######## block 1 ########
==> block_1/met1.png <==
Supply wires on this layer in grey.
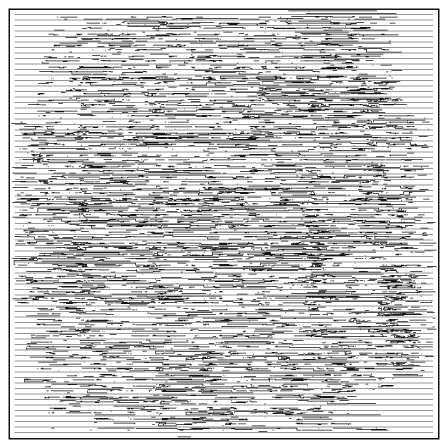

File: src/rtl/call_stack_ctrl_pkg.sv
// call_stack_ctrl_pkg: shared error codes, FSM states and default depth for the return-address stack
package call_stack_ctrl_pkg;
  localparam int DEFAULT_DEPTH = 16;
  localparam logic [1:0] ERR_NONE = 2'b00;
  localparam logic [1:0] ERR_OVF  = 2'b01;
  localparam logic [1:0] ERR_UNF  = 2'b10;
  typedef enum logic {ST_RUN, ST_ERROR} state_t;
endpackage

File: src/rtl/call_stack_ctrl_if.sv
// call_stack_ctrl_if: stack bus; master drives push/pop/commit/push_addr/err_clr, slave returns top_addr/count/empty/full/err/err_code/halt
interface call_stack_ctrl_if import call_stack_ctrl_pkg::*; #(
  parameter int ADDR_W = 32,
  parameter int DEPTH  = DEFAULT_DEPTH
);
  logic push, pop, commit, err_clr;
  logic [ADDR_W-1:0] push_addr, top_addr;
  logic [$clog2(DEPTH):0] count;
  logic empty, full, err, halt;
  logic [1:0] err_code;
  modport master(output push, pop, commit, push_addr, err_clr,
                 input top_addr, count, empty, full, err, err_code, halt);
  modport slave(input push, pop, commit, push_addr, err_clr,
                output top_addr, count, empty, full, err, err_code, halt);
endinterface

File: src/rtl/call_stack_ctrl_stack_ram.sv
// stack_ram: DEPTH x ADDR_W storage (clk; we/waddr/wdata sync write; raddr/rdata async read)
module stack_ram #(
  parameter int ADDR_W = 32,
  parameter int DEPTH  = 16
) (
  input  logic                     clk,
  input  logic                     we,
  input  logic [$clog2(DEPTH)-1:0] waddr,
  input  logic [ADDR_W-1:0]        wdata,
  input  logic [$clog2(DEPTH)-1:0] raddr,
  output logic [ADDR_W-1:0]        rdata
);
  logic [ADDR_W-1:0] mem [DEPTH];
  always_ff @(posedge clk) if (we) mem[waddr] <= wdata;
  assign rdata = mem[raddr];
endmodule

File: src/rtl/call_stack_ctrl.sv
// call_stack_ctrl: return-address stack (clk, reset sync active-low, bus slave: push/pop/commit/push_addr/err_clr in, top_addr/count/empty/full/err/err_code/halt out); CALL_STACK_WRAP_EN makes push-on-full overwrite the oldest entry
module call_stack_ctrl import call_stack_ctrl_pkg::*; #(
  parameter int ADDR_W = 32,
  parameter int DEPTH  = DEFAULT_DEPTH
) (
  input logic          clk,
  input logic          reset,
  call_stack_ctrl_if.slave bus
);
  localparam int SP_W  = $clog2(DEPTH);
  localparam int CNT_W = SP_W + 1;
  state_t state, state_n;
  logic [SP_W-1:0] sp, sp_n, waddr, raddr;
  logic [CNT_W-1:0] cnt, cnt_n;
  logic [ADDR_W-1:0] top_q, top_n, rdata;
  logic [1:0] code_q, code_n;
  logic empty_q, full_q, we;
  stack_ram #(.ADDR_W(ADDR_W), .DEPTH(DEPTH)) u_ram (
    .clk(clk), .we(we && reset), .waddr(waddr), .wdata(bus.push_addr),
    .raddr(raddr), .rdata(rdata)
  );
  // sp points at the next free slot, so after a pop the new top lives at sp-2
  always_comb begin
    state_n = state;
    sp_n    = sp;
    cnt_n   = cnt;
    top_n   = top_q;
    code_n  = code_q;
    we      = 1'b0;
    waddr   = sp;
    raddr   = sp - SP_W'(2);
    if (state == ST_ERROR) begin
      state_n = bus.err_clr ? ST_RUN : ST_ERROR;
      code_n  = bus.err_clr ? ERR_NONE : code_q;
    end else if (bus.commit) begin
      if (bus.push && bus.pop && !empty_q) begin
        we    = 1'b1;
        waddr = sp - SP_W'(1);
        top_n = bus.push_addr;
      end else if (bus.push && full_q) begin
`ifdef CALL_STACK_WRAP_EN
        we    = 1'b1;
        sp_n  = sp + SP_W'(1);
        top_n = bus.push_addr;
`else
        state_n = ST_ERROR;
        code_n  = ERR_OVF;
`endif
      end else if (bus.push) begin
        we    = 1'b1;
        sp_n  = sp + SP_W'(1);
        cnt_n = cnt + CNT_W'(1);
        top_n = bus.push_addr;
      end else if (bus.pop && empty_q) begin
        state_n = ST_ERROR;
        code_n  = ERR_UNF;
      end else if (bus.pop) begin
        sp_n  = sp - SP_W'(1);
        cnt_n = cnt - CNT_W'(1);
        top_n = (cnt == CNT_W'(1)) ? '0 : rdata;
      end
    end
  end
  always_ff @(posedge clk) begin
    if (!reset) begin
      state   <= ST_RUN;
      sp      <= '0;
      cnt     <= '0;
      top_q   <= '0;
      code_q  <= ERR_NONE;
      empty_q <= 1'b1;
      full_q  <= 1'b0;
    end else begin
      state   <= state_n;
      sp      <= sp_n;
      cnt     <= cnt_n;
      top_q   <= top_n;
      code_q  <= code_n;
      empty_q <= cnt_n == '0;
      full_q  <= cnt_n == CNT_W'(DEPTH);
    end
  end
  assign bus.top_addr = top_q;
  assign bus.count    = cnt;
  assign bus.empty    = empty_q;
  assign bus.full     = full_q;
  assign bus.err      = state == ST_ERROR;
  assign bus.halt     = state == ST_ERROR;
  assign bus.err_code = code_q;
endmodule

File: src/flat_wrapper.sv
// flat-port wrapper written by rule: the top's interface ports become plain ports
module call_stack_ctrl_flat import call_stack_ctrl_pkg::*;
#(
  parameter int ADDR_W = 32,
  parameter int DEPTH  = DEFAULT_DEPTH
)
  (clk, reset, bus_push, bus_pop, bus_commit, bus_push_addr, bus_err_clr, bus_top_addr, bus_count, bus_empty, bus_full, bus_err, bus_err_code, bus_halt);
  call_stack_ctrl_if #(.ADDR_W(ADDR_W), .DEPTH(DEPTH)) bus_i ();
  input logic clk;
  input logic reset;
  input wire logic [$bits(bus_i.push)-1:0] bus_push;
  input wire logic [$bits(bus_i.pop)-1:0] bus_pop;
  input wire logic [$bits(bus_i.commit)-1:0] bus_commit;
  input wire logic [$bits(bus_i.push_addr)-1:0] bus_push_addr;
  input wire logic [$bits(bus_i.err_clr)-1:0] bus_err_clr;
  output wire logic [$bits(bus_i.top_addr)-1:0] bus_top_addr;
  output wire logic [$bits(bus_i.count)-1:0] bus_count;
  output wire logic [$bits(bus_i.empty)-1:0] bus_empty;
  output wire logic [$bits(bus_i.full)-1:0] bus_full;
  output wire logic [$bits(bus_i.err)-1:0] bus_err;
  output wire logic [$bits(bus_i.err_code)-1:0] bus_err_code;
  output wire logic [$bits(bus_i.halt)-1:0] bus_halt;
  assign bus_i.push = bus_push;
  assign bus_i.pop = bus_pop;
  assign bus_i.commit = bus_commit;
  assign bus_i.push_addr = bus_push_addr;
  assign bus_i.err_clr = bus_err_clr;
  assign bus_top_addr = bus_i.top_addr;
  assign bus_count = bus_i.count;
  assign bus_empty = bus_i.empty;
  assign bus_full = bus_i.full;
  assign bus_err = bus_i.err;
  assign bus_err_code = bus_i.err_code;
  assign bus_halt = bus_i.halt;
  call_stack_ctrl #(.ADDR_W(ADDR_W), .DEPTH(DEPTH)) u_core (.clk(clk), .reset(reset), .bus(bus_i));
endmodule
File: config.mk
export PLATFORM = sky130hd
export DESIGN_NAME = call_stack_ctrl_flat
export DESIGN_NICKNAME = d
export VERILOG_FILES = /design/src/rtl/call_stack_ctrl_pkg.sv /design/src/rtl/call_stack_ctrl_if.sv /design/src/rtl/call_stack_ctrl_stack_ram.sv /design/src/rtl/call_stack_ctrl.sv /design/src/flat_wrapper.sv
export SDC_FILE = /design/constraint.sdc
export NUM_CORES = 1
export LEC_CHECK = 0
export CAP_MARGIN = 20
export CORE_MARGIN = 2
export CORE_UTILIZATION = 50
export DETAILED_ROUTE_END_ITERATION = 12
export PLACE_DENSITY_LB_ADDON = 0.08
export RECOVER_POWER = 50
export SLEW_MARGIN = 20
export SYNTH_ARGS = -nofsm -noshare
export SYNTH_HDL_FRONTEND = slang
export SYNTH_HIERARCHICAL = 1
export SYNTH_SLANG_ARGS = --single-unit
File: constraint.sdc
create_clock -name clk -period 11.8 [get_ports clk]
set_input_delay 2.95 -clock clk [delete_from_list [all_inputs] [get_ports clk]]
set_output_delay 2.95 -clock clk [all_outputs]
set_load 0.005 [all_outputs]
######## block 2 ########
<file path="config.mk">
export PLATFORM = sky130hd
export DESIGN_NAME = booth_pp_accumulator
export DESIGN_NICKNAME = d
export VERILOG_FILES = /design/src/rtl/booth_pp_accumulator.sv
export SDC_FILE = /design/constraint.sdc
export NUM_CORES = 1
export LEC_CHECK = 0
export CAP_MARGIN = 20
export CORE_MARGIN = 1.5
export CORE_UTILIZATION = 55
export DETAILED_ROUTE_END_ITERATION = 8
export HOLD_SLACK_MARGIN = 0.15
export PLACE_DENSITY = 0.83
export SLEW_MARGIN = 10
export SYNTH_ARGS = -nofsm -noshare
export SYNTH_HDL_FRONTEND = slang
export SYNTH_SLANG_ARGS = --single-unit
export TNS_END_PERCENT = 50
</file>
<file path="constraint.sdc">
create_clock -name clk -period 8.2 [get_ports clk]
set_input_delay 1.23 -clock clk [delete_from_list [all_inputs] [get_ports clk]]
set_output_delay 1.23 -clock clk [all_outputs]
set_load 0.01 [all_outputs]
</file>
<file path="src/rtl/booth_pp_accumulator.sv">
// Accumulates four radix-4 Booth partial products into a 16-bit signed 8x8 product.
// Uses one adder, one partial product per cycle, and valid/ready handshakes on both sides.
module booth_pp_accumulator (
  input  logic        clk,
  input  logic        reset,
  input  logic        in_valid,
  output logic        in_ready,
  input  logic [8:0]  PP0,
  input  logic [8:0]  PP1,
  input  logic [8:0]  PP2,
  input  logic [8:0]  PP3,
  input  logic        Sign0,
  input  logic        Sign1,
  input  logic        Sign2,
  input  logic        Sign3,
  output logic        out_valid,
  input  logic        out_ready,
  output logic [15:0] product,
  output logic        busy
);

  typedef enum logic [1:0] {
    IDLE = 2'd0,
    ACC  = 2'd1,
    DONE = 2'd2
  } state_t;

  state_t          state;
  state_t          state_next;
  logic [3:0][8:0] pp_q;
  logic [3:0]      sign_q;
  logic [15:0]     acc;
  logic [1:0]      step;
  logic [15:0]     ext;
  logic [15:0]     ext_shifted;
  logic            accept;

  assign in_ready  = (state == IDLE);
  assign out_valid = (state == DONE);
  assign busy      = (state != IDLE);
  assign product   = acc;
  assign accept    = in_valid && in_ready;

  // Bits 15:9 come from the separate sign bit, so PP=9'h100 with Sign=0 is +256.
  assign ext         = {{7{sign_q[step]}}, pp_q[step]};
  assign ext_shifted = ext << {step, 1'b0};

  always_comb begin
    // NOTE: assign a default before the case so no path leaves state_next unassigned (no latch).
    state_next = state;
    case (state)
      IDLE:    if (in_valid)      state_next = ACC;
      ACC:     if (step == 2'd3)  state_next = DONE;
      DONE:    if (out_ready)     state_next = IDLE;
      default:                    state_next = IDLE;
    endcase
  end

  // NOTE: sequential state uses non-blocking assignments so every register sees pre-edge values.
  always_ff @(posedge clk) begin
    if (reset) begin
      state  <= IDLE;
      acc    <= '0;
      step   <= '0;
      // NOTE: the operand registers are cleared too, so nothing captured survives an abort.
      pp_q   <= '0;
      sign_q <= '0;
    end else begin
      state <= state_next;
      if (accept) begin
        pp_q   <= {PP3, PP2, PP1, PP0};
        sign_q <= {Sign3, Sign2, Sign1, Sign0};
        acc    <= '0;
        step   <= '0;
      end else if (state == ACC) begin
        acc  <= acc + ext_shifted;
        step <= step + 2'd1;
      end
    end
  end

endmodule
</file>
######## block 3 ########
<file path="config.mk">
export PLATFORM = sky130hd
export DESIGN_NAME = seg_595_rx
export DESIGN_NICKNAME = d
export VERILOG_FILES = /design/src/rtl/seg_595_rx.sv
export SDC_FILE = /design/constraint.sdc
export NUM_CORES = 1
export LEC_CHECK = 0
export CORE_MARGIN = 1
export CORE_UTILIZATION = 30
export CTS_BUF_LIST = sky130_fd_sc_hd__clkbuf_8
export CTS_CLUSTER_SIZE = 16
export DETAILED_ROUTE_END_ITERATION = 10
export PLACE_DENSITY = 0.55
export SYNTH_ARGS = -nofsm -noshare
export SYNTH_HDL_FRONTEND = slang
export SYNTH_SLANG_ARGS = --single-unit
</file>
<file path="constraint.sdc">
create_clock -name sys_clk -period 2.33 [get_ports sys_clk]
set_input_delay 0.233 -clock sys_clk [delete_from_list [all_inputs] [get_ports sys_clk]]
set_output_delay 0.233 -clock sys_clk [all_outputs]
set_load 0.005 [all_outputs]
</file>
<file path="src/rtl/seg_595_rx.sv">
// Receiver for a 74HC595-style serial display link: synchronizes the pins,
// rebuilds the 14-bit frame on each storage clock and keeps a per-digit segment memory.
module seg_595_rx #(
   parameter int FRAME_BITS  = 14,
   parameter int SYNC_STAGES = 2
) (
   input  logic        sys_clk,
   input  logic        sys_rst,
   input  logic        shcp,
   input  logic        stcp,
   input  logic        ds,
   input  logic        oe,
   output logic [5:0]  sel,
   output logic [7:0]  seg,
   output logic        blank,
   output logic        frame_valid,
   output logic        frame_err,
   output logic [47:0] digits
);

   localparam int CNT_W = $clog2(FRAME_BITS + 2);

   logic [SYNC_STAGES-1:0] shcp_sync, stcp_sync, ds_sync, oe_sync;
   logic                   shcp_edge, stcp_edge;
   logic                   shcp_rise, stcp_rise;
   logic                   shcp_rise_q, stcp_rise_q, ds_q;
   logic [FRAME_BITS-1:0]  shift_reg;
   logic [CNT_W-1:0]       bit_cnt;
   logic [13:0]            latch_frame;
   logic                   frame_bad;
   logic [47:0]            digits_next;

   assign shcp_rise = shcp_sync[SYNC_STAGES-1] & ~shcp_edge;
   assign stcp_rise = stcp_sync[SYNC_STAGES-1] & ~stcp_edge;
   assign blank     = oe_sync[SYNC_STAGES-1];

   // Input synchronizers, edge registers and a one-cycle detection stage.
   // The oe chain resets high so the display stays blanked until real oe arrives.
   always_ff @(posedge sys_clk) begin
      if (sys_rst) begin
         shcp_sync   <= '0;
         stcp_sync   <= '0;
         ds_sync     <= '0;
         oe_sync     <= '1;
         shcp_edge   <= 1'b0;
         stcp_edge   <= 1'b0;
         shcp_rise_q <= 1'b0;
         stcp_rise_q <= 1'b0;
         ds_q        <= 1'b0;
      end else begin
         shcp_sync   <= {shcp_sync[SYNC_STAGES-2:0], shcp};
         stcp_sync   <= {stcp_sync[SYNC_STAGES-2:0], stcp};
         ds_sync     <= {ds_sync[SYNC_STAGES-2:0], ds};
         oe_sync     <= {oe_sync[SYNC_STAGES-2:0], oe};
         shcp_edge   <= shcp_sync[SYNC_STAGES-1];
         stcp_edge   <= stcp_sync[SYNC_STAGES-1];
         shcp_rise_q <= shcp_rise;
         stcp_rise_q <= stcp_rise;
         ds_q        <= ds_sync[SYNC_STAGES-1];
      end
   end

   always_comb begin
      latch_frame = shift_reg[13:0];
      frame_bad   = (bit_cnt != CNT_W'(FRAME_BITS)) ||
                    (latch_frame[5:0] == 6'd0) ||
                    ((latch_frame[5:0] & (latch_frame[5:0] - 6'd1)) != 6'd0);
      digits_next = digits;
      for (int unsigned i = 0; i < 6; i++) begin
         if (latch_frame[i])
            digits_next[8*i +: 8] = latch_frame[13:6];
      end
   end

   // Latch uses the pre-shift register, so a simultaneous shcp rise lands in the next frame.
   always_ff @(posedge sys_clk) begin
      if (sys_rst) begin
         shift_reg   <= '0;
         bit_cnt     <= '0;
         sel         <= '0;
         seg         <= '0;
         digits      <= '0;
         frame_valid <= 1'b0;
         frame_err   <= 1'b0;
      end else begin
         frame_valid <= 1'b0;
         frame_err   <= 1'b0;
         if (shcp_rise_q)
            shift_reg <= {shift_reg[FRAME_BITS-2:0], ds_q};
         if (stcp_rise_q) begin
            {seg, sel}  <= latch_frame;
            frame_valid <= 1'b1;
            frame_err   <= frame_bad;
            if (!frame_bad)
               digits <= digits_next;
            bit_cnt <= shcp_rise_q ? CNT_W'(1) : '0;
         end else if (shcp_rise_q && bit_cnt != CNT_W'(FRAME_BITS + 1)) begin
            bit_cnt <= bit_cnt + CNT_W'(1);
         end
      end
   end

endmodule

</file>
######## block 4 ########
===== config.mk =====
export PLATFORM = sky130hd
export DESIGN_NAME = mips_file_multi
export DESIGN_NICKNAME = d
export VERILOG_FILES = /design/src/rtl/mips_file_multi_pkg.sv /design/src/rtl/mips_file_lane.sv /design/src/rtl/mips_file_multi.sv
export SDC_FILE = /design/constraint.sdc
export NUM_CORES = 1
export LEC_CHECK = 0
export CELL_PAD_IN_SITES_DETAIL_PLACEMENT = 1
export CELL_PAD_IN_SITES_GLOBAL_PLACEMENT = 2
export CORE_MARGIN = 8
export CORE_UTILIZATION = 48
export DETAILED_ROUTE_END_ITERATION = 12
export PLACE_DENSITY = 0.85
export SLEW_MARGIN = 20
export SYNTH_ARGS = -nofsm -noshare
export SYNTH_HDL_FRONTEND = slang
export SYNTH_SLANG_ARGS = --single-unit

===== constraint.sdc =====
create_clock -name clock -period 2.7 [get_ports clock]
set_input_delay 0.405 -clock clock [delete_from_list [all_inputs] [get_ports clock]]
set_output_delay 0.405 -clock clock [all_outputs]
set_load 0.02 [all_outputs]

===== src/rtl/mips_file_multi_pkg.sv =====
// Shared definitions for the multi-port byte-lane register file.
package mips_file_multi_pkg;

  // Width of one byte-write lane.
  localparam int unsigned LANE_W = 8;

  // Sequencer states: CLEAR zeroes the array after reset, RUN is normal operation.
  typedef enum logic {
    ST_CLEAR = 1'b0,
    ST_RUN   = 1'b1
  } state_t;

endpackage


===== src/rtl/mips_file_lane.sv =====
// One 8-bit x 2^AW storage bank with a single write port and an
// asynchronous read port. There is no reset, because SRAM arrays
// cannot be reset in place; the top level clears the bank instead.
// Ports:
//   clock   - write clock
//   we      - write enable
//   waddr   - write address
//   wdata   - write byte
//   raddr   - read address
//   rdata_c - combinational read byte
module mips_file_lane
  import mips_file_multi_pkg::*;
#(
  parameter int unsigned AW = 5
) (
  input  logic              clock,
  input  logic              we,
  input  logic [AW-1:0]     waddr,
  input  logic [LANE_W-1:0] wdata,
  input  logic [AW-1:0]     raddr,
  output logic [LANE_W-1:0] rdata_c
);

  localparam int unsigned DEPTH = 1 << AW;

  logic [LANE_W-1:0] mem [DEPTH];

  // Write port.
  always_ff @(posedge clock) begin
    if (we) mem[waddr] <= wdata;
  end

  // Asynchronous read port.
  assign rdata_c = mem[raddr];

endmodule


===== src/rtl/mips_file_multi.sv =====
// Parametrised byte-lane-writable register file with READS asynchronous
// read ports. Register 0 reads as zero. After reset, a sequencer zeroes
// entries 1..2^AW-1 and then raises ready. Optional same-cycle
// write-to-read bypass works per lane.
// Ports:
//   clock - clock; all state changes on the rising edge
//   reset - synchronous, active-high
//   ready - high once the post-reset clear has finished
//   rd    - write address
//   we    - per-byte write enables
//   D     - write data
//   rs    - packed read addresses; port k uses rs[k*AW +: AW]
//   S     - packed read data; port k drives S[k*WIDTH +: WIDTH]
module mips_file_multi
  import mips_file_multi_pkg::*;
#(
  parameter int unsigned WIDTH  = 32,
  parameter int unsigned LANES  = WIDTH / 8,
  parameter int unsigned AW     = 5,
  parameter int unsigned READS  = 2,
  parameter int unsigned BYPASS = 1
) (
  input  logic                   clock,
  input  logic                   reset,
  output logic                   ready,
  input  logic [AW-1:0]          rd,
  input  logic [LANES-1:0]       we,
  input  logic [WIDTH-1:0]       D,
  input  logic [READS*AW-1:0]    rs,
  output logic [READS*WIDTH-1:0] S
);

  state_t          state;
  logic [AW-1:0]   cnt;
  logic            clearing;

  logic [AW-1:0]    wr_addr;
  logic [WIDTH-1:0] wr_data;
  logic [LANES-1:0] wr_en;

  assign clearing = (state == ST_CLEAR);

  // Clear sequencer. cnt stops on its last value instead of wrapping.
  always_ff @(posedge clock) begin
    if (reset) begin
      state <= ST_CLEAR;
      cnt   <= AW'(1);
      ready <= 1'b0;
    end else if (state == ST_CLEAR) begin
      if (cnt == '1) begin
        state <= ST_RUN;
        ready <= 1'b1;
      end else begin
        cnt <= cnt + AW'(1);
      end
    end
  end

  // Write mux. Reset blocks writes. CLEAR forces zero data into entry cnt.
  // Writes to register 0 are dropped.
  always_comb begin
    wr_addr = rd;
    wr_data = D;
    wr_en   = '0;
    if (!reset) begin
      if (clearing) begin
        wr_addr = cnt;
        wr_data = '0;
        wr_en   = '1;
      end else if (rd != '0) begin
        wr_en = we;
      end
    end
  end

  // Each read port has its own copy of every lane bank, and every copy
  // receives the same write.
  for (genvar k = 0; k < READS; k++) begin : g_port
    logic [AW-1:0] addr;
    assign addr = rs[k*AW +: AW];

    for (genvar i = 0; i < LANES; i++) begin : g_lane
      logic [LANE_W-1:0] stored;
      logic              hit;

      mips_file_lane #(.AW(AW)) u_bank (
        .clock   (clock),
        .we      (wr_en[i]),
        .waddr   (wr_addr),
        .wdata   (wr_data[i*LANE_W +: LANE_W]),
        .raddr   (addr),
        .rdata_c (stored)
      );

      // Forward the incoming byte when this lane is written to the same entry in this cycle.
      assign hit = (BYPASS != 0) && !clearing && (addr == rd) && (rd != '0) && we[i];

      assign S[k*WIDTH + i*LANE_W +: LANE_W] =
        (clearing || addr == '0) ? '0 :
        hit                      ? D[i*LANE_W +: LANE_W] :
                                   stored;
    end
  end

endmodule



==> layout pictures side by side <==
Clock wiring as the flow saved it.
panel A
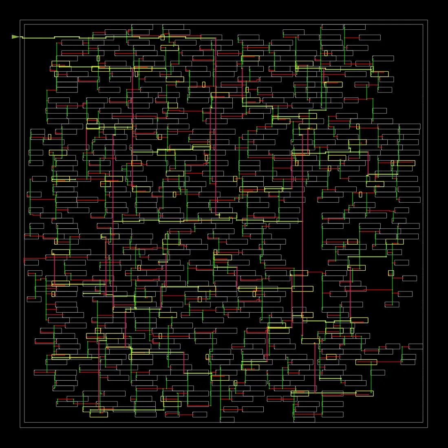
panel B
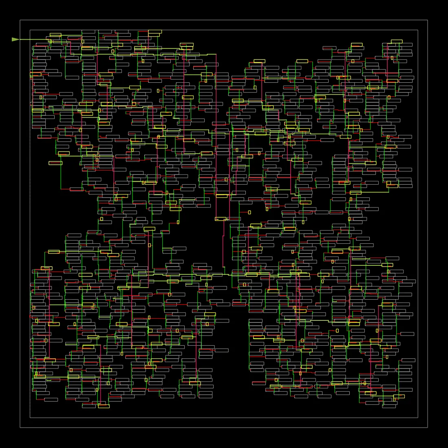
panel C
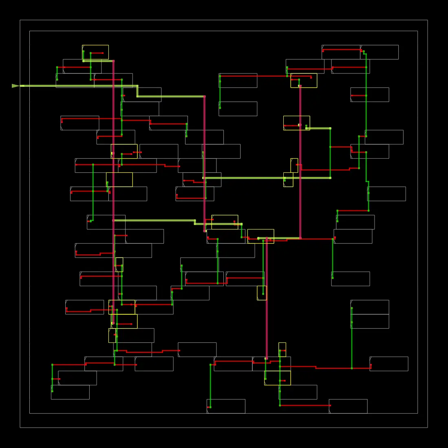
panel D
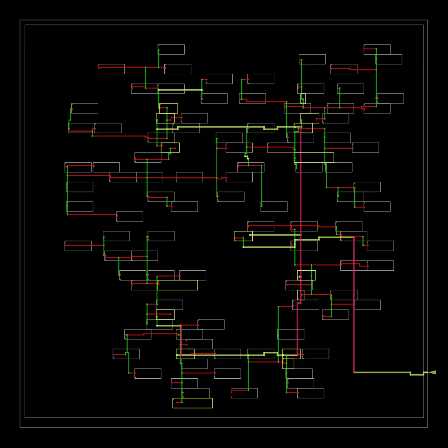
panel D: block 3
panel C: block 2
panel B: block 4
panel A: block 1
Of these, most clock buffers: panel B
Of these, fewest clock buffers: panel D

==> block_2/met3.png <==
The bar under the picture is 20 µm long.
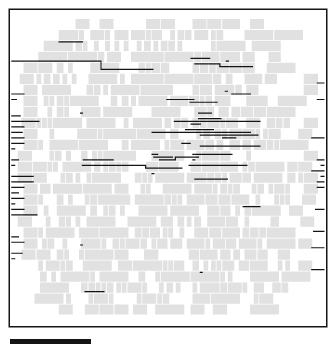
nets with wire on the layer = 59
wire length on this layer = 359 µm
main direction = horizontal
share of all routed wire = 5.0%
longest straight run = 24.4 µm

==> impl_metrics.ini, block 2 <==
; synthesis and place-and-route metrics
[timing]
min_period_ps = 3370
fin_setup_tns_ps = 0

[synth]
aoi_share_pct = 20.52
topCellsByArea = dfxtp_1 39%, nand2_1 13%, a21oi_1 10%, ha_1 6.4%, mux4_2 5.1%
syn-num-nets = 438
synth_cell_type_count = 50
synthArstFlopShare_pct = 0

[global_routing]
gr-total-overflow = 0

[cts]
cts_tree = done
clockBufferDepth = 2
hold_buffers = 0
cts-root-buf = clkbuf_8

[place]
dp_slack_ps = 4848

[status]
status = finished, final reports clean

[pwr]
powerSeq_mw = 0.320
pwr.group.clock_mw = 0.230
combPwrFrac_pct = 16.9

[floorplan]
rows = 27
initial_core_util_pct = 56.93
die_width_um = 78.27

[final_layout]
area_growth_pct = 25.86
fin_area_um2 = 3921

[route]
drt_iter0_drc = 196
drcViolationCount = 0

[setup_path]
cp.arrival_ps = 3640
-- block 2: cell type report --
type | count | area, µm² | share of cell area (%)
sequential | 60 | 1201 | 30.63
inverter | 4 | 15.01 | 0.3829
tap | 72 | 90.09 | 2.297
multi-input combinational | 292 | 1809 | 46.14
clock buffer | 14 | 152.6 | 3.893
clock inverter | 2 | 10.01 | 0.2553
timing repair buffer | 65 | 643.1 | 16.40
-- block 2: worst max-delay path: stages, from the launching register on --
cell and delay, ps:
dfxtp_1 940, mux4_2 620, ha_1 370, a21o_1 230, and3_1 180, a211o_1 280, a21oi_2 150, xor2_1 90
or3_1 310, a21oi_1 140
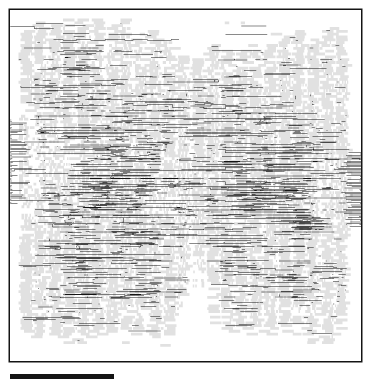
(block_4/met3.png)
The bar under the picture is 100 µm long.
nets with wire on the layer = 768
longest straight run = 246 µm
M3 GR Usage: 8.083%
Post-Route WL: 184.6 mm
via count: 34150

==> impl_metrics.ini, block 4 <==
; synthesis and place-and-route metrics
[status]
status = complete, but fails checks
violations = setup timing

[cts]
htree_num_levels = 3

[synth]
netlist_top_cells_count = 1024 x edfxtp_1, 423 x mux4_2, 270 x nor2_1, 191 x mux2i_1, 122 x o221ai_1
syn-num-nets = 2912
ys_area_um2 = 49580

[pwr]
intPower_mw = 27.60
p_sw_share_pct = 24.06
p_switching_mw = 8.746

[timing]
fin_setup_tns_ps = -14680
setup_viol = 66
grt_setup_unrepaired = yes
fin_ws_ps = -462.3

[setup_path]
slowest_stage = mux4_2
r2r_end = g_port[0].g_lane[3].u_bank.mem[1][3]

[floorplan]
core-area_um2 = 103100

[final_layout]
num-multi-input-gates = 1582
-- block 4: registers in the layout, summed over array words and instances, names as in the netlist --
| name | count |
|---|---|
| ready | 1 |
| g_port.g_lane.u_bank.mem | 1024 |
| cnt | 5 |
| state | 1 |
-- block 4: per-layer routing --
metal | track usage (%) | vias up
met5 | 0 | -
met4 | 14.85 | 6
met3 | 8.083 | 500
met2 | 49.96 | 2246
met1 | 41.79 | 17990
li1 | - | 13410
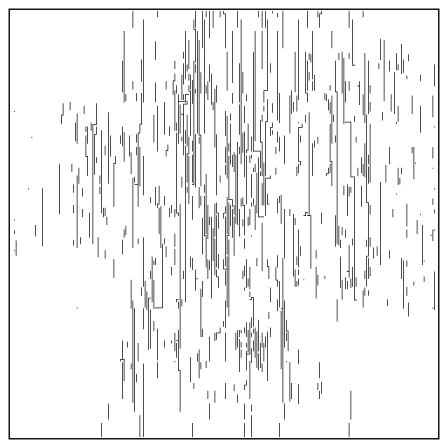
(block_3/met2.png)
share of all routed wire = 43%
nets with wire on the layer = 362
main direction = vertical
longest straight run = 41.1 µm

==> impl_metrics.ini, block 3 <==
; synthesis and place-and-route metrics
[cts]
cts_tree = done

[place]
port_buffers = 70

[synth]
syn_avg_cell_area_um2 = 10.45
mux_share_pct = 16.28
synth_cell_type_count = 36
netlist_area_um2 = 3689
aoi_share_pct = 8.820

[final_layout]
flop-count = 95
num-multi-input-gates = 233
seq_area_um2 = 1902
clk_share_pct = 5.158
diodes = 0

[pwr]
comb_power_mw = 0.0739

[route]
dr.pass1.iters = 4

[status]
status = finished, final reports clean

[floorplan]
ios = 71
==> block 3: critical path, cell delays in order (launching register included) <==
cell and delay (ps):
dfxtp_1 420, or3_4 450, and4b_1 340, o211ai_4 470, mux2i_1 240
==> block 3: flip-flops by register name (all words and copies together) (netlist names) <==
name and flops:
ds_sync 2, ds_q 1, latch_frame 14, frame_err 1
shcp_rise_q 1, frame_valid 1, stcp_sync 2, shcp_edge 1
shcp_sync 2, seg 8, sel 6, oe_sync 2
stcp_edge 1, bit_cnt 4, digits 48, stcp_rise_q 1
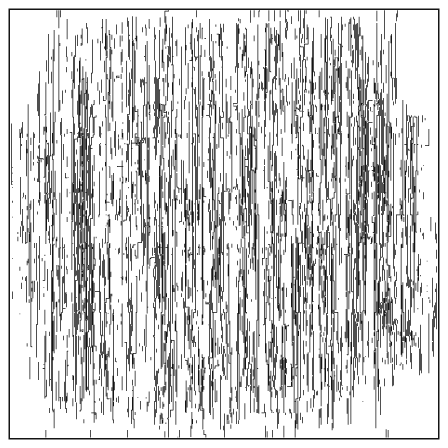
(block_1/met2.png)
wire length on this layer = 25.1 mm
nets with wire on the layer = 1080
longest straight run = 135 µm
main direction = vertical

## Picture notes: block_1/met1.png
longest straight run = 103 µm
nets with wire on the layer = 1154
share of all routed wire = 42%
met1 Use GR: 30.87%
via count: 10740

==> impl_metrics.ini, block 1 <==
; synthesis and place-and-route metrics
[min_path]
holdPathEnd = u_core/bus.top_addr[15]

[final_layout]
fillerInstances = 3196
comb_area_um2 = 5095
flop-count = 558
nets = 1215

[synth]
ys.flop_type = edfxtp_1
synthArstFlopShare_pct = 0
simple_gate_area_share_pct = 2.987
yosys-dominant-comb-family = multiplexers
synth_top_area_share_pct = 71.27

[setup_path]
endpoint_kind = register
critical-path-top-delay-family = buffers and inverters
slowest_stage = clkbuf_1
path_max_fanout = 49
crit_cells = 9

[global_routing]
antenna_found_initial = 0
grt_pass1_vias = 11100
top_usage_layer = met2

[cts]
cts_resized = 0

[floorplan]
n_tap_cell = 546

[route]
top_layer_used = met4

[timing]
final-max-slew-violation-count = 76

[run]
cap_violations = 2

[status]
violations = capacitance limit, slew limit
status = complete, but fails checks
-- block 1: power by group through the flow --
stage          Sequential [mW]  Clock (mW)  Combinational, mW
4_1_cts                   2.21        1.78              0.525
5_1_grt                   2.21        1.85              0.550
3_5_place_dp              2.25           0              0.523
3_3_place_gp              2.25           0              0.519
2_1_floorplan             2.25           0              0.324
6_report                  2.21        1.74              0.511
-- block 1: sequential cells by signal (all words and copies together) (netlist names) --
signal and count:
u_core/bus.err 1, u_core/sp 4, u_core/u_ram/mem 512, u_core/bus.top_addr 32, u_core/bus.empty 1, u_core/bus.err_code 2, u_core/bus.count 5, u_core/bus.full 1

######## block 5 ########
$ cat src/rtl/bsg_mem_1rw_sync_mask_write_byte_arbiter_if.sv
// Requester-side bus of the shared 1rw byte-masked SRAM arbiter: packed per-requester
// request fields, one-hot accept (yumi) and one-hot read-response valid with shared data.
interface bsg_mem_1rw_sync_mask_write_byte_arbiter_if
  #(parameter int els_p        = 512
   ,parameter int data_width_p = 64
   ,parameter int num_req_p    = 2
   ,localparam int addr_width_lp = (els_p > 1) ? $clog2(els_p) : 1
   ,localparam int mask_width_lp = data_width_p >> 3
   );

  logic [num_req_p-1:0]               req_v;
  logic [num_req_p-1:0]               req_w;
  logic [num_req_p*addr_width_lp-1:0] req_addr;
  logic [num_req_p*data_width_p-1:0]  req_data;
  logic [num_req_p*mask_width_lp-1:0] req_mask;
  logic [num_req_p-1:0]               req_yumi;
  logic [num_req_p-1:0]               resp_v;
  logic [data_width_p-1:0]            resp_data;

  modport master (output req_v, req_w, req_addr, req_data, req_mask
                 ,input  req_yumi, resp_v, resp_data);

  modport slave  (input  req_v, req_w, req_addr, req_data, req_mask
                 ,output req_yumi, resp_v, resp_data);

endinterface

$ cat src/rtl/bsg_mem_1rw_sync_mask_write_byte_arbiter.sv
// Round-robin sharing of one sync-read byte-masked SRAM; grant is combinational (same cycle as v),
// read data returns one cycle after grant and cannot be back-pressured; optional zero-fill after reset.
module bsg_mem_1rw_sync_mask_write_byte_arbiter
  #(parameter int els_p        = 512
   ,parameter int data_width_p = 64
   ,parameter int num_req_p    = 2
   ,parameter bit init_zero_p  = 1'b1
   ,localparam int addr_width_lp = (els_p > 1) ? $clog2(els_p) : 1
   ,localparam int mask_width_lp = data_width_p >> 3
   ,localparam int lg_req_lp     = (num_req_p > 1) ? $clog2(num_req_p) : 1
   )
  (input  logic                     clk_i
  ,input  logic                     reset_n_i
  ,bsg_mem_1rw_sync_mask_write_byte_arbiter_if.slave req_if
  ,output logic                     init_done_o
  ,output logic                     mem_v_o
  ,output logic                     mem_w_o
  ,output logic [addr_width_lp-1:0] mem_addr_o
  ,output logic [data_width_p-1:0]  mem_data_o
  ,output logic [mask_width_lp-1:0] mem_mask_o
  ,input  logic [data_width_p-1:0]  mem_data_i
  );

  typedef enum logic {e_init, e_ready} state_e;

  state_e                   state_q, state_d;
  logic [addr_width_lp-1:0] cnt_q, cnt_d;
  logic [lg_req_lp-1:0]     ptr_q, ptr_d;
  logic                     rd_v_q, rd_v_d;
  logic [lg_req_lp-1:0]     rd_id_q, rd_id_d;

  logic                     grant_v;
  logic [lg_req_lp-1:0]     grant_id;
  logic [lg_req_lp-1:0]     cand;
  logic                     sel_w;
  logic [addr_width_lp-1:0] sel_addr;
  logic [data_width_p-1:0]  sel_data;
  logic [mask_width_lp-1:0] sel_mask;

  // Search from the pointer outward; iterating downward lets the closest candidate win last.
  always_comb begin
    grant_v  = 1'b0;
    grant_id = '0;
    cand     = '0;
    for (int k = num_req_p - 1; k >= 0; k--) begin
      cand = lg_req_lp'((int'(ptr_q) + k) % num_req_p);
      if (req_if.req_v[cand]) begin
        grant_v  = 1'b1;
        grant_id = cand;
      end
    end
  end

  always_comb begin
    sel_w    = 1'b0;
    sel_addr = '0;
    sel_data = '0;
    sel_mask = '0;
    for (int i = 0; i < num_req_p; i++) begin
      if (grant_id == lg_req_lp'(i)) begin
        sel_w    = req_if.req_w[i];
        sel_addr = req_if.req_addr[i*addr_width_lp +: addr_width_lp];
        sel_data = req_if.req_data[i*data_width_p +: data_width_p];
        sel_mask = req_if.req_mask[i*mask_width_lp +: mask_width_lp];
      end
    end
  end

  // Outputs are gated by reset_n_i so nothing reaches the memory or requesters while reset is held.
  always_comb begin
    state_d         = state_q;
    cnt_d           = cnt_q;
    ptr_d           = ptr_q;
    rd_v_d          = 1'b0;
    rd_id_d         = rd_id_q;
    req_if.req_yumi = '0;
    mem_v_o         = 1'b0;
    mem_w_o         = 1'b0;
    mem_addr_o      = sel_addr;
    mem_data_o      = sel_data;
    mem_mask_o      = sel_mask;
    case (state_q)
      e_init: begin
        mem_v_o    = reset_n_i;
        mem_w_o    = 1'b1;
        mem_addr_o = cnt_q;
        mem_data_o = '0;
        mem_mask_o = '1;
        cnt_d      = cnt_q + 1'b1;
        if (cnt_q == addr_width_lp'(els_p - 1))
          state_d = e_ready;
      end
      e_ready: begin
        mem_w_o = sel_w;
        if (grant_v && reset_n_i) begin
          req_if.req_yumi[grant_id] = 1'b1;
          mem_v_o = 1'b1;
          ptr_d   = (grant_id == lg_req_lp'(num_req_p - 1)) ? '0 : grant_id + 1'b1;
          rd_v_d  = ~sel_w;
          rd_id_d = grant_id;
        end
      end
      default: state_d = e_ready;
    endcase
  end

  always_ff @(posedge clk_i) begin
    if (!reset_n_i) begin
      state_q <= init_zero_p ? e_init : e_ready;
      cnt_q   <= '0;
      ptr_q   <= '0;
      rd_v_q  <= 1'b0;
      rd_id_q <= '0;
    end else begin
      state_q <= state_d;
      cnt_q   <= cnt_d;
      ptr_q   <= ptr_d;
      rd_v_q  <= rd_v_d;
      rd_id_q <= rd_id_d;
    end
  end

  assign req_if.resp_v    = rd_v_q ? (num_req_p'(1) << rd_id_q) : '0;
  assign req_if.resp_data = mem_data_i;
  assign init_done_o      = (state_q == e_ready);

`ifndef SYNTHESIS
  a_width_bytes: assert property (@(posedge clk_i) (data_width_p % 8) == 0)
    else $error("data_width_p must be a multiple of 8");
  a_yumi_onehot: assert property (@(posedge clk_i) disable iff (!reset_n_i) $onehot0(req_if.req_yumi))
    else $error("req_yumi not one-hot");
  a_resp_onehot: assert property (@(posedge clk_i) disable iff (!reset_n_i) $onehot0(req_if.resp_v))
    else $error("resp_v not one-hot");
`endif

endmodule

$ cat src/flat_wrapper.sv
// flat-port wrapper written by rule: the top's interface ports become plain ports
module bsg_mem_1rw_sync_mask_write_byte_arbiter_flat 
#(parameter int els_p        = 512
   ,parameter int data_width_p = 64
   ,parameter int num_req_p    = 2
   ,parameter bit init_zero_p  = 1'b1
   ,localparam int addr_width_lp = (els_p > 1) ? $clog2(els_p) : 1
   ,localparam int mask_width_lp = data_width_p >> 3
   ,localparam int lg_req_lp     = (num_req_p > 1) ? $clog2(num_req_p) : 1
   )
  (clk_i, reset_n_i, init_done_o, mem_v_o, mem_w_o, mem_addr_o, mem_data_o, mem_mask_o, mem_data_i, req_if_req_v, req_if_req_w, req_if_req_addr, req_if_req_data, req_if_req_mask, req_if_req_yumi, req_if_resp_v, req_if_resp_data);
  bsg_mem_1rw_sync_mask_write_byte_arbiter_if #(.els_p(els_p), .data_width_p(data_width_p), .num_req_p(num_req_p)) req_if_i ();
  input  logic clk_i;
  input  logic reset_n_i;
  output logic init_done_o;
  output logic mem_v_o;
  output logic mem_w_o;
  output logic [addr_width_lp-1:0] mem_addr_o;
  output logic [data_width_p-1:0] mem_data_o;
  output logic [mask_width_lp-1:0] mem_mask_o;
  input  logic [data_width_p-1:0] mem_data_i;
  input wire logic [$bits(req_if_i.req_v)-1:0] req_if_req_v;
  input wire logic [$bits(req_if_i.req_w)-1:0] req_if_req_w;
  input wire logic [$bits(req_if_i.req_addr)-1:0] req_if_req_addr;
  input wire logic [$bits(req_if_i.req_data)-1:0] req_if_req_data;
  input wire logic [$bits(req_if_i.req_mask)-1:0] req_if_req_mask;
  output wire logic [$bits(req_if_i.req_yumi)-1:0] req_if_req_yumi;
  output wire logic [$bits(req_if_i.resp_v)-1:0] req_if_resp_v;
  output wire logic [$bits(req_if_i.resp_data)-1:0] req_if_resp_data;
  assign req_if_i.req_v = req_if_req_v;
  assign req_if_i.req_w = req_if_req_w;
  assign req_if_i.req_addr = req_if_req_addr;
  assign req_if_i.req_data = req_if_req_data;
  assign req_if_i.req_mask = req_if_req_mask;
  assign req_if_req_yumi = req_if_i.req_yumi;
  assign req_if_resp_v = req_if_i.resp_v;
  assign req_if_resp_data = req_if_i.resp_data;
  bsg_mem_1rw_sync_mask_write_byte_arbiter #(.els_p(els_p), .data_width_p(data_width_p), .num_req_p(num_req_p), .init_zero_p(init_zero_p)) u_core (.clk_i(clk_i), .reset_n_i(reset_n_i), .req_if(req_if_i), .init_done_o(init_done_o), .mem_v_o(mem_v_o), .mem_w_o(mem_w_o), .mem_addr_o(mem_addr_o), .mem_data_o(mem_data_o), .mem_mask_o(mem_mask_o), .mem_data_i(mem_data_i));
endmodule
$ cat config.mk
export PLATFORM = sky130hd
export DESIGN_NAME = bsg_mem_1rw_sync_mask_write_byte_arbiter_flat
export DESIGN_NICKNAME = d
export VERILOG_FILES = /design/src/rtl/bsg_mem_1rw_sync_mask_write_byte_arbiter_if.sv /design/src/rtl/bsg_mem_1rw_sync_mask_write_byte_arbiter.sv /design/src/flat_wrapper.sv
export SDC_FILE = /design/constraint.sdc
export NUM_CORES = 1
export LEC_CHECK = 0
export CAP_MARGIN = 20
export CORE_AREA = 2 2 148 150
export DETAILED_ROUTE_END_ITERATION = 16
export DIE_AREA = 0 0 150 152
export MAX_ROUTING_LAYER = met4
export PLACE_DENSITY = 0.59
export SLEW_MARGIN = 20
export SYNTH_ARGS = -nofsm -noshare
export SYNTH_HDL_FRONTEND = slang
export SYNTH_SLANG_ARGS = --single-unit
$ cat constraint.sdc
create_clock -name clk_i -period 1.46 [get_ports clk_i]
set_input_delay 0.146 -clock clk_i [delete_from_list [all_inputs] [get_ports clk_i]]
set_output_delay 0.146 -clock clk_i [all_outputs]
set_load 0.02 [all_outputs]
######## block 6 ########
<file path="src/rtl/axis_frame_packer.sv">
// axis_frame_packer: packs 8-bit pixels little-endian into 32-bit stream words,
// flags the final word of each frame, and collects one 4-bit class result per frame.
//
// state | meaning
// ------+-----------------------------------------------------------------
// FILL  | collecting pixels into the current word, output stream idle
// SEND  | complete word presented on m_axis_*, waiting for the handshake
module axis_frame_packer #(
   parameter int FRAME_PIXELS = 784,
   parameter int CNT_W        = 16
) (
   input  logic             axi_clk,
   input  logic             axi_reset,
   input  logic             pix_valid,
   input  logic [7:0]       pix_data,
   output logic             pix_ready,
   output logic             m_axis_valid,
   output logic [31:0]      m_axis_data,
   output logic             m_axis_last,
   input  logic             m_axis_ready,
   input  logic             s_axis_valid,
   input  logic [3:0]       s_axis_data,
   input  logic             s_axis_last,
   output logic             s_axis_ready,
   output logic             res_valid,
   output logic [3:0]       res_class,
   output logic [CNT_W-1:0] frame_cnt,
   output logic             err
);

   localparam int             PIX_W    = 16;
   localparam logic [PIX_W-1:0] LAST_PIX = PIX_W'(FRAME_PIXELS - 1);

   typedef enum logic {
      FILL = 1'b0,
      SEND = 1'b1
   } state_t;

   state_t           state;
   state_t           state_next;
   logic [1:0]       lane;
   logic [PIX_W-1:0] pix_cnt;
   logic [PIX_W-1:0] pix_cnt_next;
   logic [7:0]       outstanding;

   logic pix_fire;
   logic m_fire;
   logic is_final;
   logic word_done;
   logic res_beat;
   logic res_end;
   logic frame_sent;
   logic err_set;

   assign is_final     = (pix_cnt == LAST_PIX);
   assign word_done    = (lane == 2'd3) || is_final;
   assign pix_cnt_next = is_final ? '0 : pix_cnt + PIX_W'(1);
   assign pix_fire     = pix_valid && pix_ready;
   assign m_fire       = m_axis_valid && m_axis_ready;
   assign frame_sent   = m_fire && m_axis_last;
   assign s_axis_ready = !axi_reset;
   assign res_beat     = s_axis_valid && s_axis_ready;
   assign res_end      = res_beat && s_axis_last;

   // A frame send and a result in the same cycle cancel, so neither limit can trip.
   assign err_set = (res_beat && !s_axis_last)
                 || (frame_sent && !res_end && (outstanding == 8'hFF))
                 || (res_end && !frame_sent && (outstanding == 8'h00));

   // State register.
   always_ff @(posedge axi_clk) begin
      if (axi_reset) state <= FILL;
      else           state <= state_next;
   end

   // Next state and stream handshake outputs; a pending word blocks pixels until it moves.
   always_comb begin
      state_next   = state;
      pix_ready    = 1'b0;
      m_axis_valid = 1'b0;
      if (!axi_reset) begin
         case (state)
            FILL: begin
               pix_ready = 1'b1;
               if (pix_valid && word_done) state_next = SEND;
            end
            SEND: begin
               m_axis_valid = 1'b1;
               pix_ready    = m_axis_ready;
               if (m_axis_ready) state_next = (pix_valid && is_final) ? SEND : FILL;
            end
            default: state_next = FILL;
         endcase
      end
   end

   // Word assembly: lanes fill low to high; a handshake starts a zero-cleared word.
   always_ff @(posedge axi_clk) begin
      if (axi_reset) begin
         m_axis_data <= '0;
         m_axis_last <= 1'b0;
         lane        <= 2'd0;
         pix_cnt     <= '0;
      end else if (state == FILL) begin
         if (pix_fire) begin
            m_axis_data[{lane, 3'b000} +: 8] <= pix_data;
            pix_cnt <= pix_cnt_next;
            if (word_done) begin
               lane        <= 2'd0;
               m_axis_last <= is_final;
            end else begin
               lane <= lane + 2'd1;
            end
         end
      end else if (m_fire) begin
         if (pix_fire) begin
            m_axis_data <= {24'h000000, pix_data};
            pix_cnt     <= pix_cnt_next;
            lane        <= is_final ? 2'd0 : 2'd1;
            m_axis_last <= is_final;
         end else begin
            m_axis_data <= '0;
            lane        <= 2'd0;
            m_axis_last <= 1'b0;
         end
      end
   end

   // Result capture, frames-in-flight bookkeeping and sticky error.
   always_ff @(posedge axi_clk) begin
      if (axi_reset) begin
         res_valid   <= 1'b0;
         res_class   <= 4'h0;
         frame_cnt   <= '0;
         outstanding <= 8'h00;
         err         <= 1'b0;
      end else begin
         res_valid <= res_end;
         if (res_end) begin
            res_class <= s_axis_data;
            frame_cnt <= frame_cnt + CNT_W'(1);
         end
         if (frame_sent && !res_end) begin
            if (outstanding != 8'hFF) outstanding <= outstanding + 8'd1;
         end else if (res_end && !frame_sent) begin
            if (outstanding != 8'h00) outstanding <= outstanding - 8'd1;
         end
         if (err_set) err <= 1'b1;
      end
   end

endmodule

</file>
<file path="config.mk">
export PLATFORM = sky130hd
export DESIGN_NAME = axis_frame_packer
export DESIGN_NICKNAME = d
export VERILOG_FILES = /design/src/rtl/axis_frame_packer.sv
export SDC_FILE = /design/constraint.sdc
export NUM_CORES = 1
export LEC_CHECK = 0
export CORE_AREA = 8 8 83 114
export DETAILED_ROUTE_END_ITERATION = 8
export DIE_AREA = 0 0 91 122
export PLACE_DENSITY = 0.76
export REMOVE_ABC_BUFFERS = 1
export SLEW_MARGIN = 20
export SYNTH_ARGS = -nofsm -noshare
export SYNTH_HDL_FRONTEND = slang
export SYNTH_SLANG_ARGS = --single-unit
</file>
<file path="constraint.sdc">
create_clock -name axi_clk -period 3.75 [get_ports axi_clk]
set_input_delay 0.5625 -clock axi_clk [delete_from_list [all_inputs] [get_ports axi_clk]]
set_output_delay 0.5625 -clock axi_clk [all_outputs]
set_load 0.005 [all_outputs]
</file>
######## block 7 ########
--- src/rtl/dm_store_buffer.sv ---
// rtl/dm_store_buffer.sv - posted-write store buffer between MEM stage and data memory
// Optional build macro: STBUF_COALESCE_EN (merge a store into the youngest entry when
// it targets the same word; undefined by default, every accepted store allocates).
module dm_store_buffer #(
    parameter int DEPTH = 4,
    parameter int PTR_W = 2
) (
    input  logic             clk,
    input  logic             reset,
    input  logic             st_valid,
    input  logic [31:0]      st_pc4,
    input  logic [31:0]      st_addr,
    input  logic [31:0]      st_data,
    output logic             st_ready,
    input  logic [31:0]      ld_addr,
    output logic             ld_hit,
    output logic [31:0]      ld_data,
    input  logic             dm_busy,
    output logic             dm_we,
    output logic [31:0]      dm_addr,
    output logic [31:0]      dm_wd,
    output logic [31:0]      dm_pc4,
    output logic [PTR_W:0]   count,
    output logic             empty
);

    localparam logic [PTR_W:0] LP_DEPTH = (PTR_W+1)'(DEPTH);

    logic [31:0]      r_pc4  [DEPTH];
    logic [31:0]      r_addr [DEPTH];
    logic [31:0]      r_data [DEPTH];
    logic [PTR_W-1:0] r_head;
    logic [PTR_W-1:0] r_tail;
    logic [PTR_W:0]   r_count;

    logic [PTR_W-1:0] w_tail_m1;
    logic             w_empty;
    logic             w_dm_we;
    logic             w_accept;
    logic             w_coalesce;
    logic             w_push;
    logic             w_update;
    logic             w_hit;
    logic [31:0]      w_fwd;
    logic [PTR_W-1:0] w_idx;
    logic             w_unused_bits;

    // Only word-index bits of the load address take part in matching.
    assign w_unused_bits = ^{ld_addr[31:12], ld_addr[1:0]};

    assign w_tail_m1 = r_tail - PTR_W'(1);
    assign w_empty   = (r_count == '0);
    // Reset cycle must never commit a DM write, even with entries pending.
    assign w_dm_we   = !w_empty && !dm_busy && !reset;
    assign w_accept  = st_valid && st_ready;

`ifdef STBUF_COALESCE_EN
    // Merge into the youngest entry unless that entry is the head leaving this cycle.
    assign w_coalesce = !w_empty
                     && (r_addr[w_tail_m1][11:2] == st_addr[11:2])
                     && !((r_count == (PTR_W+1)'(1)) && w_dm_we);
`else
    assign w_coalesce = 1'b0;
`endif

    assign w_push   = w_accept && !w_coalesce;
    assign w_update = w_accept && w_coalesce;

    assign st_ready = (r_count < LP_DEPTH);
    assign empty    = w_empty;
    assign count    = r_count;
    assign dm_we    = w_dm_we;
    assign dm_addr  = w_empty ? 32'h0 : r_addr[r_head];
    assign dm_wd    = w_empty ? 32'h0 : r_data[r_head];
    assign dm_pc4   = w_empty ? 32'h0 : r_pc4[r_head];
    assign ld_hit   = w_hit;
    assign ld_data  = w_fwd;

    // Walk entries oldest to youngest so the last match seen is the youngest one.
    always_comb begin
        w_hit = 1'b0;
        w_fwd = 32'h0;
        w_idx = r_head;
        for (int i = 0; i < DEPTH; i++) begin
            w_idx = r_head + PTR_W'(i);
            if (((PTR_W+1)'(i) < r_count) && (r_addr[w_idx][11:2] == ld_addr[11:2])) begin
                w_hit = 1'b1;
                w_fwd = r_data[w_idx];
            end
        end
    end

    // Entry storage needs no reset: validity is defined purely by head/count.
    always_ff @(posedge clk) begin
        if (w_push) begin
            r_pc4[r_tail]  <= st_pc4;
            r_addr[r_tail] <= st_addr;
            r_data[r_tail] <= st_data;
        end else if (w_update) begin
            r_pc4[w_tail_m1]  <= st_pc4;
            r_data[w_tail_m1] <= st_data;
        end
    end

    // Pointer and occupancy bookkeeping; push and pop together leave count unchanged.
    always_ff @(posedge clk) begin
        if (reset) begin
            r_head  <= '0;
            r_tail  <= '0;
            r_count <= '0;
        end else begin
            if (w_push)  r_tail <= r_tail + PTR_W'(1);
            if (w_dm_we) r_head <= r_head + PTR_W'(1);
            case ({w_push, w_dm_we})
                2'b10:   r_count <= r_count + (PTR_W+1)'(1);
                2'b01:   r_count <= r_count - (PTR_W+1)'(1);
                default: r_count <= r_count;
            endcase
        end
    end

endmodule

--- config.mk ---
export PLATFORM = sky130hd
export DESIGN_NAME = dm_store_buffer
export DESIGN_NICKNAME = d
export VERILOG_FILES = /design/src/rtl/dm_store_buffer.sv
export SDC_FILE = /design/constraint.sdc
export NUM_CORES = 1
export LEC_CHECK = 0
export CELL_PAD_IN_SITES_DETAIL_PLACEMENT = 0
export CELL_PAD_IN_SITES_GLOBAL_PLACEMENT = 1
export CORE_MARGIN = 4
export CORE_UTILIZATION = 52
export CTS_BUF_LIST = sky130_fd_sc_hd__clkbuf_4 sky130_fd_sc_hd__clkbuf_8
export CTS_CLUSTER_DIAMETER = 200
export DETAILED_ROUTE_END_ITERATION = 8
export GPL_TIMING_DRIVEN = 0
export MAX_ROUTING_LAYER = met4
export PLACE_DENSITY_LB_ADDON = 0.1
export SYNTH_ARGS = -nofsm -noshare
export SYNTH_HDL_FRONTEND = slang
export SYNTH_SLANG_ARGS = --single-unit
--- constraint.sdc ---
create_clock -name clk -period 7.4 [get_ports clk]
set_input_delay 1.48 -clock clk [delete_from_list [all_inputs] [get_ports clk]]
set_output_delay 1.48 -clock clk [all_outputs]
set_load 0.05 [all_outputs]
==> block_5/final_clocks.png <==
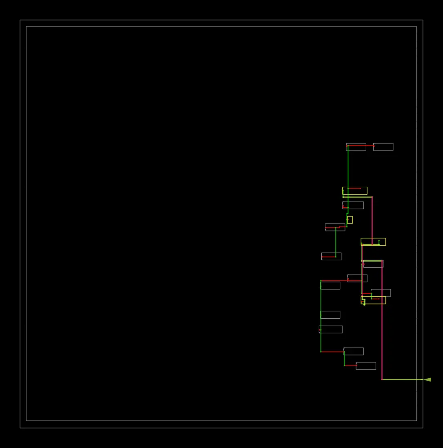
clk latency of the worst-skew pair: 250 ps
Clock Skew: 2.549 ps
clk sinks: 13
flop count: 13
P_clk: 0.541 mW

==> impl_metrics.ini, block 5 <==
; synthesis and place-and-route metrics
[synth]
syn_inst = 429

[final_layout]
largest_register_ffs = 9
clk_share_pct = 1.277

[pwr]
p_sw_share_pct = 30.68
clkPwrFrac_pct = 25.7

[timing]
fin_ws_ps = -300.0
worst_slew_pin_slew_ps = 362.9
setup_viol = 84

[route]
dr.pass1.iters = 6

[status]
status = complete, but fails checks
violations = setup timing

[setup_path]
cp.arrival_ps = 1610

[cts]
hold_buffers = 0

[global_routing]
gr-total-overflow = 0

[min_path]
hp-start = mem_data_i[17]
[block 5: cell usage after synthesis (3+ instances only)]
master	instances	area share, %
buf_1	3	0.43
nand2_1	14	2.0
mux2i_1	3	1.2
o21ai_0	66	13
inv_1	9	1.3
clkbuf_1	11	1.6
and2_1	3	0.72
a21oi_1	64	12
buf_4	65	19
nor2b_1	4	0.96
o221ai_1	8	2.7
dfxtp_1	13	10
nand4_1	9	2.2
nand3_1	84	16
buf_2	33	6.3
nor2_1	3	0.43
o21ai_1	10	1.9
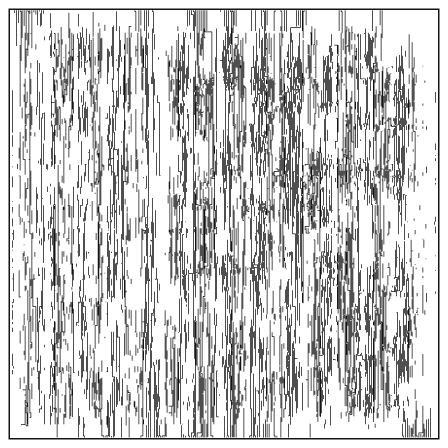
(block_7/met2.png)
share of all routed wire = 49%
longest straight run = 84.0 µm
wire length on this layer = 25.1 mm
nets with wire on the layer = 1485
main direction = vertical
met2 usage in global routing: 39.92%
via count: 12600
Post-Route WL: 51.31 mm

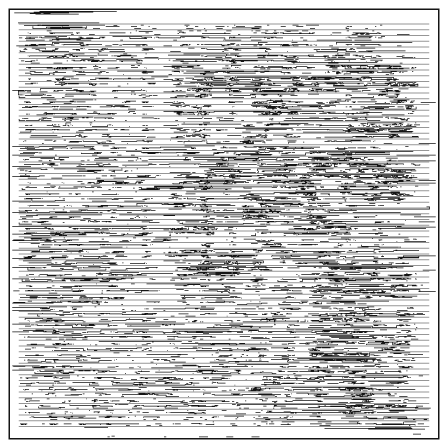
(block_7/met1.png)
Supply wires on this layer in grey.
wire length on this layer = 20.1 mm
share of all routed wire = 39%
main direction = horizontal

==> impl_metrics.ini, block 7 <==
; synthesis and place-and-route metrics
[status]
status = finished, final reports clean

[timing]
grt_setup_unrepaired = no
fin_setup_tns_ps = 0
holdWs_ps = 588.5

[place]
dp_slack_ps = 848.0
dp.cells = 2009

[floorplan]
chip_area_um2 = 40980
rows = 70

[pwr]
comb_power_mw = 2.83
power.leakage_nw = 7.567

[final_layout]
fillerInstances = 2755
area_growth_pct = 22.59
comb_share_pct = 30.77
lay_top_count = edfxtp_1
final-nonclk-buf-share_pct = 12.23
buffers_excl_clock = 340

[setup_path]
cp.arrival_ps = 5100
r2r_end = count[2]
endpoint = ld_data[29]
path_max_fanout = 10

[cts]
cts_resized = 0
cts_tree = done

[min_path]
holdCritPathClass = reg2reg

[global_routing]
antenna_found_initial = 7

[synth]
ys_seq_share_pct = 59.57
synthArstFlopShare_pct = 0

[route]
wl_met3_mm = 4.470
## block 7: worst min path at each step
stage          slack [ps]   endpoint  cells past startpoint
3_5_place_dp          570  r_tail[0]                      2
6_report              590  r_tail[0]                      2
2_1_floorplan         540  r_tail[0]                      2
4_1_cts               590  r_tail[0]                      2
3_3_place_gp          560  r_tail[0]                      2
5_1_grt               630  r_tail[0]                      2
## block 7: metal layers
| layer | global-route usage [%] | vias up |
|---|---|---|
| met4 | 9.287 | 0 |
| met3 | 7.059 | 106 |
| met1 | 32.00 | 6346 |
| met2 | 39.92 | 562 |
| li1 | - | 5587 |
| met5 | - | - |
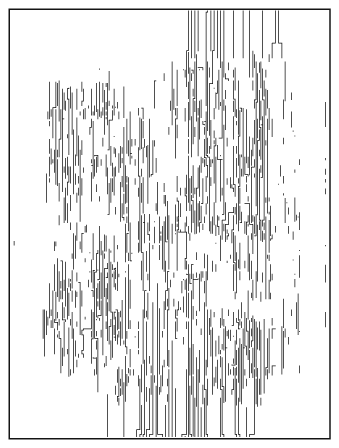
(block_6/met2.png)
longest straight run = 43.0 µm
main direction = vertical
nets with wire on the layer = 491

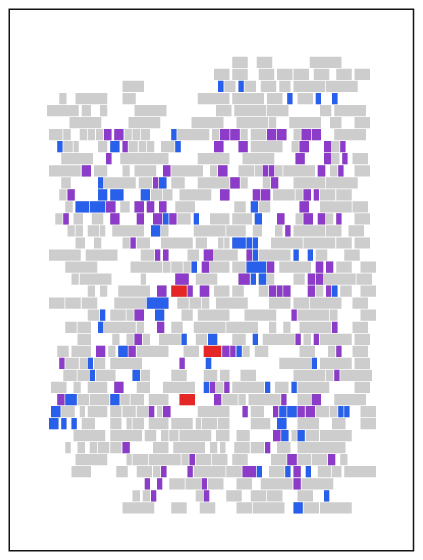
(block_6/gate_families.png)
red -> multiplexers  # cells 3
blue -> NOR gates  # cells 67
purple -> NAND gates  # cells 114

==> impl_metrics.ini, block 6 <==
; synthesis and place-and-route metrics
[final_layout]
largest_register = m_axis_data
nets = 572
diodes = 0
largest_class = multi-input combinational cells
seq_area_um2 = 1642

[place]
port_buffers = 75
place.gp.congestion = 0.8759

[synth]
aoi_share_pct = 17.08
simple_gate_area_share_pct = 28.00

[min_path]
holdCritPathClass = reg2reg
holdPathEnd = m_axis_data[11]

[setup_path]
slowest_delay_ps = 620

[status]
status = finished, final reports clean

[floorplan]
n_tap_cell = 100

[run]
cap_violations = 0
warning_count = 29

[global_routing]
grt_usage_pct = 18.14
block 6: cells in the mapped netlist (all sizes together) (12+ instances only):
cell	number
a21oi	45
clkbuf	14
dfxtp	82
ha	14
inv	13
nand2	43
nand2b	12
nand3	37
nand4	19
nor2	39
o21ai	23
or3	12
xnor2	13
block 6: metrics by stage:
step                cell area (µm²)  setup slack, ps  util, %  instances
global route                   4957            418.7    64.36        643
floorplan                      3835            935.1        -        447
detailed placement             4751            392.6    61.68        628
global placement               4751            526.0    61.68        628
CTS                            4957            781.1    64.36        643
finish                         4957            771.5    64.36        643

==> layout pictures side by side <==
Metal 3.
(a)
The bar under the picture is 20 µm long.
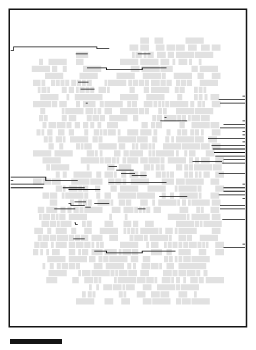
(b)
The bar under the picture is 50 µm long.
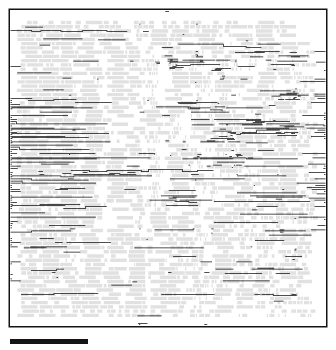
(c)
The bar under the picture is 50 µm long.
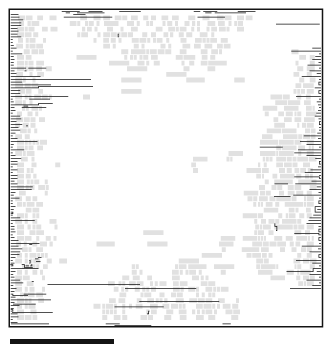
Block 7 is (b).
Block 6 is (a).
Block 5 is (c).
Of these, largest die: (b)
Of these, smallest die: (a)

Key to (c):
main direction = horizontal
longest straight run = 44.2 µm


######## block 8 ########
==> block_8/final_clocks.png <==
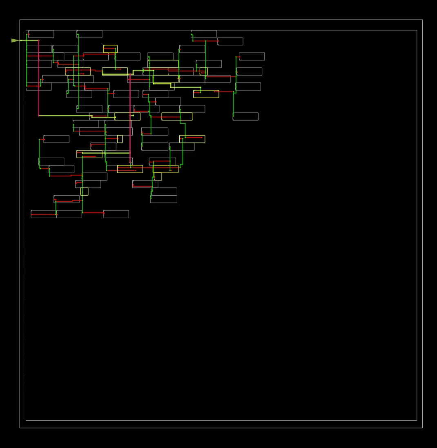

File: src/rtl/rr_resource_arbiter.sv
// Round-robin arbiter: one owner at a time, held until its request drops, registered outputs.
// Define ARB_HOLD_LIMIT_EN to force a release after MAX_HOLD cycles of continuous ownership.
`timescale 1ns/1ps
module rr_resource_arbiter #(
    parameter int unsigned NUM_REQ  = 24,
    parameter int unsigned MAX_HOLD = 16
) (
    input  logic               clock,
    input  logic               resetn,
    input  logic [NUM_REQ-1:0] req,
    output logic [31:0]        grant,
    output logic [4:0]         grantIndex,
    output logic               grantValid,
    output logic [15:0]        grantCount
);

    typedef enum logic {StIdle, StOwn} state_e;

    localparam logic [4:0] LastIdx = 5'(NUM_REQ - 1);
    localparam logic [4:0] NoOwner = 5'd31;
    localparam logic [7:0] HoldMax = 8'(MAX_HOLD);
`ifdef ARB_HOLD_LIMIT_EN
    localparam bit HoldLimitOn = 1'b1;
`else
    localparam bit HoldLimitOn = 1'b0;
`endif

    state_e      state_q, state_d;
    logic [31:0] grant_q, grant_d;
    logic [4:0]  index_q, index_d;
    logic        valid_q, valid_d;
    logic [4:0]  ptr_q, ptr_d;
    logic [7:0]  hold_q, hold_d;
    logic [15:0] count_q, count_d;

    logic [31:0] req_ext;
    logic [5:0]  cand;
    logic [4:0]  sel;
    logic        found;
    logic        hold_hit;

    assign req_ext = 32'(req);

    always_comb begin
        state_d  = state_q;
        grant_d  = grant_q;
        index_d  = index_q;
        valid_d  = valid_q;
        ptr_d    = ptr_q;
        hold_d   = hold_q;
        count_d  = count_q;
        cand     = '0;
        sel      = '0;
        found    = 1'b0;
        hold_hit = HoldLimitOn && (hold_q >= HoldMax);

        // First set request at or above the pointer, wrapping at NUM_REQ-1.
        for (int i = 0; i < int'(NUM_REQ); i++) begin
            cand = {1'b0, ptr_q} + 6'(i);
            if (cand >= 6'(NUM_REQ)) begin
                cand = cand - 6'(NUM_REQ);
            end
            if (!found && req_ext[cand[4:0]]) begin
                found = 1'b1;
                sel   = cand[4:0];
            end
        end

        unique case (state_q)
            StIdle: begin
                if (found) begin
                    state_d = StOwn;
                    grant_d = 32'd1 << sel;
                    index_d = sel;
                    valid_d = 1'b1;
                    hold_d  = 8'd1;
                    if (count_q != 16'hFFFF) begin
                        count_d = count_q + 16'd1;
                    end
                end
            end
            StOwn: begin
                if (!req_ext[index_q] || hold_hit) begin
                    state_d = StIdle;
                    grant_d = '0;
                    index_d = NoOwner;
                    valid_d = 1'b0;
                    ptr_d   = (index_q == LastIdx) ? 5'd0 : index_q + 5'd1;
                end else if (hold_q != 8'hFF) begin
                    hold_d = hold_q + 8'd1;
                end
            end
            default: state_d = StIdle;
        endcase
    end

    always_ff @(posedge clock or negedge resetn) begin
        if (!resetn) begin
            state_q <= StIdle;
            grant_q <= '0;
            index_q <= NoOwner;
            valid_q <= 1'b0;
            ptr_q   <= '0;
            hold_q  <= '0;
            count_q <= '0;
        end else begin
            state_q <= state_d;
            grant_q <= grant_d;
            index_q <= index_d;
            valid_q <= valid_d;
            ptr_q   <= ptr_d;
            hold_q  <= hold_d;
            count_q <= count_d;
        end
    end

    assign grant      = grant_q;
    assign grantIndex = index_q;
    assign grantValid = valid_q;
    assign grantCount = count_q;

endmodule

File: config.mk
export PLATFORM = sky130hd
export DESIGN_NAME = rr_resource_arbiter
export DESIGN_NICKNAME = d
export VERILOG_FILES = /design/src/rtl/rr_resource_arbiter.sv
export SDC_FILE = /design/constraint.sdc
export NUM_CORES = 1
export LEC_CHECK = 0
export ABC_CLOCK_PERIOD_IN_PS = 6000
export CAP_MARGIN = 40
export CORE_AREA = 2 2 144 146
export CTS_BUF_LIST = sky130_fd_sc_hd__clkbuf_4 sky130_fd_sc_hd__clkbuf_8 sky130_fd_sc_hd__clkbuf_16
export CTS_CLUSTER_SIZE = 20
export DETAILED_ROUTE_END_ITERATION = 6
export DIE_AREA = 0 0 146 148
export PLACE_DENSITY = 0.66
export RECOVER_POWER = 25
export SLEW_MARGIN = 20
export SYNTH_ARGS = -nofsm -noshare
export SYNTH_HDL_FRONTEND = slang
export SYNTH_SLANG_ARGS = --single-unit
File: constraint.sdc
create_clock -name clock -period 6 [get_ports clock]
set_input_delay 1.2 -clock clock [delete_from_list [all_inputs] [get_ports clock]]
set_output_delay 1.2 -clock clock [all_outputs]
set_load 0.01 [all_outputs]
######## block 9 ########
`src/rtl/bch_pkg.sv`:
```
// bch_pkg: shared constants, types and helper functions for the BCH(63,51)
// encoder (t=2, g(x) = x^12+x^10+x^8+x^5+x^4+x^3+1).
//   N        codeword length
//   K        message length
//   PAR_W    parity width
//   GEN_POLY generator polynomial bits [12:0], x^12 down to x^0
//   state_t  serial encoder states (MSG, PAR)
//   bch_step one division step of the systematic encoder LFSR
//   bch_parity remainder of msg(x)*x^12 mod g(x)
package bch_pkg;

    localparam int N     = 63;
    localparam int K     = 51;
    localparam int PAR_W = 12;

    localparam logic [PAR_W:0] GEN_POLY = 13'h1539;

    typedef enum logic [0:0] {
        MSG = 1'b0,
        PAR = 1'b1
    } state_t;

    // One message bit entering the division register: feedback is the
    // incoming bit XOR the register MSB (the x^12 term being reduced).
    function automatic logic [PAR_W-1:0] bch_step(input logic [PAR_W-1:0] r,
                                                  input logic             b);
        logic f;
        f = b ^ r[PAR_W-1];
        return {r[PAR_W-2:0], 1'b0} ^ (f ? GEN_POLY[PAR_W-1:0] : {PAR_W{1'b0}});
    endfunction

    // Fully unrolled division: synthesises to a pure XOR network.
    function automatic logic [PAR_W-1:0] bch_parity(input logic [K-1:0] msg);
        logic [PAR_W-1:0] r;
        r = {PAR_W{1'b0}};
        for (int i = K - 1; i >= 0; i--) begin
            r = bch_step(r, msg[i]);
        end
        return r;
    endfunction

endpackage

```
`src/rtl/bch_if.sv`:
```
// bch_if: handshake and data bundle of the BCH encoder.
//   ready_in     downstream ready (serial output advances only when high)
//   valid_in     data_in carries a valid message bit
//   data_in      serial message bit, MSB first
//   data_in_all  parallel message
//   ready_out    encoder accepts a serial message bit this cycle
//   valid_out    data_out carries a valid codeword bit
//   data_out     serial codeword bit
//   data_out_all parallel codeword {message, parity}
// master = bit source / sink side, slave = encoder side.
interface bch_if;
    import bch_pkg::*;

    logic             ready_in;
    logic             valid_in;
    logic             data_in;
    logic [K-1:0]     data_in_all;
    logic             ready_out;
    logic             valid_out;
    logic             data_out;
    logic [N-1:0]     data_out_all;

    modport master (
        output ready_in, valid_in, data_in, data_in_all,
        input  ready_out, valid_out, data_out, data_out_all
    );

    modport slave (
        input  ready_in, valid_in, data_in, data_in_all,
        output ready_out, valid_out, data_out, data_out_all
    );
endinterface

```
`src/rtl/bch_encoder_lfsr.sv`:
```
// bch_encoder_lfsr: 12-bit serial division register of the BCH encoder.
//   clk, rst     clock, asynchronous active-high reset
//   clr_i        load-clear (highest priority)
//   shift_in_i   divide in one message bit (bit_i)
//   shift_out_i  shift parity out, MSB first (zero fill)
//   bit_i        message bit for shift-in
//   msb_o        current register MSB (next parity bit)
module bch_lfsr
    import bch_pkg::*;
(
    input  logic clk,
    input  logic rst,
    input  logic clr_i,
    input  logic shift_in_i,
    input  logic shift_out_i,
    input  logic bit_i,
    output logic msb_o
);

    logic [PAR_W-1:0] lfsr_q;
    logic [PAR_W-1:0] lfsr_d;

    // Next-state selection among clear, divide and shift-out modes.
    always_comb begin
        lfsr_d = lfsr_q;
        if (clr_i) begin
            lfsr_d = {PAR_W{1'b0}};
        end else if (shift_in_i) begin
            lfsr_d = bch_step(lfsr_q, bit_i);
        end else if (shift_out_i) begin
            lfsr_d = {lfsr_q[PAR_W-2:0], 1'b0};
        end else begin
            lfsr_d = lfsr_q;
        end
    end

    // Division register with asynchronous reset.
    always_ff @(posedge clk or posedge rst) begin
        if (rst) begin
            lfsr_q <= {PAR_W{1'b0}};
        end else begin
            lfsr_q <= lfsr_d;
        end
    end

    assign msb_o = lfsr_q[PAR_W-1];

endmodule

```
`src/rtl/bch_encoder.sv`:
```
// bch_encoder: systematic BCH(63,51) encoder with a serial (LFSR, valid/ready)
// path and an independent one-stage parallel path.
//   clk  system clock, rising edge
//   rst  asynchronous active-high reset
//   bus  bch_if.slave: serial handshake/data and parallel message/codeword
module bch_encoder
    import bch_pkg::*;
(
    input  logic   clk,
    input  logic   rst,
    bch_if.slave   bus
);

    state_t        state_q, state_d;
    logic [5:0]    cnt_q, cnt_d;
    logic          valid_q, valid_d;
    logic          dout_q, dout_d;
    logic [N-1:0]  all_q;

    logic          ready_s;
    logic          clr_s;
    logic          shin_s;
    logic          shout_s;
    logic          msb_s;

    bch_lfsr u_lfsr (
        .clk         (clk),
        .rst         (rst),
        .clr_i       (clr_s),
        .shift_in_i  (shin_s),
        .shift_out_i (shout_s),
        .bit_i       (bus.data_in),
        .msb_o       (msb_s)
    );

    // Serial FSM next-state, handshake and LFSR control.
    always_comb begin
        state_d = state_q;
        cnt_d   = cnt_q;
        valid_d = valid_q;
        dout_d  = dout_q;
        ready_s = 1'b0;
        clr_s   = 1'b0;
        shin_s  = 1'b0;
        shout_s = 1'b0;
        case (state_q)
            MSG: begin
                ready_s = bus.ready_in;
                if (bus.ready_in) begin
                    if (bus.valid_in) begin
                        shin_s  = 1'b1;
                        dout_d  = bus.data_in;
                        valid_d = 1'b1;
                        if (cnt_q == 6'(K - 1)) begin
                            cnt_d   = 6'd0;
                            state_d = PAR;
                        end else begin
                            cnt_d = cnt_q + 6'd1;
                        end
                    end else begin
                        // bubble: nothing accepted, LFSR holds
                        valid_d = 1'b0;
                    end
                end else begin
                    valid_d = valid_q;
                end
            end
            PAR: begin
                if (bus.ready_in) begin
                    shout_s = 1'b1;
                    dout_d  = msb_s;
                    valid_d = 1'b1;
                    // after the 12th shift the register is empty again,
                    // so the next message starts from a clean remainder
                    if (cnt_q == 6'(PAR_W - 1)) begin
                        cnt_d   = 6'd0;
                        state_d = MSG;
                    end else begin
                        cnt_d = cnt_q + 6'd1;
                    end
                end else begin
                    valid_d = valid_q;
                end
            end
            default: begin
                state_d = MSG;
                cnt_d   = 6'd0;
                valid_d = 1'b0;
                clr_s   = 1'b1;
            end
        endcase
    end

    // Serial state, counter and registered serial outputs.
    always_ff @(posedge clk or posedge rst) begin
        if (rst) begin
            state_q <= MSG;
            cnt_q   <= 6'd0;
            valid_q <= 1'b0;
            dout_q  <= 1'b0;
        end else begin
            state_q <= state_d;
            cnt_q   <= cnt_d;
            valid_q <= valid_d;
            dout_q  <= dout_d;
        end
    end

    // Parallel codeword register, free-running and independent of the FSM.
    always_ff @(posedge clk or posedge rst) begin
        if (rst) begin
            all_q <= {N{1'b0}};
        end else begin
            all_q <= {bus.data_in_all, bch_parity(bus.data_in_all)};
        end
    end

    assign bus.ready_out    = ready_s;
    assign bus.valid_out    = valid_q;
    assign bus.data_out     = dout_q;
    assign bus.data_out_all = all_q;

endmodule

```
`src/flat_wrapper.sv`:
```
// flat-port wrapper written by rule: the top's interface ports become plain ports
module bch_encoder_flat import bch_pkg::*;
  (clk, rst, bus_ready_in, bus_valid_in, bus_data_in, bus_data_in_all, bus_ready_out, bus_valid_out, bus_data_out, bus_data_out_all);
  bch_if bus_i ();
  input  logic clk;
  input  logic rst;
  input wire logic [$bits(bus_i.ready_in)-1:0] bus_ready_in;
  input wire logic [$bits(bus_i.valid_in)-1:0] bus_valid_in;
  input wire logic [$bits(bus_i.data_in)-1:0] bus_data_in;
  input wire logic [$bits(bus_i.data_in_all)-1:0] bus_data_in_all;
  output wire logic [$bits(bus_i.ready_out)-1:0] bus_ready_out;
  output wire logic [$bits(bus_i.valid_out)-1:0] bus_valid_out;
  output wire logic [$bits(bus_i.data_out)-1:0] bus_data_out;
  output wire logic [$bits(bus_i.data_out_all)-1:0] bus_data_out_all;
  assign bus_i.ready_in = bus_ready_in;
  assign bus_i.valid_in = bus_valid_in;
  assign bus_i.data_in = bus_data_in;
  assign bus_i.data_in_all = bus_data_in_all;
  assign bus_ready_out = bus_i.ready_out;
  assign bus_valid_out = bus_i.valid_out;
  assign bus_data_out = bus_i.data_out;
  assign bus_data_out_all = bus_i.data_out_all;
  bch_encoder u_core (.clk(clk), .rst(rst), .bus(bus_i));
endmodule
```
`config.mk`:
```
export PLATFORM = sky130hd
export DESIGN_NAME = bch_encoder_flat
export DESIGN_NICKNAME = d
export VERILOG_FILES = /design/src/rtl/bch_pkg.sv /design/src/rtl/bch_if.sv /design/src/rtl/bch_encoder_lfsr.sv /design/src/rtl/bch_encoder.sv /design/src/flat_wrapper.sv
export SDC_FILE = /design/constraint.sdc
export NUM_CORES = 1
export LEC_CHECK = 0
export CAP_MARGIN = 20
export CORE_MARGIN = 5
export CORE_UTILIZATION = 55
export CTS_CLUSTER_DIAMETER = 120
export CTS_CLUSTER_SIZE = 25
export DETAILED_ROUTE_END_ITERATION = 6
export PLACE_DENSITY = 0.86
export REMOVE_ABC_BUFFERS = 1
export SYNTH_ARGS = -nofsm -noshare
export SYNTH_HDL_FRONTEND = slang
export SYNTH_SLANG_ARGS = --single-unit
```
`constraint.sdc`:
```
create_clock -name clk -period 5.6 [get_ports clk]
set_input_delay 0.56 -clock clk [delete_from_list [all_inputs] [get_ports clk]]
set_output_delay 0.56 -clock clk [all_outputs]
set_load 0.05 [all_outputs]
```
######## block 10 ########
$ cat src/rtl/demux4_reg_pkg.sv
// rtl/demux4_reg_pkg.sv - shared select codes and width for the 4-slot write demux
package demux4_reg_pkg;

  localparam int DEFAULT_WIDTH = 32;

  // Same encodings as the 4:1 read mux select, so one controller field drives both.
  localparam logic [1:0] SEL_S0 = 2'd0;
  localparam logic [1:0] SEL_S1 = 2'd1;
  localparam logic [1:0] SEL_S2 = 2'd2;
  localparam logic [1:0] SEL_S3 = 2'd3;

  function automatic logic [3:0] sel_decode(input logic [1:0] sel);
    logic [3:0] oh;
    oh = 4'b0000;
    case (sel)
      SEL_S0:  oh = 4'b0001;
      SEL_S1:  oh = 4'b0010;
      SEL_S2:  oh = 4'b0100;
      SEL_S3:  oh = 4'b1000;
      default: oh = 4'b0000;
    endcase
    return oh;
  endfunction

endpackage

$ cat src/rtl/demux_slot.sv
// rtl/demux_slot.sv - one holding slot: data register plus full flag
module demux_slot
  import demux4_reg_pkg::*;
#(
  parameter int WIDTH = DEFAULT_WIDTH
) (
  input  logic             clk,
  input  logic             reset,
  input  logic             load,
  input  logic [WIDTH-1:0] E,
  input  logic             ack,
  output logic [WIDTH-1:0] S,
  output logic             full
);

  logic [WIDTH-1:0] data_d, data_q;
  logic             full_d, full_q;

  // Load wins over ack so a same-edge drain and refill keeps the slot full.
  // Ack leaves the data in place; only the flag drops.
  always_comb begin
    data_d = data_q;
    full_d = full_q;
    if (load) begin
      data_d = E;
      full_d = 1'b1;
    end else if (ack) begin
      full_d = 1'b0;
    end
  end

  always_ff @(posedge clk or posedge reset) begin
    if (reset) begin
      data_q <= '0;
      full_q <= 1'b0;
    end else begin
      data_q <= data_d;
      full_q <= full_d;
    end
  end

  assign S    = data_q;
  assign full = full_q;

endmodule

$ cat src/rtl/demux4_reg.sv
// rtl/demux4_reg.sv - steers one write word into one of four independently drained slots
module demux4_reg
  import demux4_reg_pkg::*;
#(
  parameter int WIDTH = DEFAULT_WIDTH
) (
  input  logic             clk,
  input  logic             reset,
  input  logic [1:0]       sel,
  input  logic [WIDTH-1:0] E,
  input  logic             wr,
  input  logic [3:0]       ack,
  output logic             ready,
  output logic [WIDTH-1:0] S0,
  output logic [WIDTH-1:0] S1,
  output logic [WIDTH-1:0] S2,
  output logic [WIDTH-1:0] S3,
  output logic [3:0]       full,
  output logic             ovf
);

  logic [3:0]       sel_oh;
  logic [3:0]       load;
  logic [WIDTH-1:0] slot_s [4];
  logic             ovf_d, ovf_q;

  assign sel_oh = sel_decode(sel);

  // An ack on the selected slot frees it this edge, so the write can land.
  assign ready = |(sel_oh & (~full | ack));
  assign load  = sel_oh & {4{wr & ready}};

  always_comb begin
    ovf_d = ovf_q;
    if (wr && !ready) begin
      ovf_d = 1'b1;
    end
  end

  always_ff @(posedge clk or posedge reset) begin
    if (reset) begin
      ovf_q <= 1'b0;
    end else begin
      ovf_q <= ovf_d;
    end
  end

  assign ovf = ovf_q;

  for (genvar n = 0; n < 4; n++) begin : g_slot
    demux_slot #(.WIDTH(WIDTH)) u_slot (
      .clk   (clk),
      .reset (reset),
      .load  (load[n]),
      .E     (E),
      .ack   (ack[n]),
      .S     (slot_s[n]),
      .full  (full[n])
    );
  end

  assign S0 = slot_s[0];
  assign S1 = slot_s[1];
  assign S2 = slot_s[2];
  assign S3 = slot_s[3];

endmodule

$ cat config.mk
export PLATFORM = sky130hd
export DESIGN_NAME = demux4_reg
export DESIGN_NICKNAME = d
export VERILOG_FILES = /design/src/rtl/demux4_reg_pkg.sv /design/src/rtl/demux_slot.sv /design/src/rtl/demux4_reg.sv
export SDC_FILE = /design/constraint.sdc
export NUM_CORES = 1
export LEC_CHECK = 0
export CAP_MARGIN = 20
export CORE_ASPECT_RATIO = 1.4
export CORE_MARGIN = 10
export CORE_UTILIZATION = 47
export DETAILED_ROUTE_END_ITERATION = 12
export PLACE_DENSITY = 0.8
export SETUP_SLACK_MARGIN = 0.02
export SLEW_MARGIN = 20
export SYNTH_ARGS = -nofsm -noshare
export SYNTH_HDL_FRONTEND = slang
export SYNTH_HIERARCHICAL = 1
export SYNTH_SLANG_ARGS = --single-unit
$ cat constraint.sdc
create_clock -name clk -period 2 [get_ports clk]
set_input_delay 0.6 -clock clk [delete_from_list [all_inputs] [get_ports clk]]
set_output_delay 0.6 -clock clk [all_outputs]
set_load 0.01 [all_outputs]
######## block 11 ########
===== config.mk =====
export PLATFORM = sky130hd
export DESIGN_NAME = regfile_write_arbiter
export DESIGN_NICKNAME = d
export VERILOG_FILES = /design/src/rtl/regfile_write_arbiter.sv
export SDC_FILE = /design/constraint.sdc
export NUM_CORES = 1
export LEC_CHECK = 0
export CAP_MARGIN = 20
export CORE_MARGIN = 4
export CORE_UTILIZATION = 39
export CTS_CLUSTER_DIAMETER = 120
export DETAILED_ROUTE_END_ITERATION = 8
export PLACE_DENSITY = 0.89
export SLEW_MARGIN = 30
export SYNTH_ARGS = -nofsm -noshare
export SYNTH_HDL_FRONTEND = slang
export SYNTH_SLANG_ARGS = --single-unit

===== constraint.sdc =====
create_clock -name clk_i -period 3.3 [get_ports clk_i]
set_clock_uncertainty 0.05 [all_clocks]
set_input_delay 0.825 -clock clk_i [delete_from_list [all_inputs] [get_ports clk_i]]
set_output_delay 0.825 -clock clk_i [all_outputs]
set_load 0.05 [all_outputs]

===== src/rtl/regfile_write_arbiter.sv =====
// regfile_write_arbiter
//
// Round-robin arbiter sharing the single write port of a 4-entry register file
// between three requesters: ALU writeback (0), load return (1) and host/debug (2).
// At most one request is granted per cycle. The winner's address/data are
// captured into a one-deep output stage that drives the register file's write
// decoder directly, so a grant in cycle t appears as a write strobe in t+1.
//
// Ports
//   clk_i          clock, all state updates on the rising edge
//   rst_i          synchronous active-high reset
//   stall_i        suppresses granting this cycle (write strobe drops next cycle)
//   req_i[2:0]     pending write per requester, held until granted
//   addrN_i        destination register of requester N
//   dataN_i        write data of requester N
//   gnt_o[2:0]     combinational one-hot (or zero) grant
//   wr_o           registered write address to the register file decoder
//   write_enable_o registered write strobe
//   wdata_o        registered write data
//   busy_ptr_o     current round-robin priority pointer (debug)

module regfile_write_arbiter #(
  parameter int unsigned Width = 8
) (
  input  logic             clk_i,
  input  logic             rst_i,
  input  logic             stall_i,
  input  logic [2:0]       req_i,
  input  logic [1:0]       addr0_i,
  input  logic [1:0]       addr1_i,
  input  logic [1:0]       addr2_i,
  input  logic [Width-1:0] data0_i,
  input  logic [Width-1:0] data1_i,
  input  logic [Width-1:0] data2_i,
  output logic [2:0]       gnt_o,
  output logic [1:0]       wr_o,
  output logic             write_enable_o,
  output logic [Width-1:0] wdata_o,
  output logic [1:0]       busy_ptr_o
);

  logic [1:0]       ptr_q, ptr_d;
  logic             we_q, we_d;
  logic [1:0]       wr_q, wr_d;
  logic [Width-1:0] wdata_q, wdata_d;

  logic [1:0]       ptr_eff;
  logic [2:0]       gnt;
  logic [1:0]       ptr_nxt;
  logic [1:0]       sel_addr;
  logic [Width-1:0] sel_data;

  // The pointer only ever holds 0..2; an illegal 3 is folded back to 0 so the
  // arbiter always recovers to a defined priority order.
  assign ptr_eff = (ptr_q == 2'd3) ? 2'd0 : ptr_q;

  // Priority search starting at the pointer and wrapping modulo 3.
  always_comb begin
    gnt = 3'b000;
    case (ptr_eff)
      2'd0: begin
        if      (req_i[0]) gnt = 3'b001;
        else if (req_i[1]) gnt = 3'b010;
        else if (req_i[2]) gnt = 3'b100;
      end
      2'd1: begin
        if      (req_i[1]) gnt = 3'b010;
        else if (req_i[2]) gnt = 3'b100;
        else if (req_i[0]) gnt = 3'b001;
      end
      2'd2: begin
        if      (req_i[2]) gnt = 3'b100;
        else if (req_i[0]) gnt = 3'b001;
        else if (req_i[1]) gnt = 3'b010;
      end
      default: gnt = 3'b000;
    endcase
    // Reset and stall veto the grant in the same cycle.
    if (rst_i || stall_i) begin
      gnt = 3'b000;
    end
  end

  // Winner's payload and the pointer position just past the winner.
  always_comb begin
    sel_addr = addr0_i;
    sel_data = data0_i;
    ptr_nxt  = ptr_eff;
    unique case (1'b1)
      gnt[0]: begin
        sel_addr = addr0_i;
        sel_data = data0_i;
        ptr_nxt  = 2'd1;
      end
      gnt[1]: begin
        sel_addr = addr1_i;
        sel_data = data1_i;
        ptr_nxt  = 2'd2;
      end
      gnt[2]: begin
        sel_addr = addr2_i;
        sel_data = data2_i;
        ptr_nxt  = 2'd0;
      end
      default: begin
        sel_addr = addr0_i;
        sel_data = data0_i;
        ptr_nxt  = ptr_eff;
      end
    endcase
  end

  // Output stage: load on a grant, otherwise drop the strobe and hold
  // address/data so the decoder inputs stay quiet.
  always_comb begin
    ptr_d   = ptr_eff;
    we_d    = 1'b0;
    wr_d    = wr_q;
    wdata_d = wdata_q;
    if (|gnt) begin
      ptr_d   = ptr_nxt;
      we_d    = 1'b1;
      wr_d    = sel_addr;
      wdata_d = sel_data;
    end
  end

  // A reset also discards any write sitting in the output stage; the granted
  // requester has already retired its request and will not retry.
  always_ff @(posedge clk_i) begin
    if (rst_i) begin
      ptr_q   <= 2'd0;
      we_q    <= 1'b0;
      wr_q    <= 2'd0;
      wdata_q <= '0;
    end else begin
      ptr_q   <= ptr_d;
      we_q    <= we_d;
      wr_q    <= wr_d;
      wdata_q <= wdata_d;
    end
  end

  assign gnt_o          = gnt;
  assign wr_o           = wr_q;
  assign write_enable_o = we_q;
  assign wdata_o        = wdata_q;
  assign busy_ptr_o     = ptr_eff;

endmodule


==> block_11/final_clocks.png <==
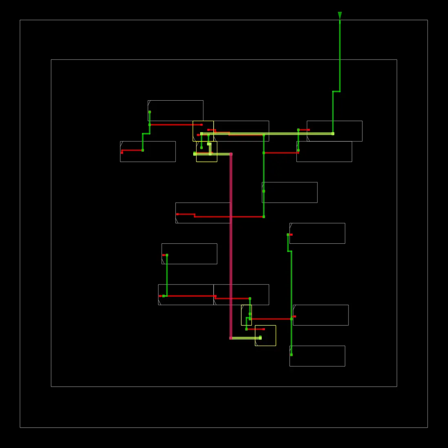
flop count: 13
clock buf count: 4
CTS buffer count: 3

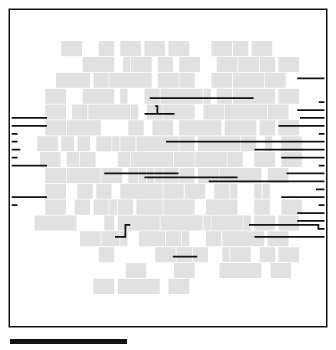
(block_11/met3.png)
The bar under the picture is 20 µm long.
wire length on this layer = 224 µm
nets with wire on the layer = 33
main direction = horizontal
share of all routed wire = 8.0%

==> impl_metrics.ini, block 11 <==
; synthesis and place-and-route metrics
[synth]
syn-num-nets = 121
mux_share_pct = 0
edf_count = 0

[setup_path]
endpoint = gnt_o[2]
worstRegToRegCells = 9
crit_type = in2out

[global_routing]
antenna_found_initial = 0

[floorplan]
n_tap_cell = 27

[run]
cap_violations = 0

[timing]
post-route-period-util_pct = 89.37
finalHoldViolCount = 0
setup_viol = 0

[status]
status = finished, final reports clean

[route]
ant_nets = 0

[final_layout]
most-common-layout-cells = 48 x clkdlybuf4s50_1, 13 x inv_1, 13 x dfxtp_1, 10 x a22oi_1, 10 x o211ai_1
n_all_inverters = 16

[cts]
postCtsSetupBuffers = 0

[place]
hpwl_mm = 2.112

[min_path]
min_path_cells = 2
block 11: through the flow:
step	cell area [µm²]	instances
after floorplan	833.3	83
after global placement	1406	161
after detailed placement	1406	161
after CTS	1433	165
after global routing	1433	165
final	1433	165
block 11: critical path, delay by kind of cell:
family / cells / cell delay [ps]
buffers and inverters: 3 / 810
AOI/OAI and AO/OA: 1 / 350
and+or+nand+nor: 1 / 90
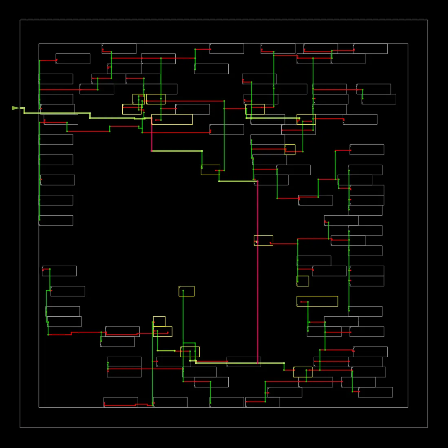
(block_9/final_clocks.png)
CTS buffer count: 9
clock buf count: 9
Clock Skew: 5.347 ps

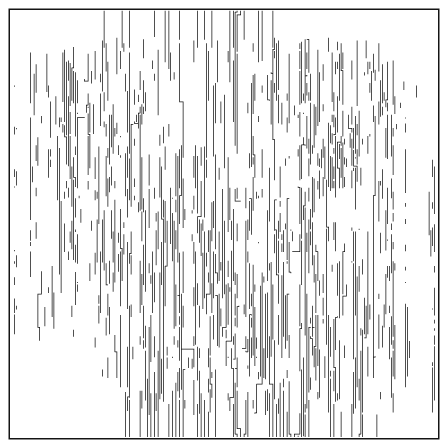
(block_9/met2.png)
main direction = vertical
nets with wire on the layer = 530
share of all routed wire = 52%
via count: 3232
met2 usage in global routing: 35.40%
Post-Route WL: 11.53 mm

==> impl_metrics.ini, block 9 <==
; synthesis and place-and-route metrics
[status]
status = finished, final reports clean

[min_path]
min_path_cells = 2

[timing]
worst_slew_pin_slew_ps = 927.1
setup_viol = 0

[final_layout]
final-nonclk-buf-share_pct = 19.73
nets = 577
clk_share_pct = 3.151
flop-count = 84

[floorplan]
n_tap_cell = 133
core-area_um2 = 9729

[setup_path]
r2r_end = u_core.cnt_q[4]
slowest_delay_ps = 570
worstRegToRegCells = 8
endpoint_kind = register
crit_path_start = bus_data_in_all[46]

[synth]
topCellsByArea = dfrtp_1 38%, xnor3_1 21%, xnor2_1 17%, xor2_1 4.8%, xor3_1 4.3%
simple_gate_area_share_pct = 2.517

[global_routing]
grt_usage_pct = 20.48
met3_usage_pct = 5.050
gr-total-overflow = 0

[route]
vias_per_cell = 4.919
drcViolationCount = 0

[place]
dp_slack_ps = -71.79
## block 9: flip-flops by register name (all words and copies together), names as in the netlist
name / cells
u_core.cnt_q: 6
u_core.u_lfsr.lfsr_q: 12
u_core.state_q: 1
u_core.bus.data_out_all: 63
u_core.bus.valid_out: 1
u_core.bus.data_out: 1
## block 9: critical path, delay by kind of cell
family / cells / cell delay (ps)
xor gates and xnor gates: 11 / 4240
buffers and inverters: 2 / 750
## block 9: metal layers
metal,share of wire [%],vias to the layer above
li1,-,1531
met1,42,1598
met4,0.95,0
met2,52,94
met5,0,-
met3,5.3,9
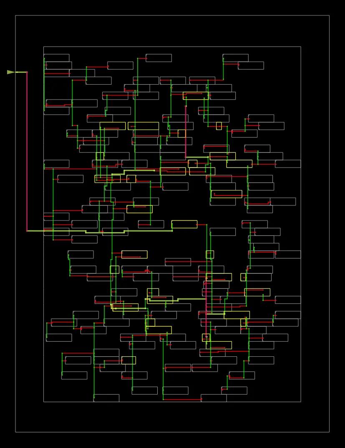
(block_10/final_clocks.png)
clock buf count: 18
CTS buffer count: 17
flop count: 133
clk latency of the worst-skew pair: 410 ps

==> impl_metrics.ini, block 10 <==
; synthesis and place-and-route metrics
[route]
wl_met2_mm = 8.551
top_layer_used = met4
drt_iter0_drc = 112

[timing]
fin_ws_ps = -119.3
min_period_ps = 2119
setup_viol = 1

[min_path]
holdPathEnd = g_slot[0].u_slot/full
holdCritPathClass = in2reg

[synth]
yosysTopAreaCell = dfrtp_1
yosysCellCount = 301
syn_inst = 301
simple_gate_area_share_pct = 1.368

[setup_path]
endpoint = ready
crit_type = reg2out

[place]
port_buffers = 174
dpl_cell_area_um2 = 7620

[cts]
cts-root-buf = clkbuf_16
cts.sinks = 133
cts_resized = 35

[floorplan]
initial_core_util_pct = 47.96
core-area_um2 = 11820

[final_layout]
num-multi-input-gates = 142

[status]
status = complete, but fails checks
violations = setup timing

[run]
cap_violations = 0
block 10: registers in the layout (all words and copies together) (netlist names):
name,count
g_slot.u_slot/S,128
ovf,1
g_slot.u_slot/full,4
block 10: synth_stat cells, drive strengths merged:
master  count
nand2b      4
o21bai      1
dfrtp     133
a21o        4
and4        1
inv        10
mux4        1
and4b       2
buf        16
mux2      128
nor4b       1
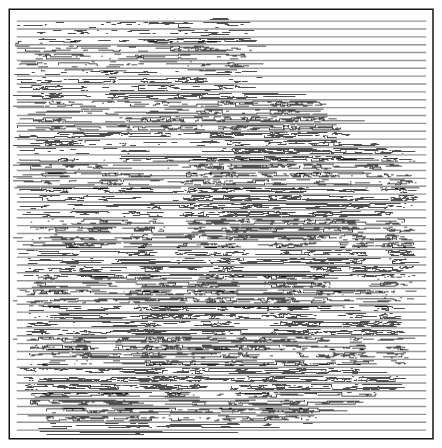
(block_8/met1.png)
Supply wires on this layer in grey.
main direction = horizontal
longest straight run = 72.2 µm
nets with wire on the layer = 1133
via count: 9629
Post-Route WL: 34.87 mm
met1 Use GR: 44.64%

About block_8/final_clocks.png:
clock buf count: 12
clk latency of the worst-skew pair: 320 ps

==> impl_metrics.ini, block 8 <==
; synthesis and place-and-route metrics
[place]
place.gp.congestion = 1.093
dp_slack_ps = 283.8

[final_layout]
final_cells = 1445
comb_area_um2 = 6954
comb_share_pct = 66.73
clk_share_pct = 3.134

[status]
violations = capacitance limit, slew limit
status = complete, but fails checks

[cts]
clockBufferDepth = 2

[min_path]
holdPathEnd = grantValid

[run]
cap_violations = 1

[synth]
synth_cell_type_count = 100

[timing]
final-max-slew-violation-count = 61
min_period_ps = 5567
fin_ws_ps = 433.2
fin_setup_tns_ps = 0
max_freq_ghz = 0.1796

[global_routing]
grt_pass1_vias = 8841
antenna_found_initial = 0

[setup_path]
path_common_cell = nor2_1
crit_path_start = ptr_q[4]
slowest_delay_ps = 780

[route]
ant_nets = 0

[floorplan]
initial_core_util_pct = 44.61
block 8: placed cells by master (no fill, tap or decap), drive strengths merged, types with 28 or more instances in the layout:
master	count
a21oi	56
buf	53
clkdlybuf4s50	78
dfrtp	55
inv	29
mux2i	67
mux4	32
nand2	109
nand3	41
nor2	76
nor3	28
o21ai	79
xnor2	34
block 8: worst register-to-register path: cells and delay by family (launching register included):
family,cells,cell delay (ps)
flops,1,780
compound gates,5,1510
simple gates,8,2540
fa+ha+maj,1,210
buf+inv,1,420

######## block 12 ########
==> block_12/final_clocks.png <==
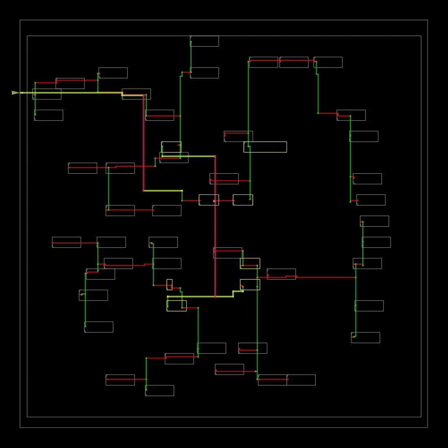

===== src/rtl/iter_shifter.sv =====
// rtl/iter_shifter.sv - multi-cycle SLL/SRL/SRA/ROL/ROR shifter with valid/ready handshakes
module iter_shifter #(
    parameter int XLEN = 32,
    parameter int STEP = 1
) (
    input  logic                     clk,
    input  logic                     rst,
    input  logic                     flush,
    input  logic                     in_valid,
    output logic                     in_ready,
    input  logic [2:0]               op,
    input  logic [$clog2(XLEN)-1:0]  shamt,
    input  logic [XLEN-1:0]          data_in,
    output logic                     out_valid,
    input  logic                     out_ready,
    output logic [XLEN-1:0]          data_out
);

    localparam int SHW = $clog2(XLEN);
    localparam logic [SHW:0] STEP_K = (SHW+1)'(STEP);

    localparam logic [2:0] OP_SLL = 3'b000;
    localparam logic [2:0] OP_SRL = 3'b001;
    localparam logic [2:0] OP_SRA = 3'b010;
    localparam logic [2:0] OP_ROL = 3'b011;
    localparam logic [2:0] OP_ROR = 3'b100;

    typedef enum logic [1:0] {
        IDLE = 2'd0,
        BUSY = 2'd1,
        DONE = 2'd2
    } state_t;

    state_t              state;
    logic [2:0]          op_r;
    logic                fill_r;
    logic [XLEN-1:0]     data_r;
    logic [SHW-1:0]      remaining;

    logic [SHW:0]        rem_ext;
    logic [SHW:0]        k;
    logic [SHW-1:0]      rem_next;
    logic [XLEN-1:0]     step_data;
    logic [2*XLEN-1:0]   dbl;

    assign rem_ext  = {1'b0, remaining};
    assign data_out = data_r;

    // One BUSY step: move by k = min(remaining, STEP); k never reaches XLEN since remaining < XLEN
    always_comb begin
        k         = (rem_ext < STEP_K) ? rem_ext : STEP_K;
        rem_next  = remaining - k[SHW-1:0];
        dbl       = '0;
        step_data = data_r;
        case (op_r)
            OP_SLL: step_data = data_r << k;
            OP_SRL: step_data = data_r >> k;
            OP_SRA: begin
                dbl       = {{XLEN{fill_r}}, data_r} >> k;
                step_data = dbl[XLEN-1:0];
            end
            OP_ROL: begin
                dbl       = {data_r, data_r} << k;
                step_data = dbl[2*XLEN-1:XLEN];
            end
            OP_ROR: begin
                dbl       = {data_r, data_r} >> k;
                step_data = dbl[XLEN-1:0];
            end
            default: step_data = data_r;
        endcase
    end

    // Control FSM with registered handshake outputs; rst beats flush, flush beats everything else
    always_ff @(posedge clk) begin
        if (rst) begin
            state     <= IDLE;
            in_ready  <= 1'b1;
            out_valid <= 1'b0;
            data_r    <= '0;
            op_r      <= OP_SLL;
            fill_r    <= 1'b0;
            remaining <= '0;
        end else if (flush) begin
            state     <= IDLE;
            in_ready  <= 1'b1;
            out_valid <= 1'b0;
            remaining <= '0;
        end else begin
            case (state)
                IDLE: begin
                    if (in_valid) begin
                        op_r      <= op;
                        data_r    <= data_in;
                        remaining <= shamt;
                        fill_r    <= (op == OP_SRA) ? data_in[XLEN-1] : 1'b0;
                        in_ready  <= 1'b0;
                        if (shamt == '0) begin
                            state     <= DONE;
                            out_valid <= 1'b1;
                        end else begin
                            state <= BUSY;
                        end
                    end
                end
                BUSY: begin
                    data_r    <= step_data;
                    remaining <= rem_next;
                    if (rem_next == '0) begin
                        state     <= DONE;
                        out_valid <= 1'b1;
                    end
                end
                DONE: begin
                    if (out_ready) begin
                        state     <= IDLE;
                        out_valid <= 1'b0;
                        in_ready  <= 1'b1;
                    end
                end
                default: begin
                    state     <= IDLE;
                    out_valid <= 1'b0;
                    in_ready  <= 1'b1;
                end
            endcase
        end
    end

endmodule


===== config.mk =====
export PLATFORM = sky130hd
export DESIGN_NAME = iter_shifter
export DESIGN_NICKNAME = d
export VERILOG_FILES = /design/src/rtl/iter_shifter.sv
export SDC_FILE = /design/constraint.sdc
export NUM_CORES = 1
export LEC_CHECK = 0
export ABC_AREA = 1
export CORE_MARGIN = 1.5
export CORE_UTILIZATION = 32
export DETAILED_ROUTE_END_ITERATION = 12
export PLACE_DENSITY = 0.66
export SYNTH_ARGS = -nofsm -noshare
export SYNTH_HDL_FRONTEND = slang
export SYNTH_SLANG_ARGS = --single-unit

===== constraint.sdc =====
create_clock -name clk -period 2.19 [get_ports clk]
set_clock_uncertainty 0.05 [all_clocks]
set_input_delay 0.219 -clock clk [delete_from_list [all_inputs] [get_ports clk]]
set_output_delay 0.219 -clock clk [all_outputs]
set_load 0.1 [all_outputs]

######## block 13 ########
[src/rtl/side_buffer_pkg.sv]
// Shared types and defaults for the MinBD side buffer.
// Optional round-robin slot select is enabled with SIDEBUF_ROTATE_EN.
package side_buffer_pkg;

    localparam int SIDEBUF_DEPTH     = 4;
    localparam int SIDEBUF_STARVE_TH = 2;
    localparam int N_CHNL            = 4;

    typedef struct packed {
        logic        vld;
        logic [3:0]  dst;
        logic [15:0] data;
    } flit_int_t;

    function automatic logic [3:0] chnl_onehot(input logic [1:0] idx);
        return 4'b0001 << idx;
    endfunction

endpackage

[src/rtl/side_buffer_if.sv]
// Channel bundle between the redirect stage and the side buffer.
// The router side is the master; the side buffer is the slave.
interface side_buffer_if;
    import side_buffer_pkg::*;

    flit_int_t din_0;
    flit_int_t din_1;
    flit_int_t din_2;
    flit_int_t din_3;
    flit_int_t din_redirected;
    logic      redirect_gnt;
    flit_int_t dout_0;
    flit_int_t dout_1;
    flit_int_t dout_2;
    flit_int_t dout_3;
    logic      full;
    logic      starve;

    modport master (
        output din_0, din_1, din_2, din_3,
        output din_redirected, redirect_gnt,
        input  dout_0, dout_1, dout_2, dout_3,
        input  full, starve
    );

    modport slave (
        input  din_0, din_1, din_2, din_3,
        input  din_redirected, redirect_gnt,
        output dout_0, dout_1, dout_2, dout_3,
        output full, starve
    );

endinterface

[src/rtl/side_buffer_insert_one_flit.sv]
// Places one flit into the channel selected by a one-hot vector.
// Counterpart of the redirect stage's flit-removal block.
module insert_one_flit
    import side_buffer_pkg::*;
(
    input  flit_int_t  din_0,
    input  flit_int_t  din_1,
    input  flit_int_t  din_2,
    input  flit_int_t  din_3,
    input  flit_int_t  ins_flit,
    input  logic [3:0] chnl_vec,
    output flit_int_t  dout_0,
    output flit_int_t  dout_1,
    output flit_int_t  dout_2,
    output flit_int_t  dout_3
);

    assign dout_0 = chnl_vec[0] ? ins_flit : din_0;
    assign dout_1 = chnl_vec[1] ? ins_flit : din_1;
    assign dout_2 = chnl_vec[2] ? ins_flit : din_2;
    assign dout_3 = chnl_vec[3] ? ins_flit : din_3;

endmodule

[src/rtl/side_buffer.sv]
// MinBD side buffer: holds redirected flits and reinjects them into free slots.
// Define SIDEBUF_ROTATE_EN for round-robin slot select instead of lowest-index.
module side_buffer
    import side_buffer_pkg::*;
#(
    parameter int DEPTH     = SIDEBUF_DEPTH,
    parameter int STARVE_TH = SIDEBUF_STARVE_TH
) (
    input  logic        clk,
    input  logic        reset,
    side_buffer_if.slave bus
);

    localparam int AW = $clog2(DEPTH);
    localparam int CW = AW + 1;
    localparam logic [CW-1:0] CNT_FULL = CW'(DEPTH);
    localparam logic [7:0]    TH       = 8'(STARVE_TH);

    flit_int_t       mem [DEPTH];
    logic [AW-1:0]   wr_ptr;
    logic [AW-1:0]   rd_ptr;
    logic [CW-1:0]   count;
    logic [CW-1:0]   count_n;
    logic [7:0]      stv_cnt;
    logic [7:0]      stv_cnt_n;
    logic            full_q;
    logic            starve_q;
    logic [3:0]      empty_vec;
    logic [3:0]      chnl_vec;
    logic [1:0]      start_idx;
    logic [1:0]      sel_idx;
    logic            has_slot;
    logic            push;
    logic            pop;

    assign empty_vec = {~bus.din_3.vld, ~bus.din_2.vld,
                        ~bus.din_1.vld, ~bus.din_0.vld};

`ifdef SIDEBUF_ROTATE_EN
    logic [1:0] last_slot;

    assign start_idx = last_slot + 2'd1;

    always_ff @(posedge clk) begin
        if (reset) begin
            last_slot <= 2'd3;
        end else if (pop) begin
            last_slot <= sel_idx;
        end
    end
`else
    assign start_idx = 2'd0;
`endif

    // Walk backwards so the first free slot from start_idx wins.
    always_comb begin
        sel_idx  = start_idx;
        has_slot = 1'b0;
        for (int i = 3; i >= 0; i--) begin
            if (empty_vec[start_idx + 2'(i)]) begin
                sel_idx  = start_idx + 2'(i);
                has_slot = 1'b1;
            end
        end
    end

    // A grant cycle frees the redirected flit's own slot, so never reinject then.
    assign push     = bus.redirect_gnt && (count != CNT_FULL);
    assign pop      = (count != '0) && !bus.redirect_gnt && has_slot;
    assign chnl_vec = pop ? chnl_onehot(sel_idx) : 4'b0000;
    assign count_n  = count + CW'(push) - CW'(pop);

    always_comb begin
        stv_cnt_n = stv_cnt;
        if ((count == '0) || pop) begin
            stv_cnt_n = 8'd0;
        end else if (stv_cnt != TH) begin
            stv_cnt_n = stv_cnt + 8'd1;
        end
    end

    always_ff @(posedge clk) begin
        if (reset) begin
            wr_ptr   <= '0;
            rd_ptr   <= '0;
            count    <= '0;
            stv_cnt  <= 8'd0;
            full_q   <= 1'b0;
            starve_q <= 1'b0;
        end else begin
            if (push) wr_ptr <= wr_ptr + 1'b1;
            if (pop)  rd_ptr <= rd_ptr + 1'b1;
            count    <= count_n;
            stv_cnt  <= stv_cnt_n;
            full_q   <= (count_n == CNT_FULL);
            starve_q <= (stv_cnt_n == TH);
        end
    end

    always_ff @(posedge clk) begin
        if (!reset && push) begin
            mem[wr_ptr] <= bus.din_redirected;
        end
    end

    assert property (@(posedge clk) disable iff (reset)
        !(bus.redirect_gnt && (count == CNT_FULL)));

    insert_one_flit u_ins (
        .din_0    (bus.din_0),
        .din_1    (bus.din_1),
        .din_2    (bus.din_2),
        .din_3    (bus.din_3),
        .ins_flit (mem[rd_ptr]),
        .chnl_vec (chnl_vec),
        .dout_0   (bus.dout_0),
        .dout_1   (bus.dout_1),
        .dout_2   (bus.dout_2),
        .dout_3   (bus.dout_3)
    );

    assign bus.full   = full_q;
    assign bus.starve = starve_q;

endmodule
[src/flat_wrapper.sv]
// flat-port wrapper written by rule: the top's interface ports become plain ports
module side_buffer_flat import side_buffer_pkg::*;
#(
    parameter int DEPTH     = SIDEBUF_DEPTH,
    parameter int STARVE_TH = SIDEBUF_STARVE_TH
)
  (clk, reset, bus_din_0, bus_din_1, bus_din_2, bus_din_3, bus_din_redirected, bus_redirect_gnt, bus_dout_0, bus_dout_1, bus_dout_2, bus_dout_3, bus_full, bus_starve);
  side_buffer_if bus_i ();
  input  logic clk;
  input  logic reset;
  input wire logic [$bits(bus_i.din_0)-1:0] bus_din_0;
  input wire logic [$bits(bus_i.din_1)-1:0] bus_din_1;
  input wire logic [$bits(bus_i.din_2)-1:0] bus_din_2;
  input wire logic [$bits(bus_i.din_3)-1:0] bus_din_3;
  input wire logic [$bits(bus_i.din_redirected)-1:0] bus_din_redirected;
  input wire logic [$bits(bus_i.redirect_gnt)-1:0] bus_redirect_gnt;
  output wire logic [$bits(bus_i.dout_0)-1:0] bus_dout_0;
  output wire logic [$bits(bus_i.dout_1)-1:0] bus_dout_1;
  output wire logic [$bits(bus_i.dout_2)-1:0] bus_dout_2;
  output wire logic [$bits(bus_i.dout_3)-1:0] bus_dout_3;
  output wire logic [$bits(bus_i.full)-1:0] bus_full;
  output wire logic [$bits(bus_i.starve)-1:0] bus_starve;
  assign bus_i.din_0 = bus_din_0;
  assign bus_i.din_1 = bus_din_1;
  assign bus_i.din_2 = bus_din_2;
  assign bus_i.din_3 = bus_din_3;
  assign bus_i.din_redirected = bus_din_redirected;
  assign bus_i.redirect_gnt = bus_redirect_gnt;
  assign bus_dout_0 = bus_i.dout_0;
  assign bus_dout_1 = bus_i.dout_1;
  assign bus_dout_2 = bus_i.dout_2;
  assign bus_dout_3 = bus_i.dout_3;
  assign bus_full = bus_i.full;
  assign bus_starve = bus_i.starve;
  side_buffer #(.DEPTH(DEPTH), .STARVE_TH(STARVE_TH)) u_core (.clk(clk), .reset(reset), .bus(bus_i));
endmodule
[config.mk]
export PLATFORM = sky130hd
export DESIGN_NAME = side_buffer_flat
export DESIGN_NICKNAME = d
export VERILOG_FILES = /design/src/rtl/side_buffer_pkg.sv /design/src/rtl/side_buffer_if.sv /design/src/rtl/side_buffer_insert_one_flit.sv /design/src/rtl/side_buffer.sv /design/src/flat_wrapper.sv
export SDC_FILE = /design/constraint.sdc
export NUM_CORES = 1
export LEC_CHECK = 0
export ABC_AREA = 1
export CAP_MARGIN = 20
export CORE_UTILIZATION = 41
export DETAILED_ROUTE_END_ITERATION = 10
export GPL_TIMING_DRIVEN = 0
export MAX_ROUTING_LAYER = met4
export PLACE_DENSITY = 0.76
export SYNTH_ARGS = -nofsm -noshare
export SYNTH_HDL_FRONTEND = slang
export SYNTH_HIERARCHICAL = 1
export SYNTH_SLANG_ARGS = --single-unit
[constraint.sdc]
create_clock -name clk -period 3.2 [get_ports clk]
set_input_delay 0.96 -clock clk [delete_from_list [all_inputs] [get_ports clk]]
set_output_delay 0.96 -clock clk [all_outputs]
set_load 0.1 [all_outputs]
==> block_12/gate_families.png <==
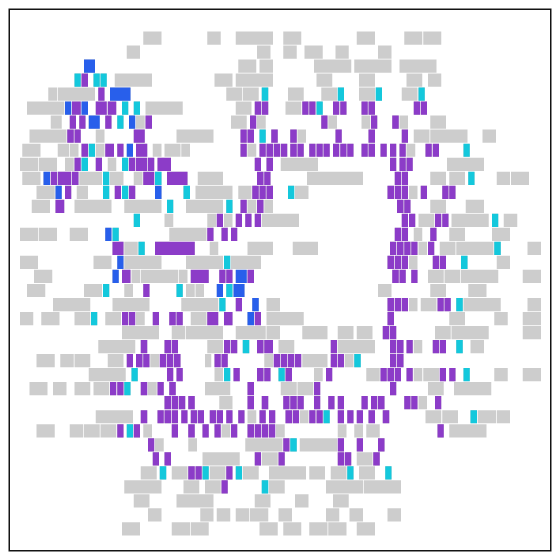
cyan -> inverters  # cells 56, where widely spread
blue -> NOR gates  # cells 18
purple -> NAND gates  # cells 264

## Picture notes: block_12/final_clocks.png
clock buf count: 7
clk latency of the worst-skew pair: 300 ps
clk sinks: 45

==> impl_metrics.ini, block 12 <==
; synthesis and place-and-route metrics
[timing]
holdWs_ps = 432.2
final-max-slew-violation-count = 0
worst_slew_pin_slew_ps = 421.4

[global_routing]
grt_pass1_vias = 3255
gr-total-overflow = 0

[final_layout]
nets = 644
diodes = 0

[place]
place.gp.congestion = 0.8143

[route]
dr.pass1.iters = 5

[status]
status = finished, final reports clean

[pwr]
combPwrFrac_pct = 45.7

[cts]
hold_buffers = 0
clk_pin_slew_ps = 90

[run]
warning_count = 26

[floorplan]
n_tap_cell = 133
## block 12: critical path, cell delays in order, from the launching register on
cell,delay [ps]
dfxtp_1,380
inv_1,80
nand2_1,130
nor2_4,60
nor2_1,140
inv_1,60
ha_1,230
nor2_2,130
nand2_1,60
nand2_1,60
nand2_1,60
nand2_1,110
nand4_1,130
nand2_1,80
a21oi_1,50
## block 12: sequential cells by signal, summed over array words and instances, names as in the netlist
signal and flops:
remaining 5, data_out 32, state 2, out_valid 1
fill_r 1, op_r 3, in_ready 1
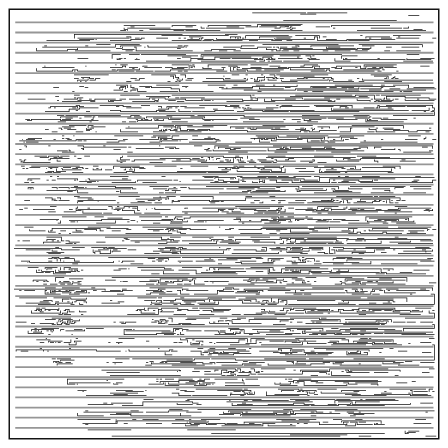
(block_13/met1.png)
Supply wires on this layer in grey.
main direction = horizontal
wire length on this layer = 10100 µm
share of all routed wire = 33%
nets with wire on the layer = 898

==> impl_metrics.ini, block 13 <==
; synthesis and place-and-route metrics
[status]
status = complete, but fails checks
violations = setup timing

[synth]
yosys-dominant-comb-family = simple AND/OR/NAND/NOR gates
ys_area_um2 = 5220
edf_count = 84
netlist_area_um2 = 5220

[final_layout]
n_all_inverters = 37

[route]
ant_nets = 0
top_layer_used = met4
via_count = 6509

[global_routing]
grt_pass1_vias = 5553

[timing]
fin_ws_ps = -482.6
setup_viol = 84
fin_setup_tns_ps = -21430
final-max-slew-violation-count = 0

[cts]
insertion_delay_ps = 340

[pwr]
comb_power_mw = 4.25
## block 13: worst paths after layout
kind | start | end | slack [ps] | depth (start not counted)
setup reg to reg | u_core/count[2] | u_core/bus.full | 900 | 12
hold reg to reg | u_core/rd_ptr[1] | register | 470 | 2
setup / recovery | bus_din_1[20] | bus_dout_2[1] | -480 | 12
hold / removal | u_core/rd_ptr[1] | register | 470 | 2
## block 13: flip-flops by register name, indices dropped and copies added, names as in the netlist, named ones only
name and flops:
u_core/stv_cnt 8, u_core/rd_ptr 2, u_core/bus.starve 1, u_core/count 3, u_core/wr_ptr 2, u_core/mem 84, u_core/bus.full 1

==> notes/layouts.md <==
Pictures saved along the way, in no particular order.

M2 wires.
picture 1
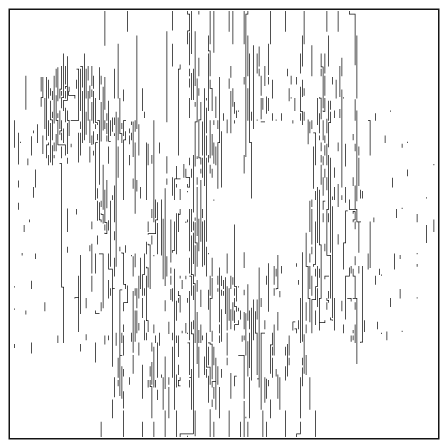
picture 2
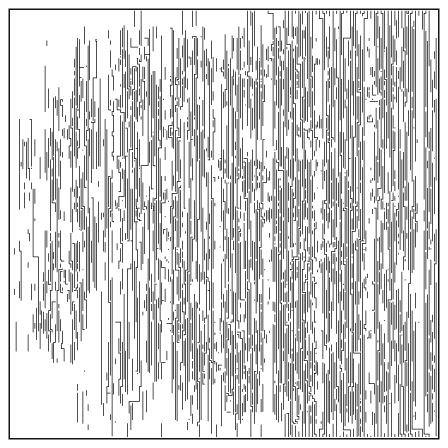
Picture 1 is block 12.
Picture 2 is block 13.

Key to picture 1:
share of all routed wire = 46%
wire length on this layer = 3940 µm



==> screenshots <==
Metal 3.
shot_01.png
The bar under the picture is 20 µm long.
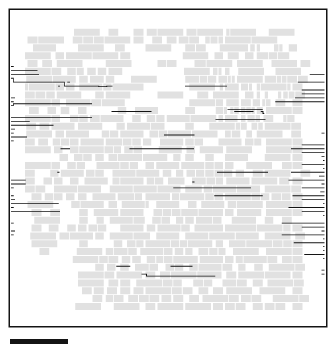
shot_02.png
The bar under the picture is 20 µm long.
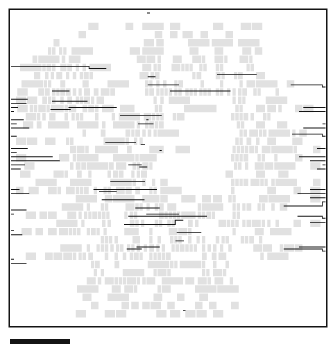
shot_03.png
The bar under the picture is 20 µm long.
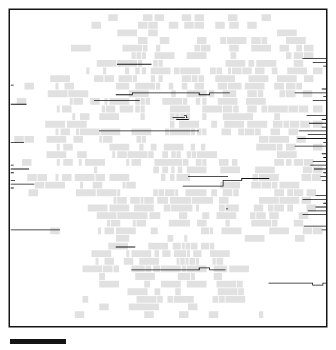
shot_04.png
The bar under the picture is 50 µm long.
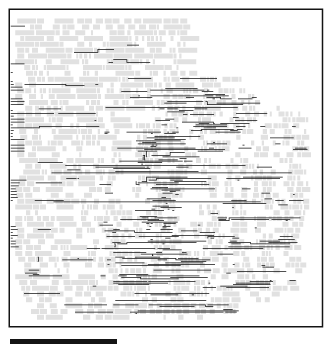
shot_05.png
The bar under the picture is 20 µm long.
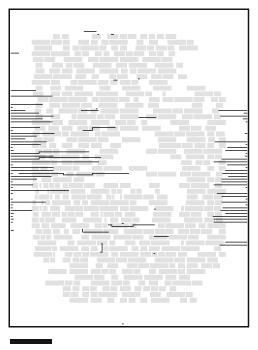
shot_06.png
The bar under the picture is 50 µm long.
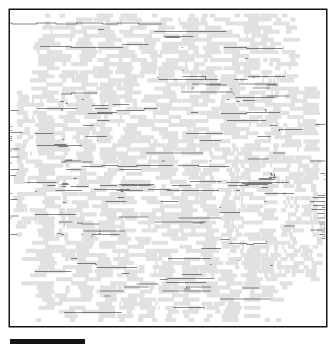
The one with the largest die is shot_06.png.
shot_04.png: block 8
shot_01.png: block 9
shot_03.png: block 3
shot_02.png: block 12
shot_06.png: block 1
shot_05.png: block 10


==> notes/layouts.md <==
Pictures saved along the way, in no particular order.

Metal 1.
Supply wires on this layer in grey.
image #1
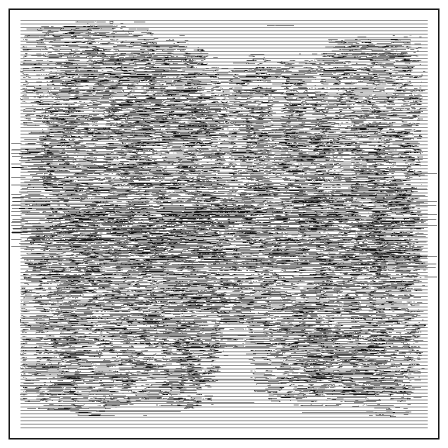
image #2
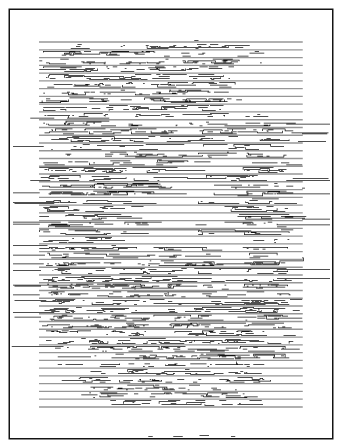
image #3
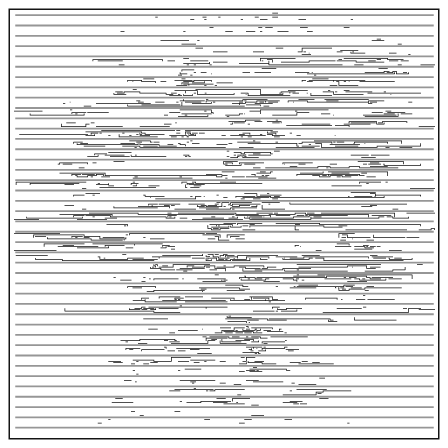
image #4
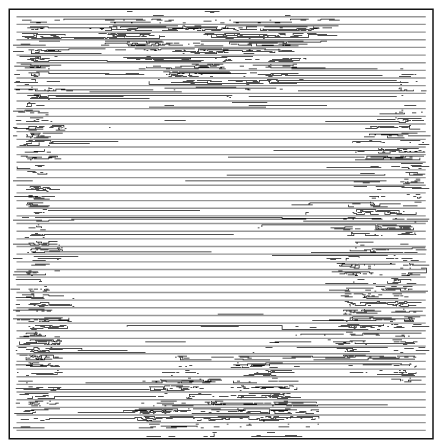
image #5
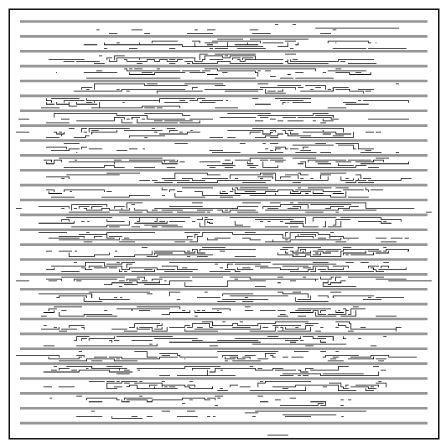
image #6
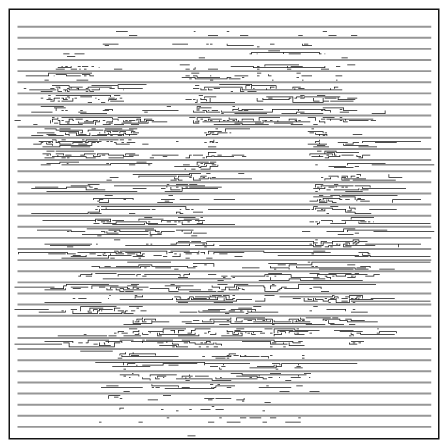
Block 12 is image #6.
Block 2 is image #5.
Block 3 is image #3.
Block 4 is image #1.
Block 10 is image #2.
Block 5 is image #4.

Power and IR drop assume default switching activity.
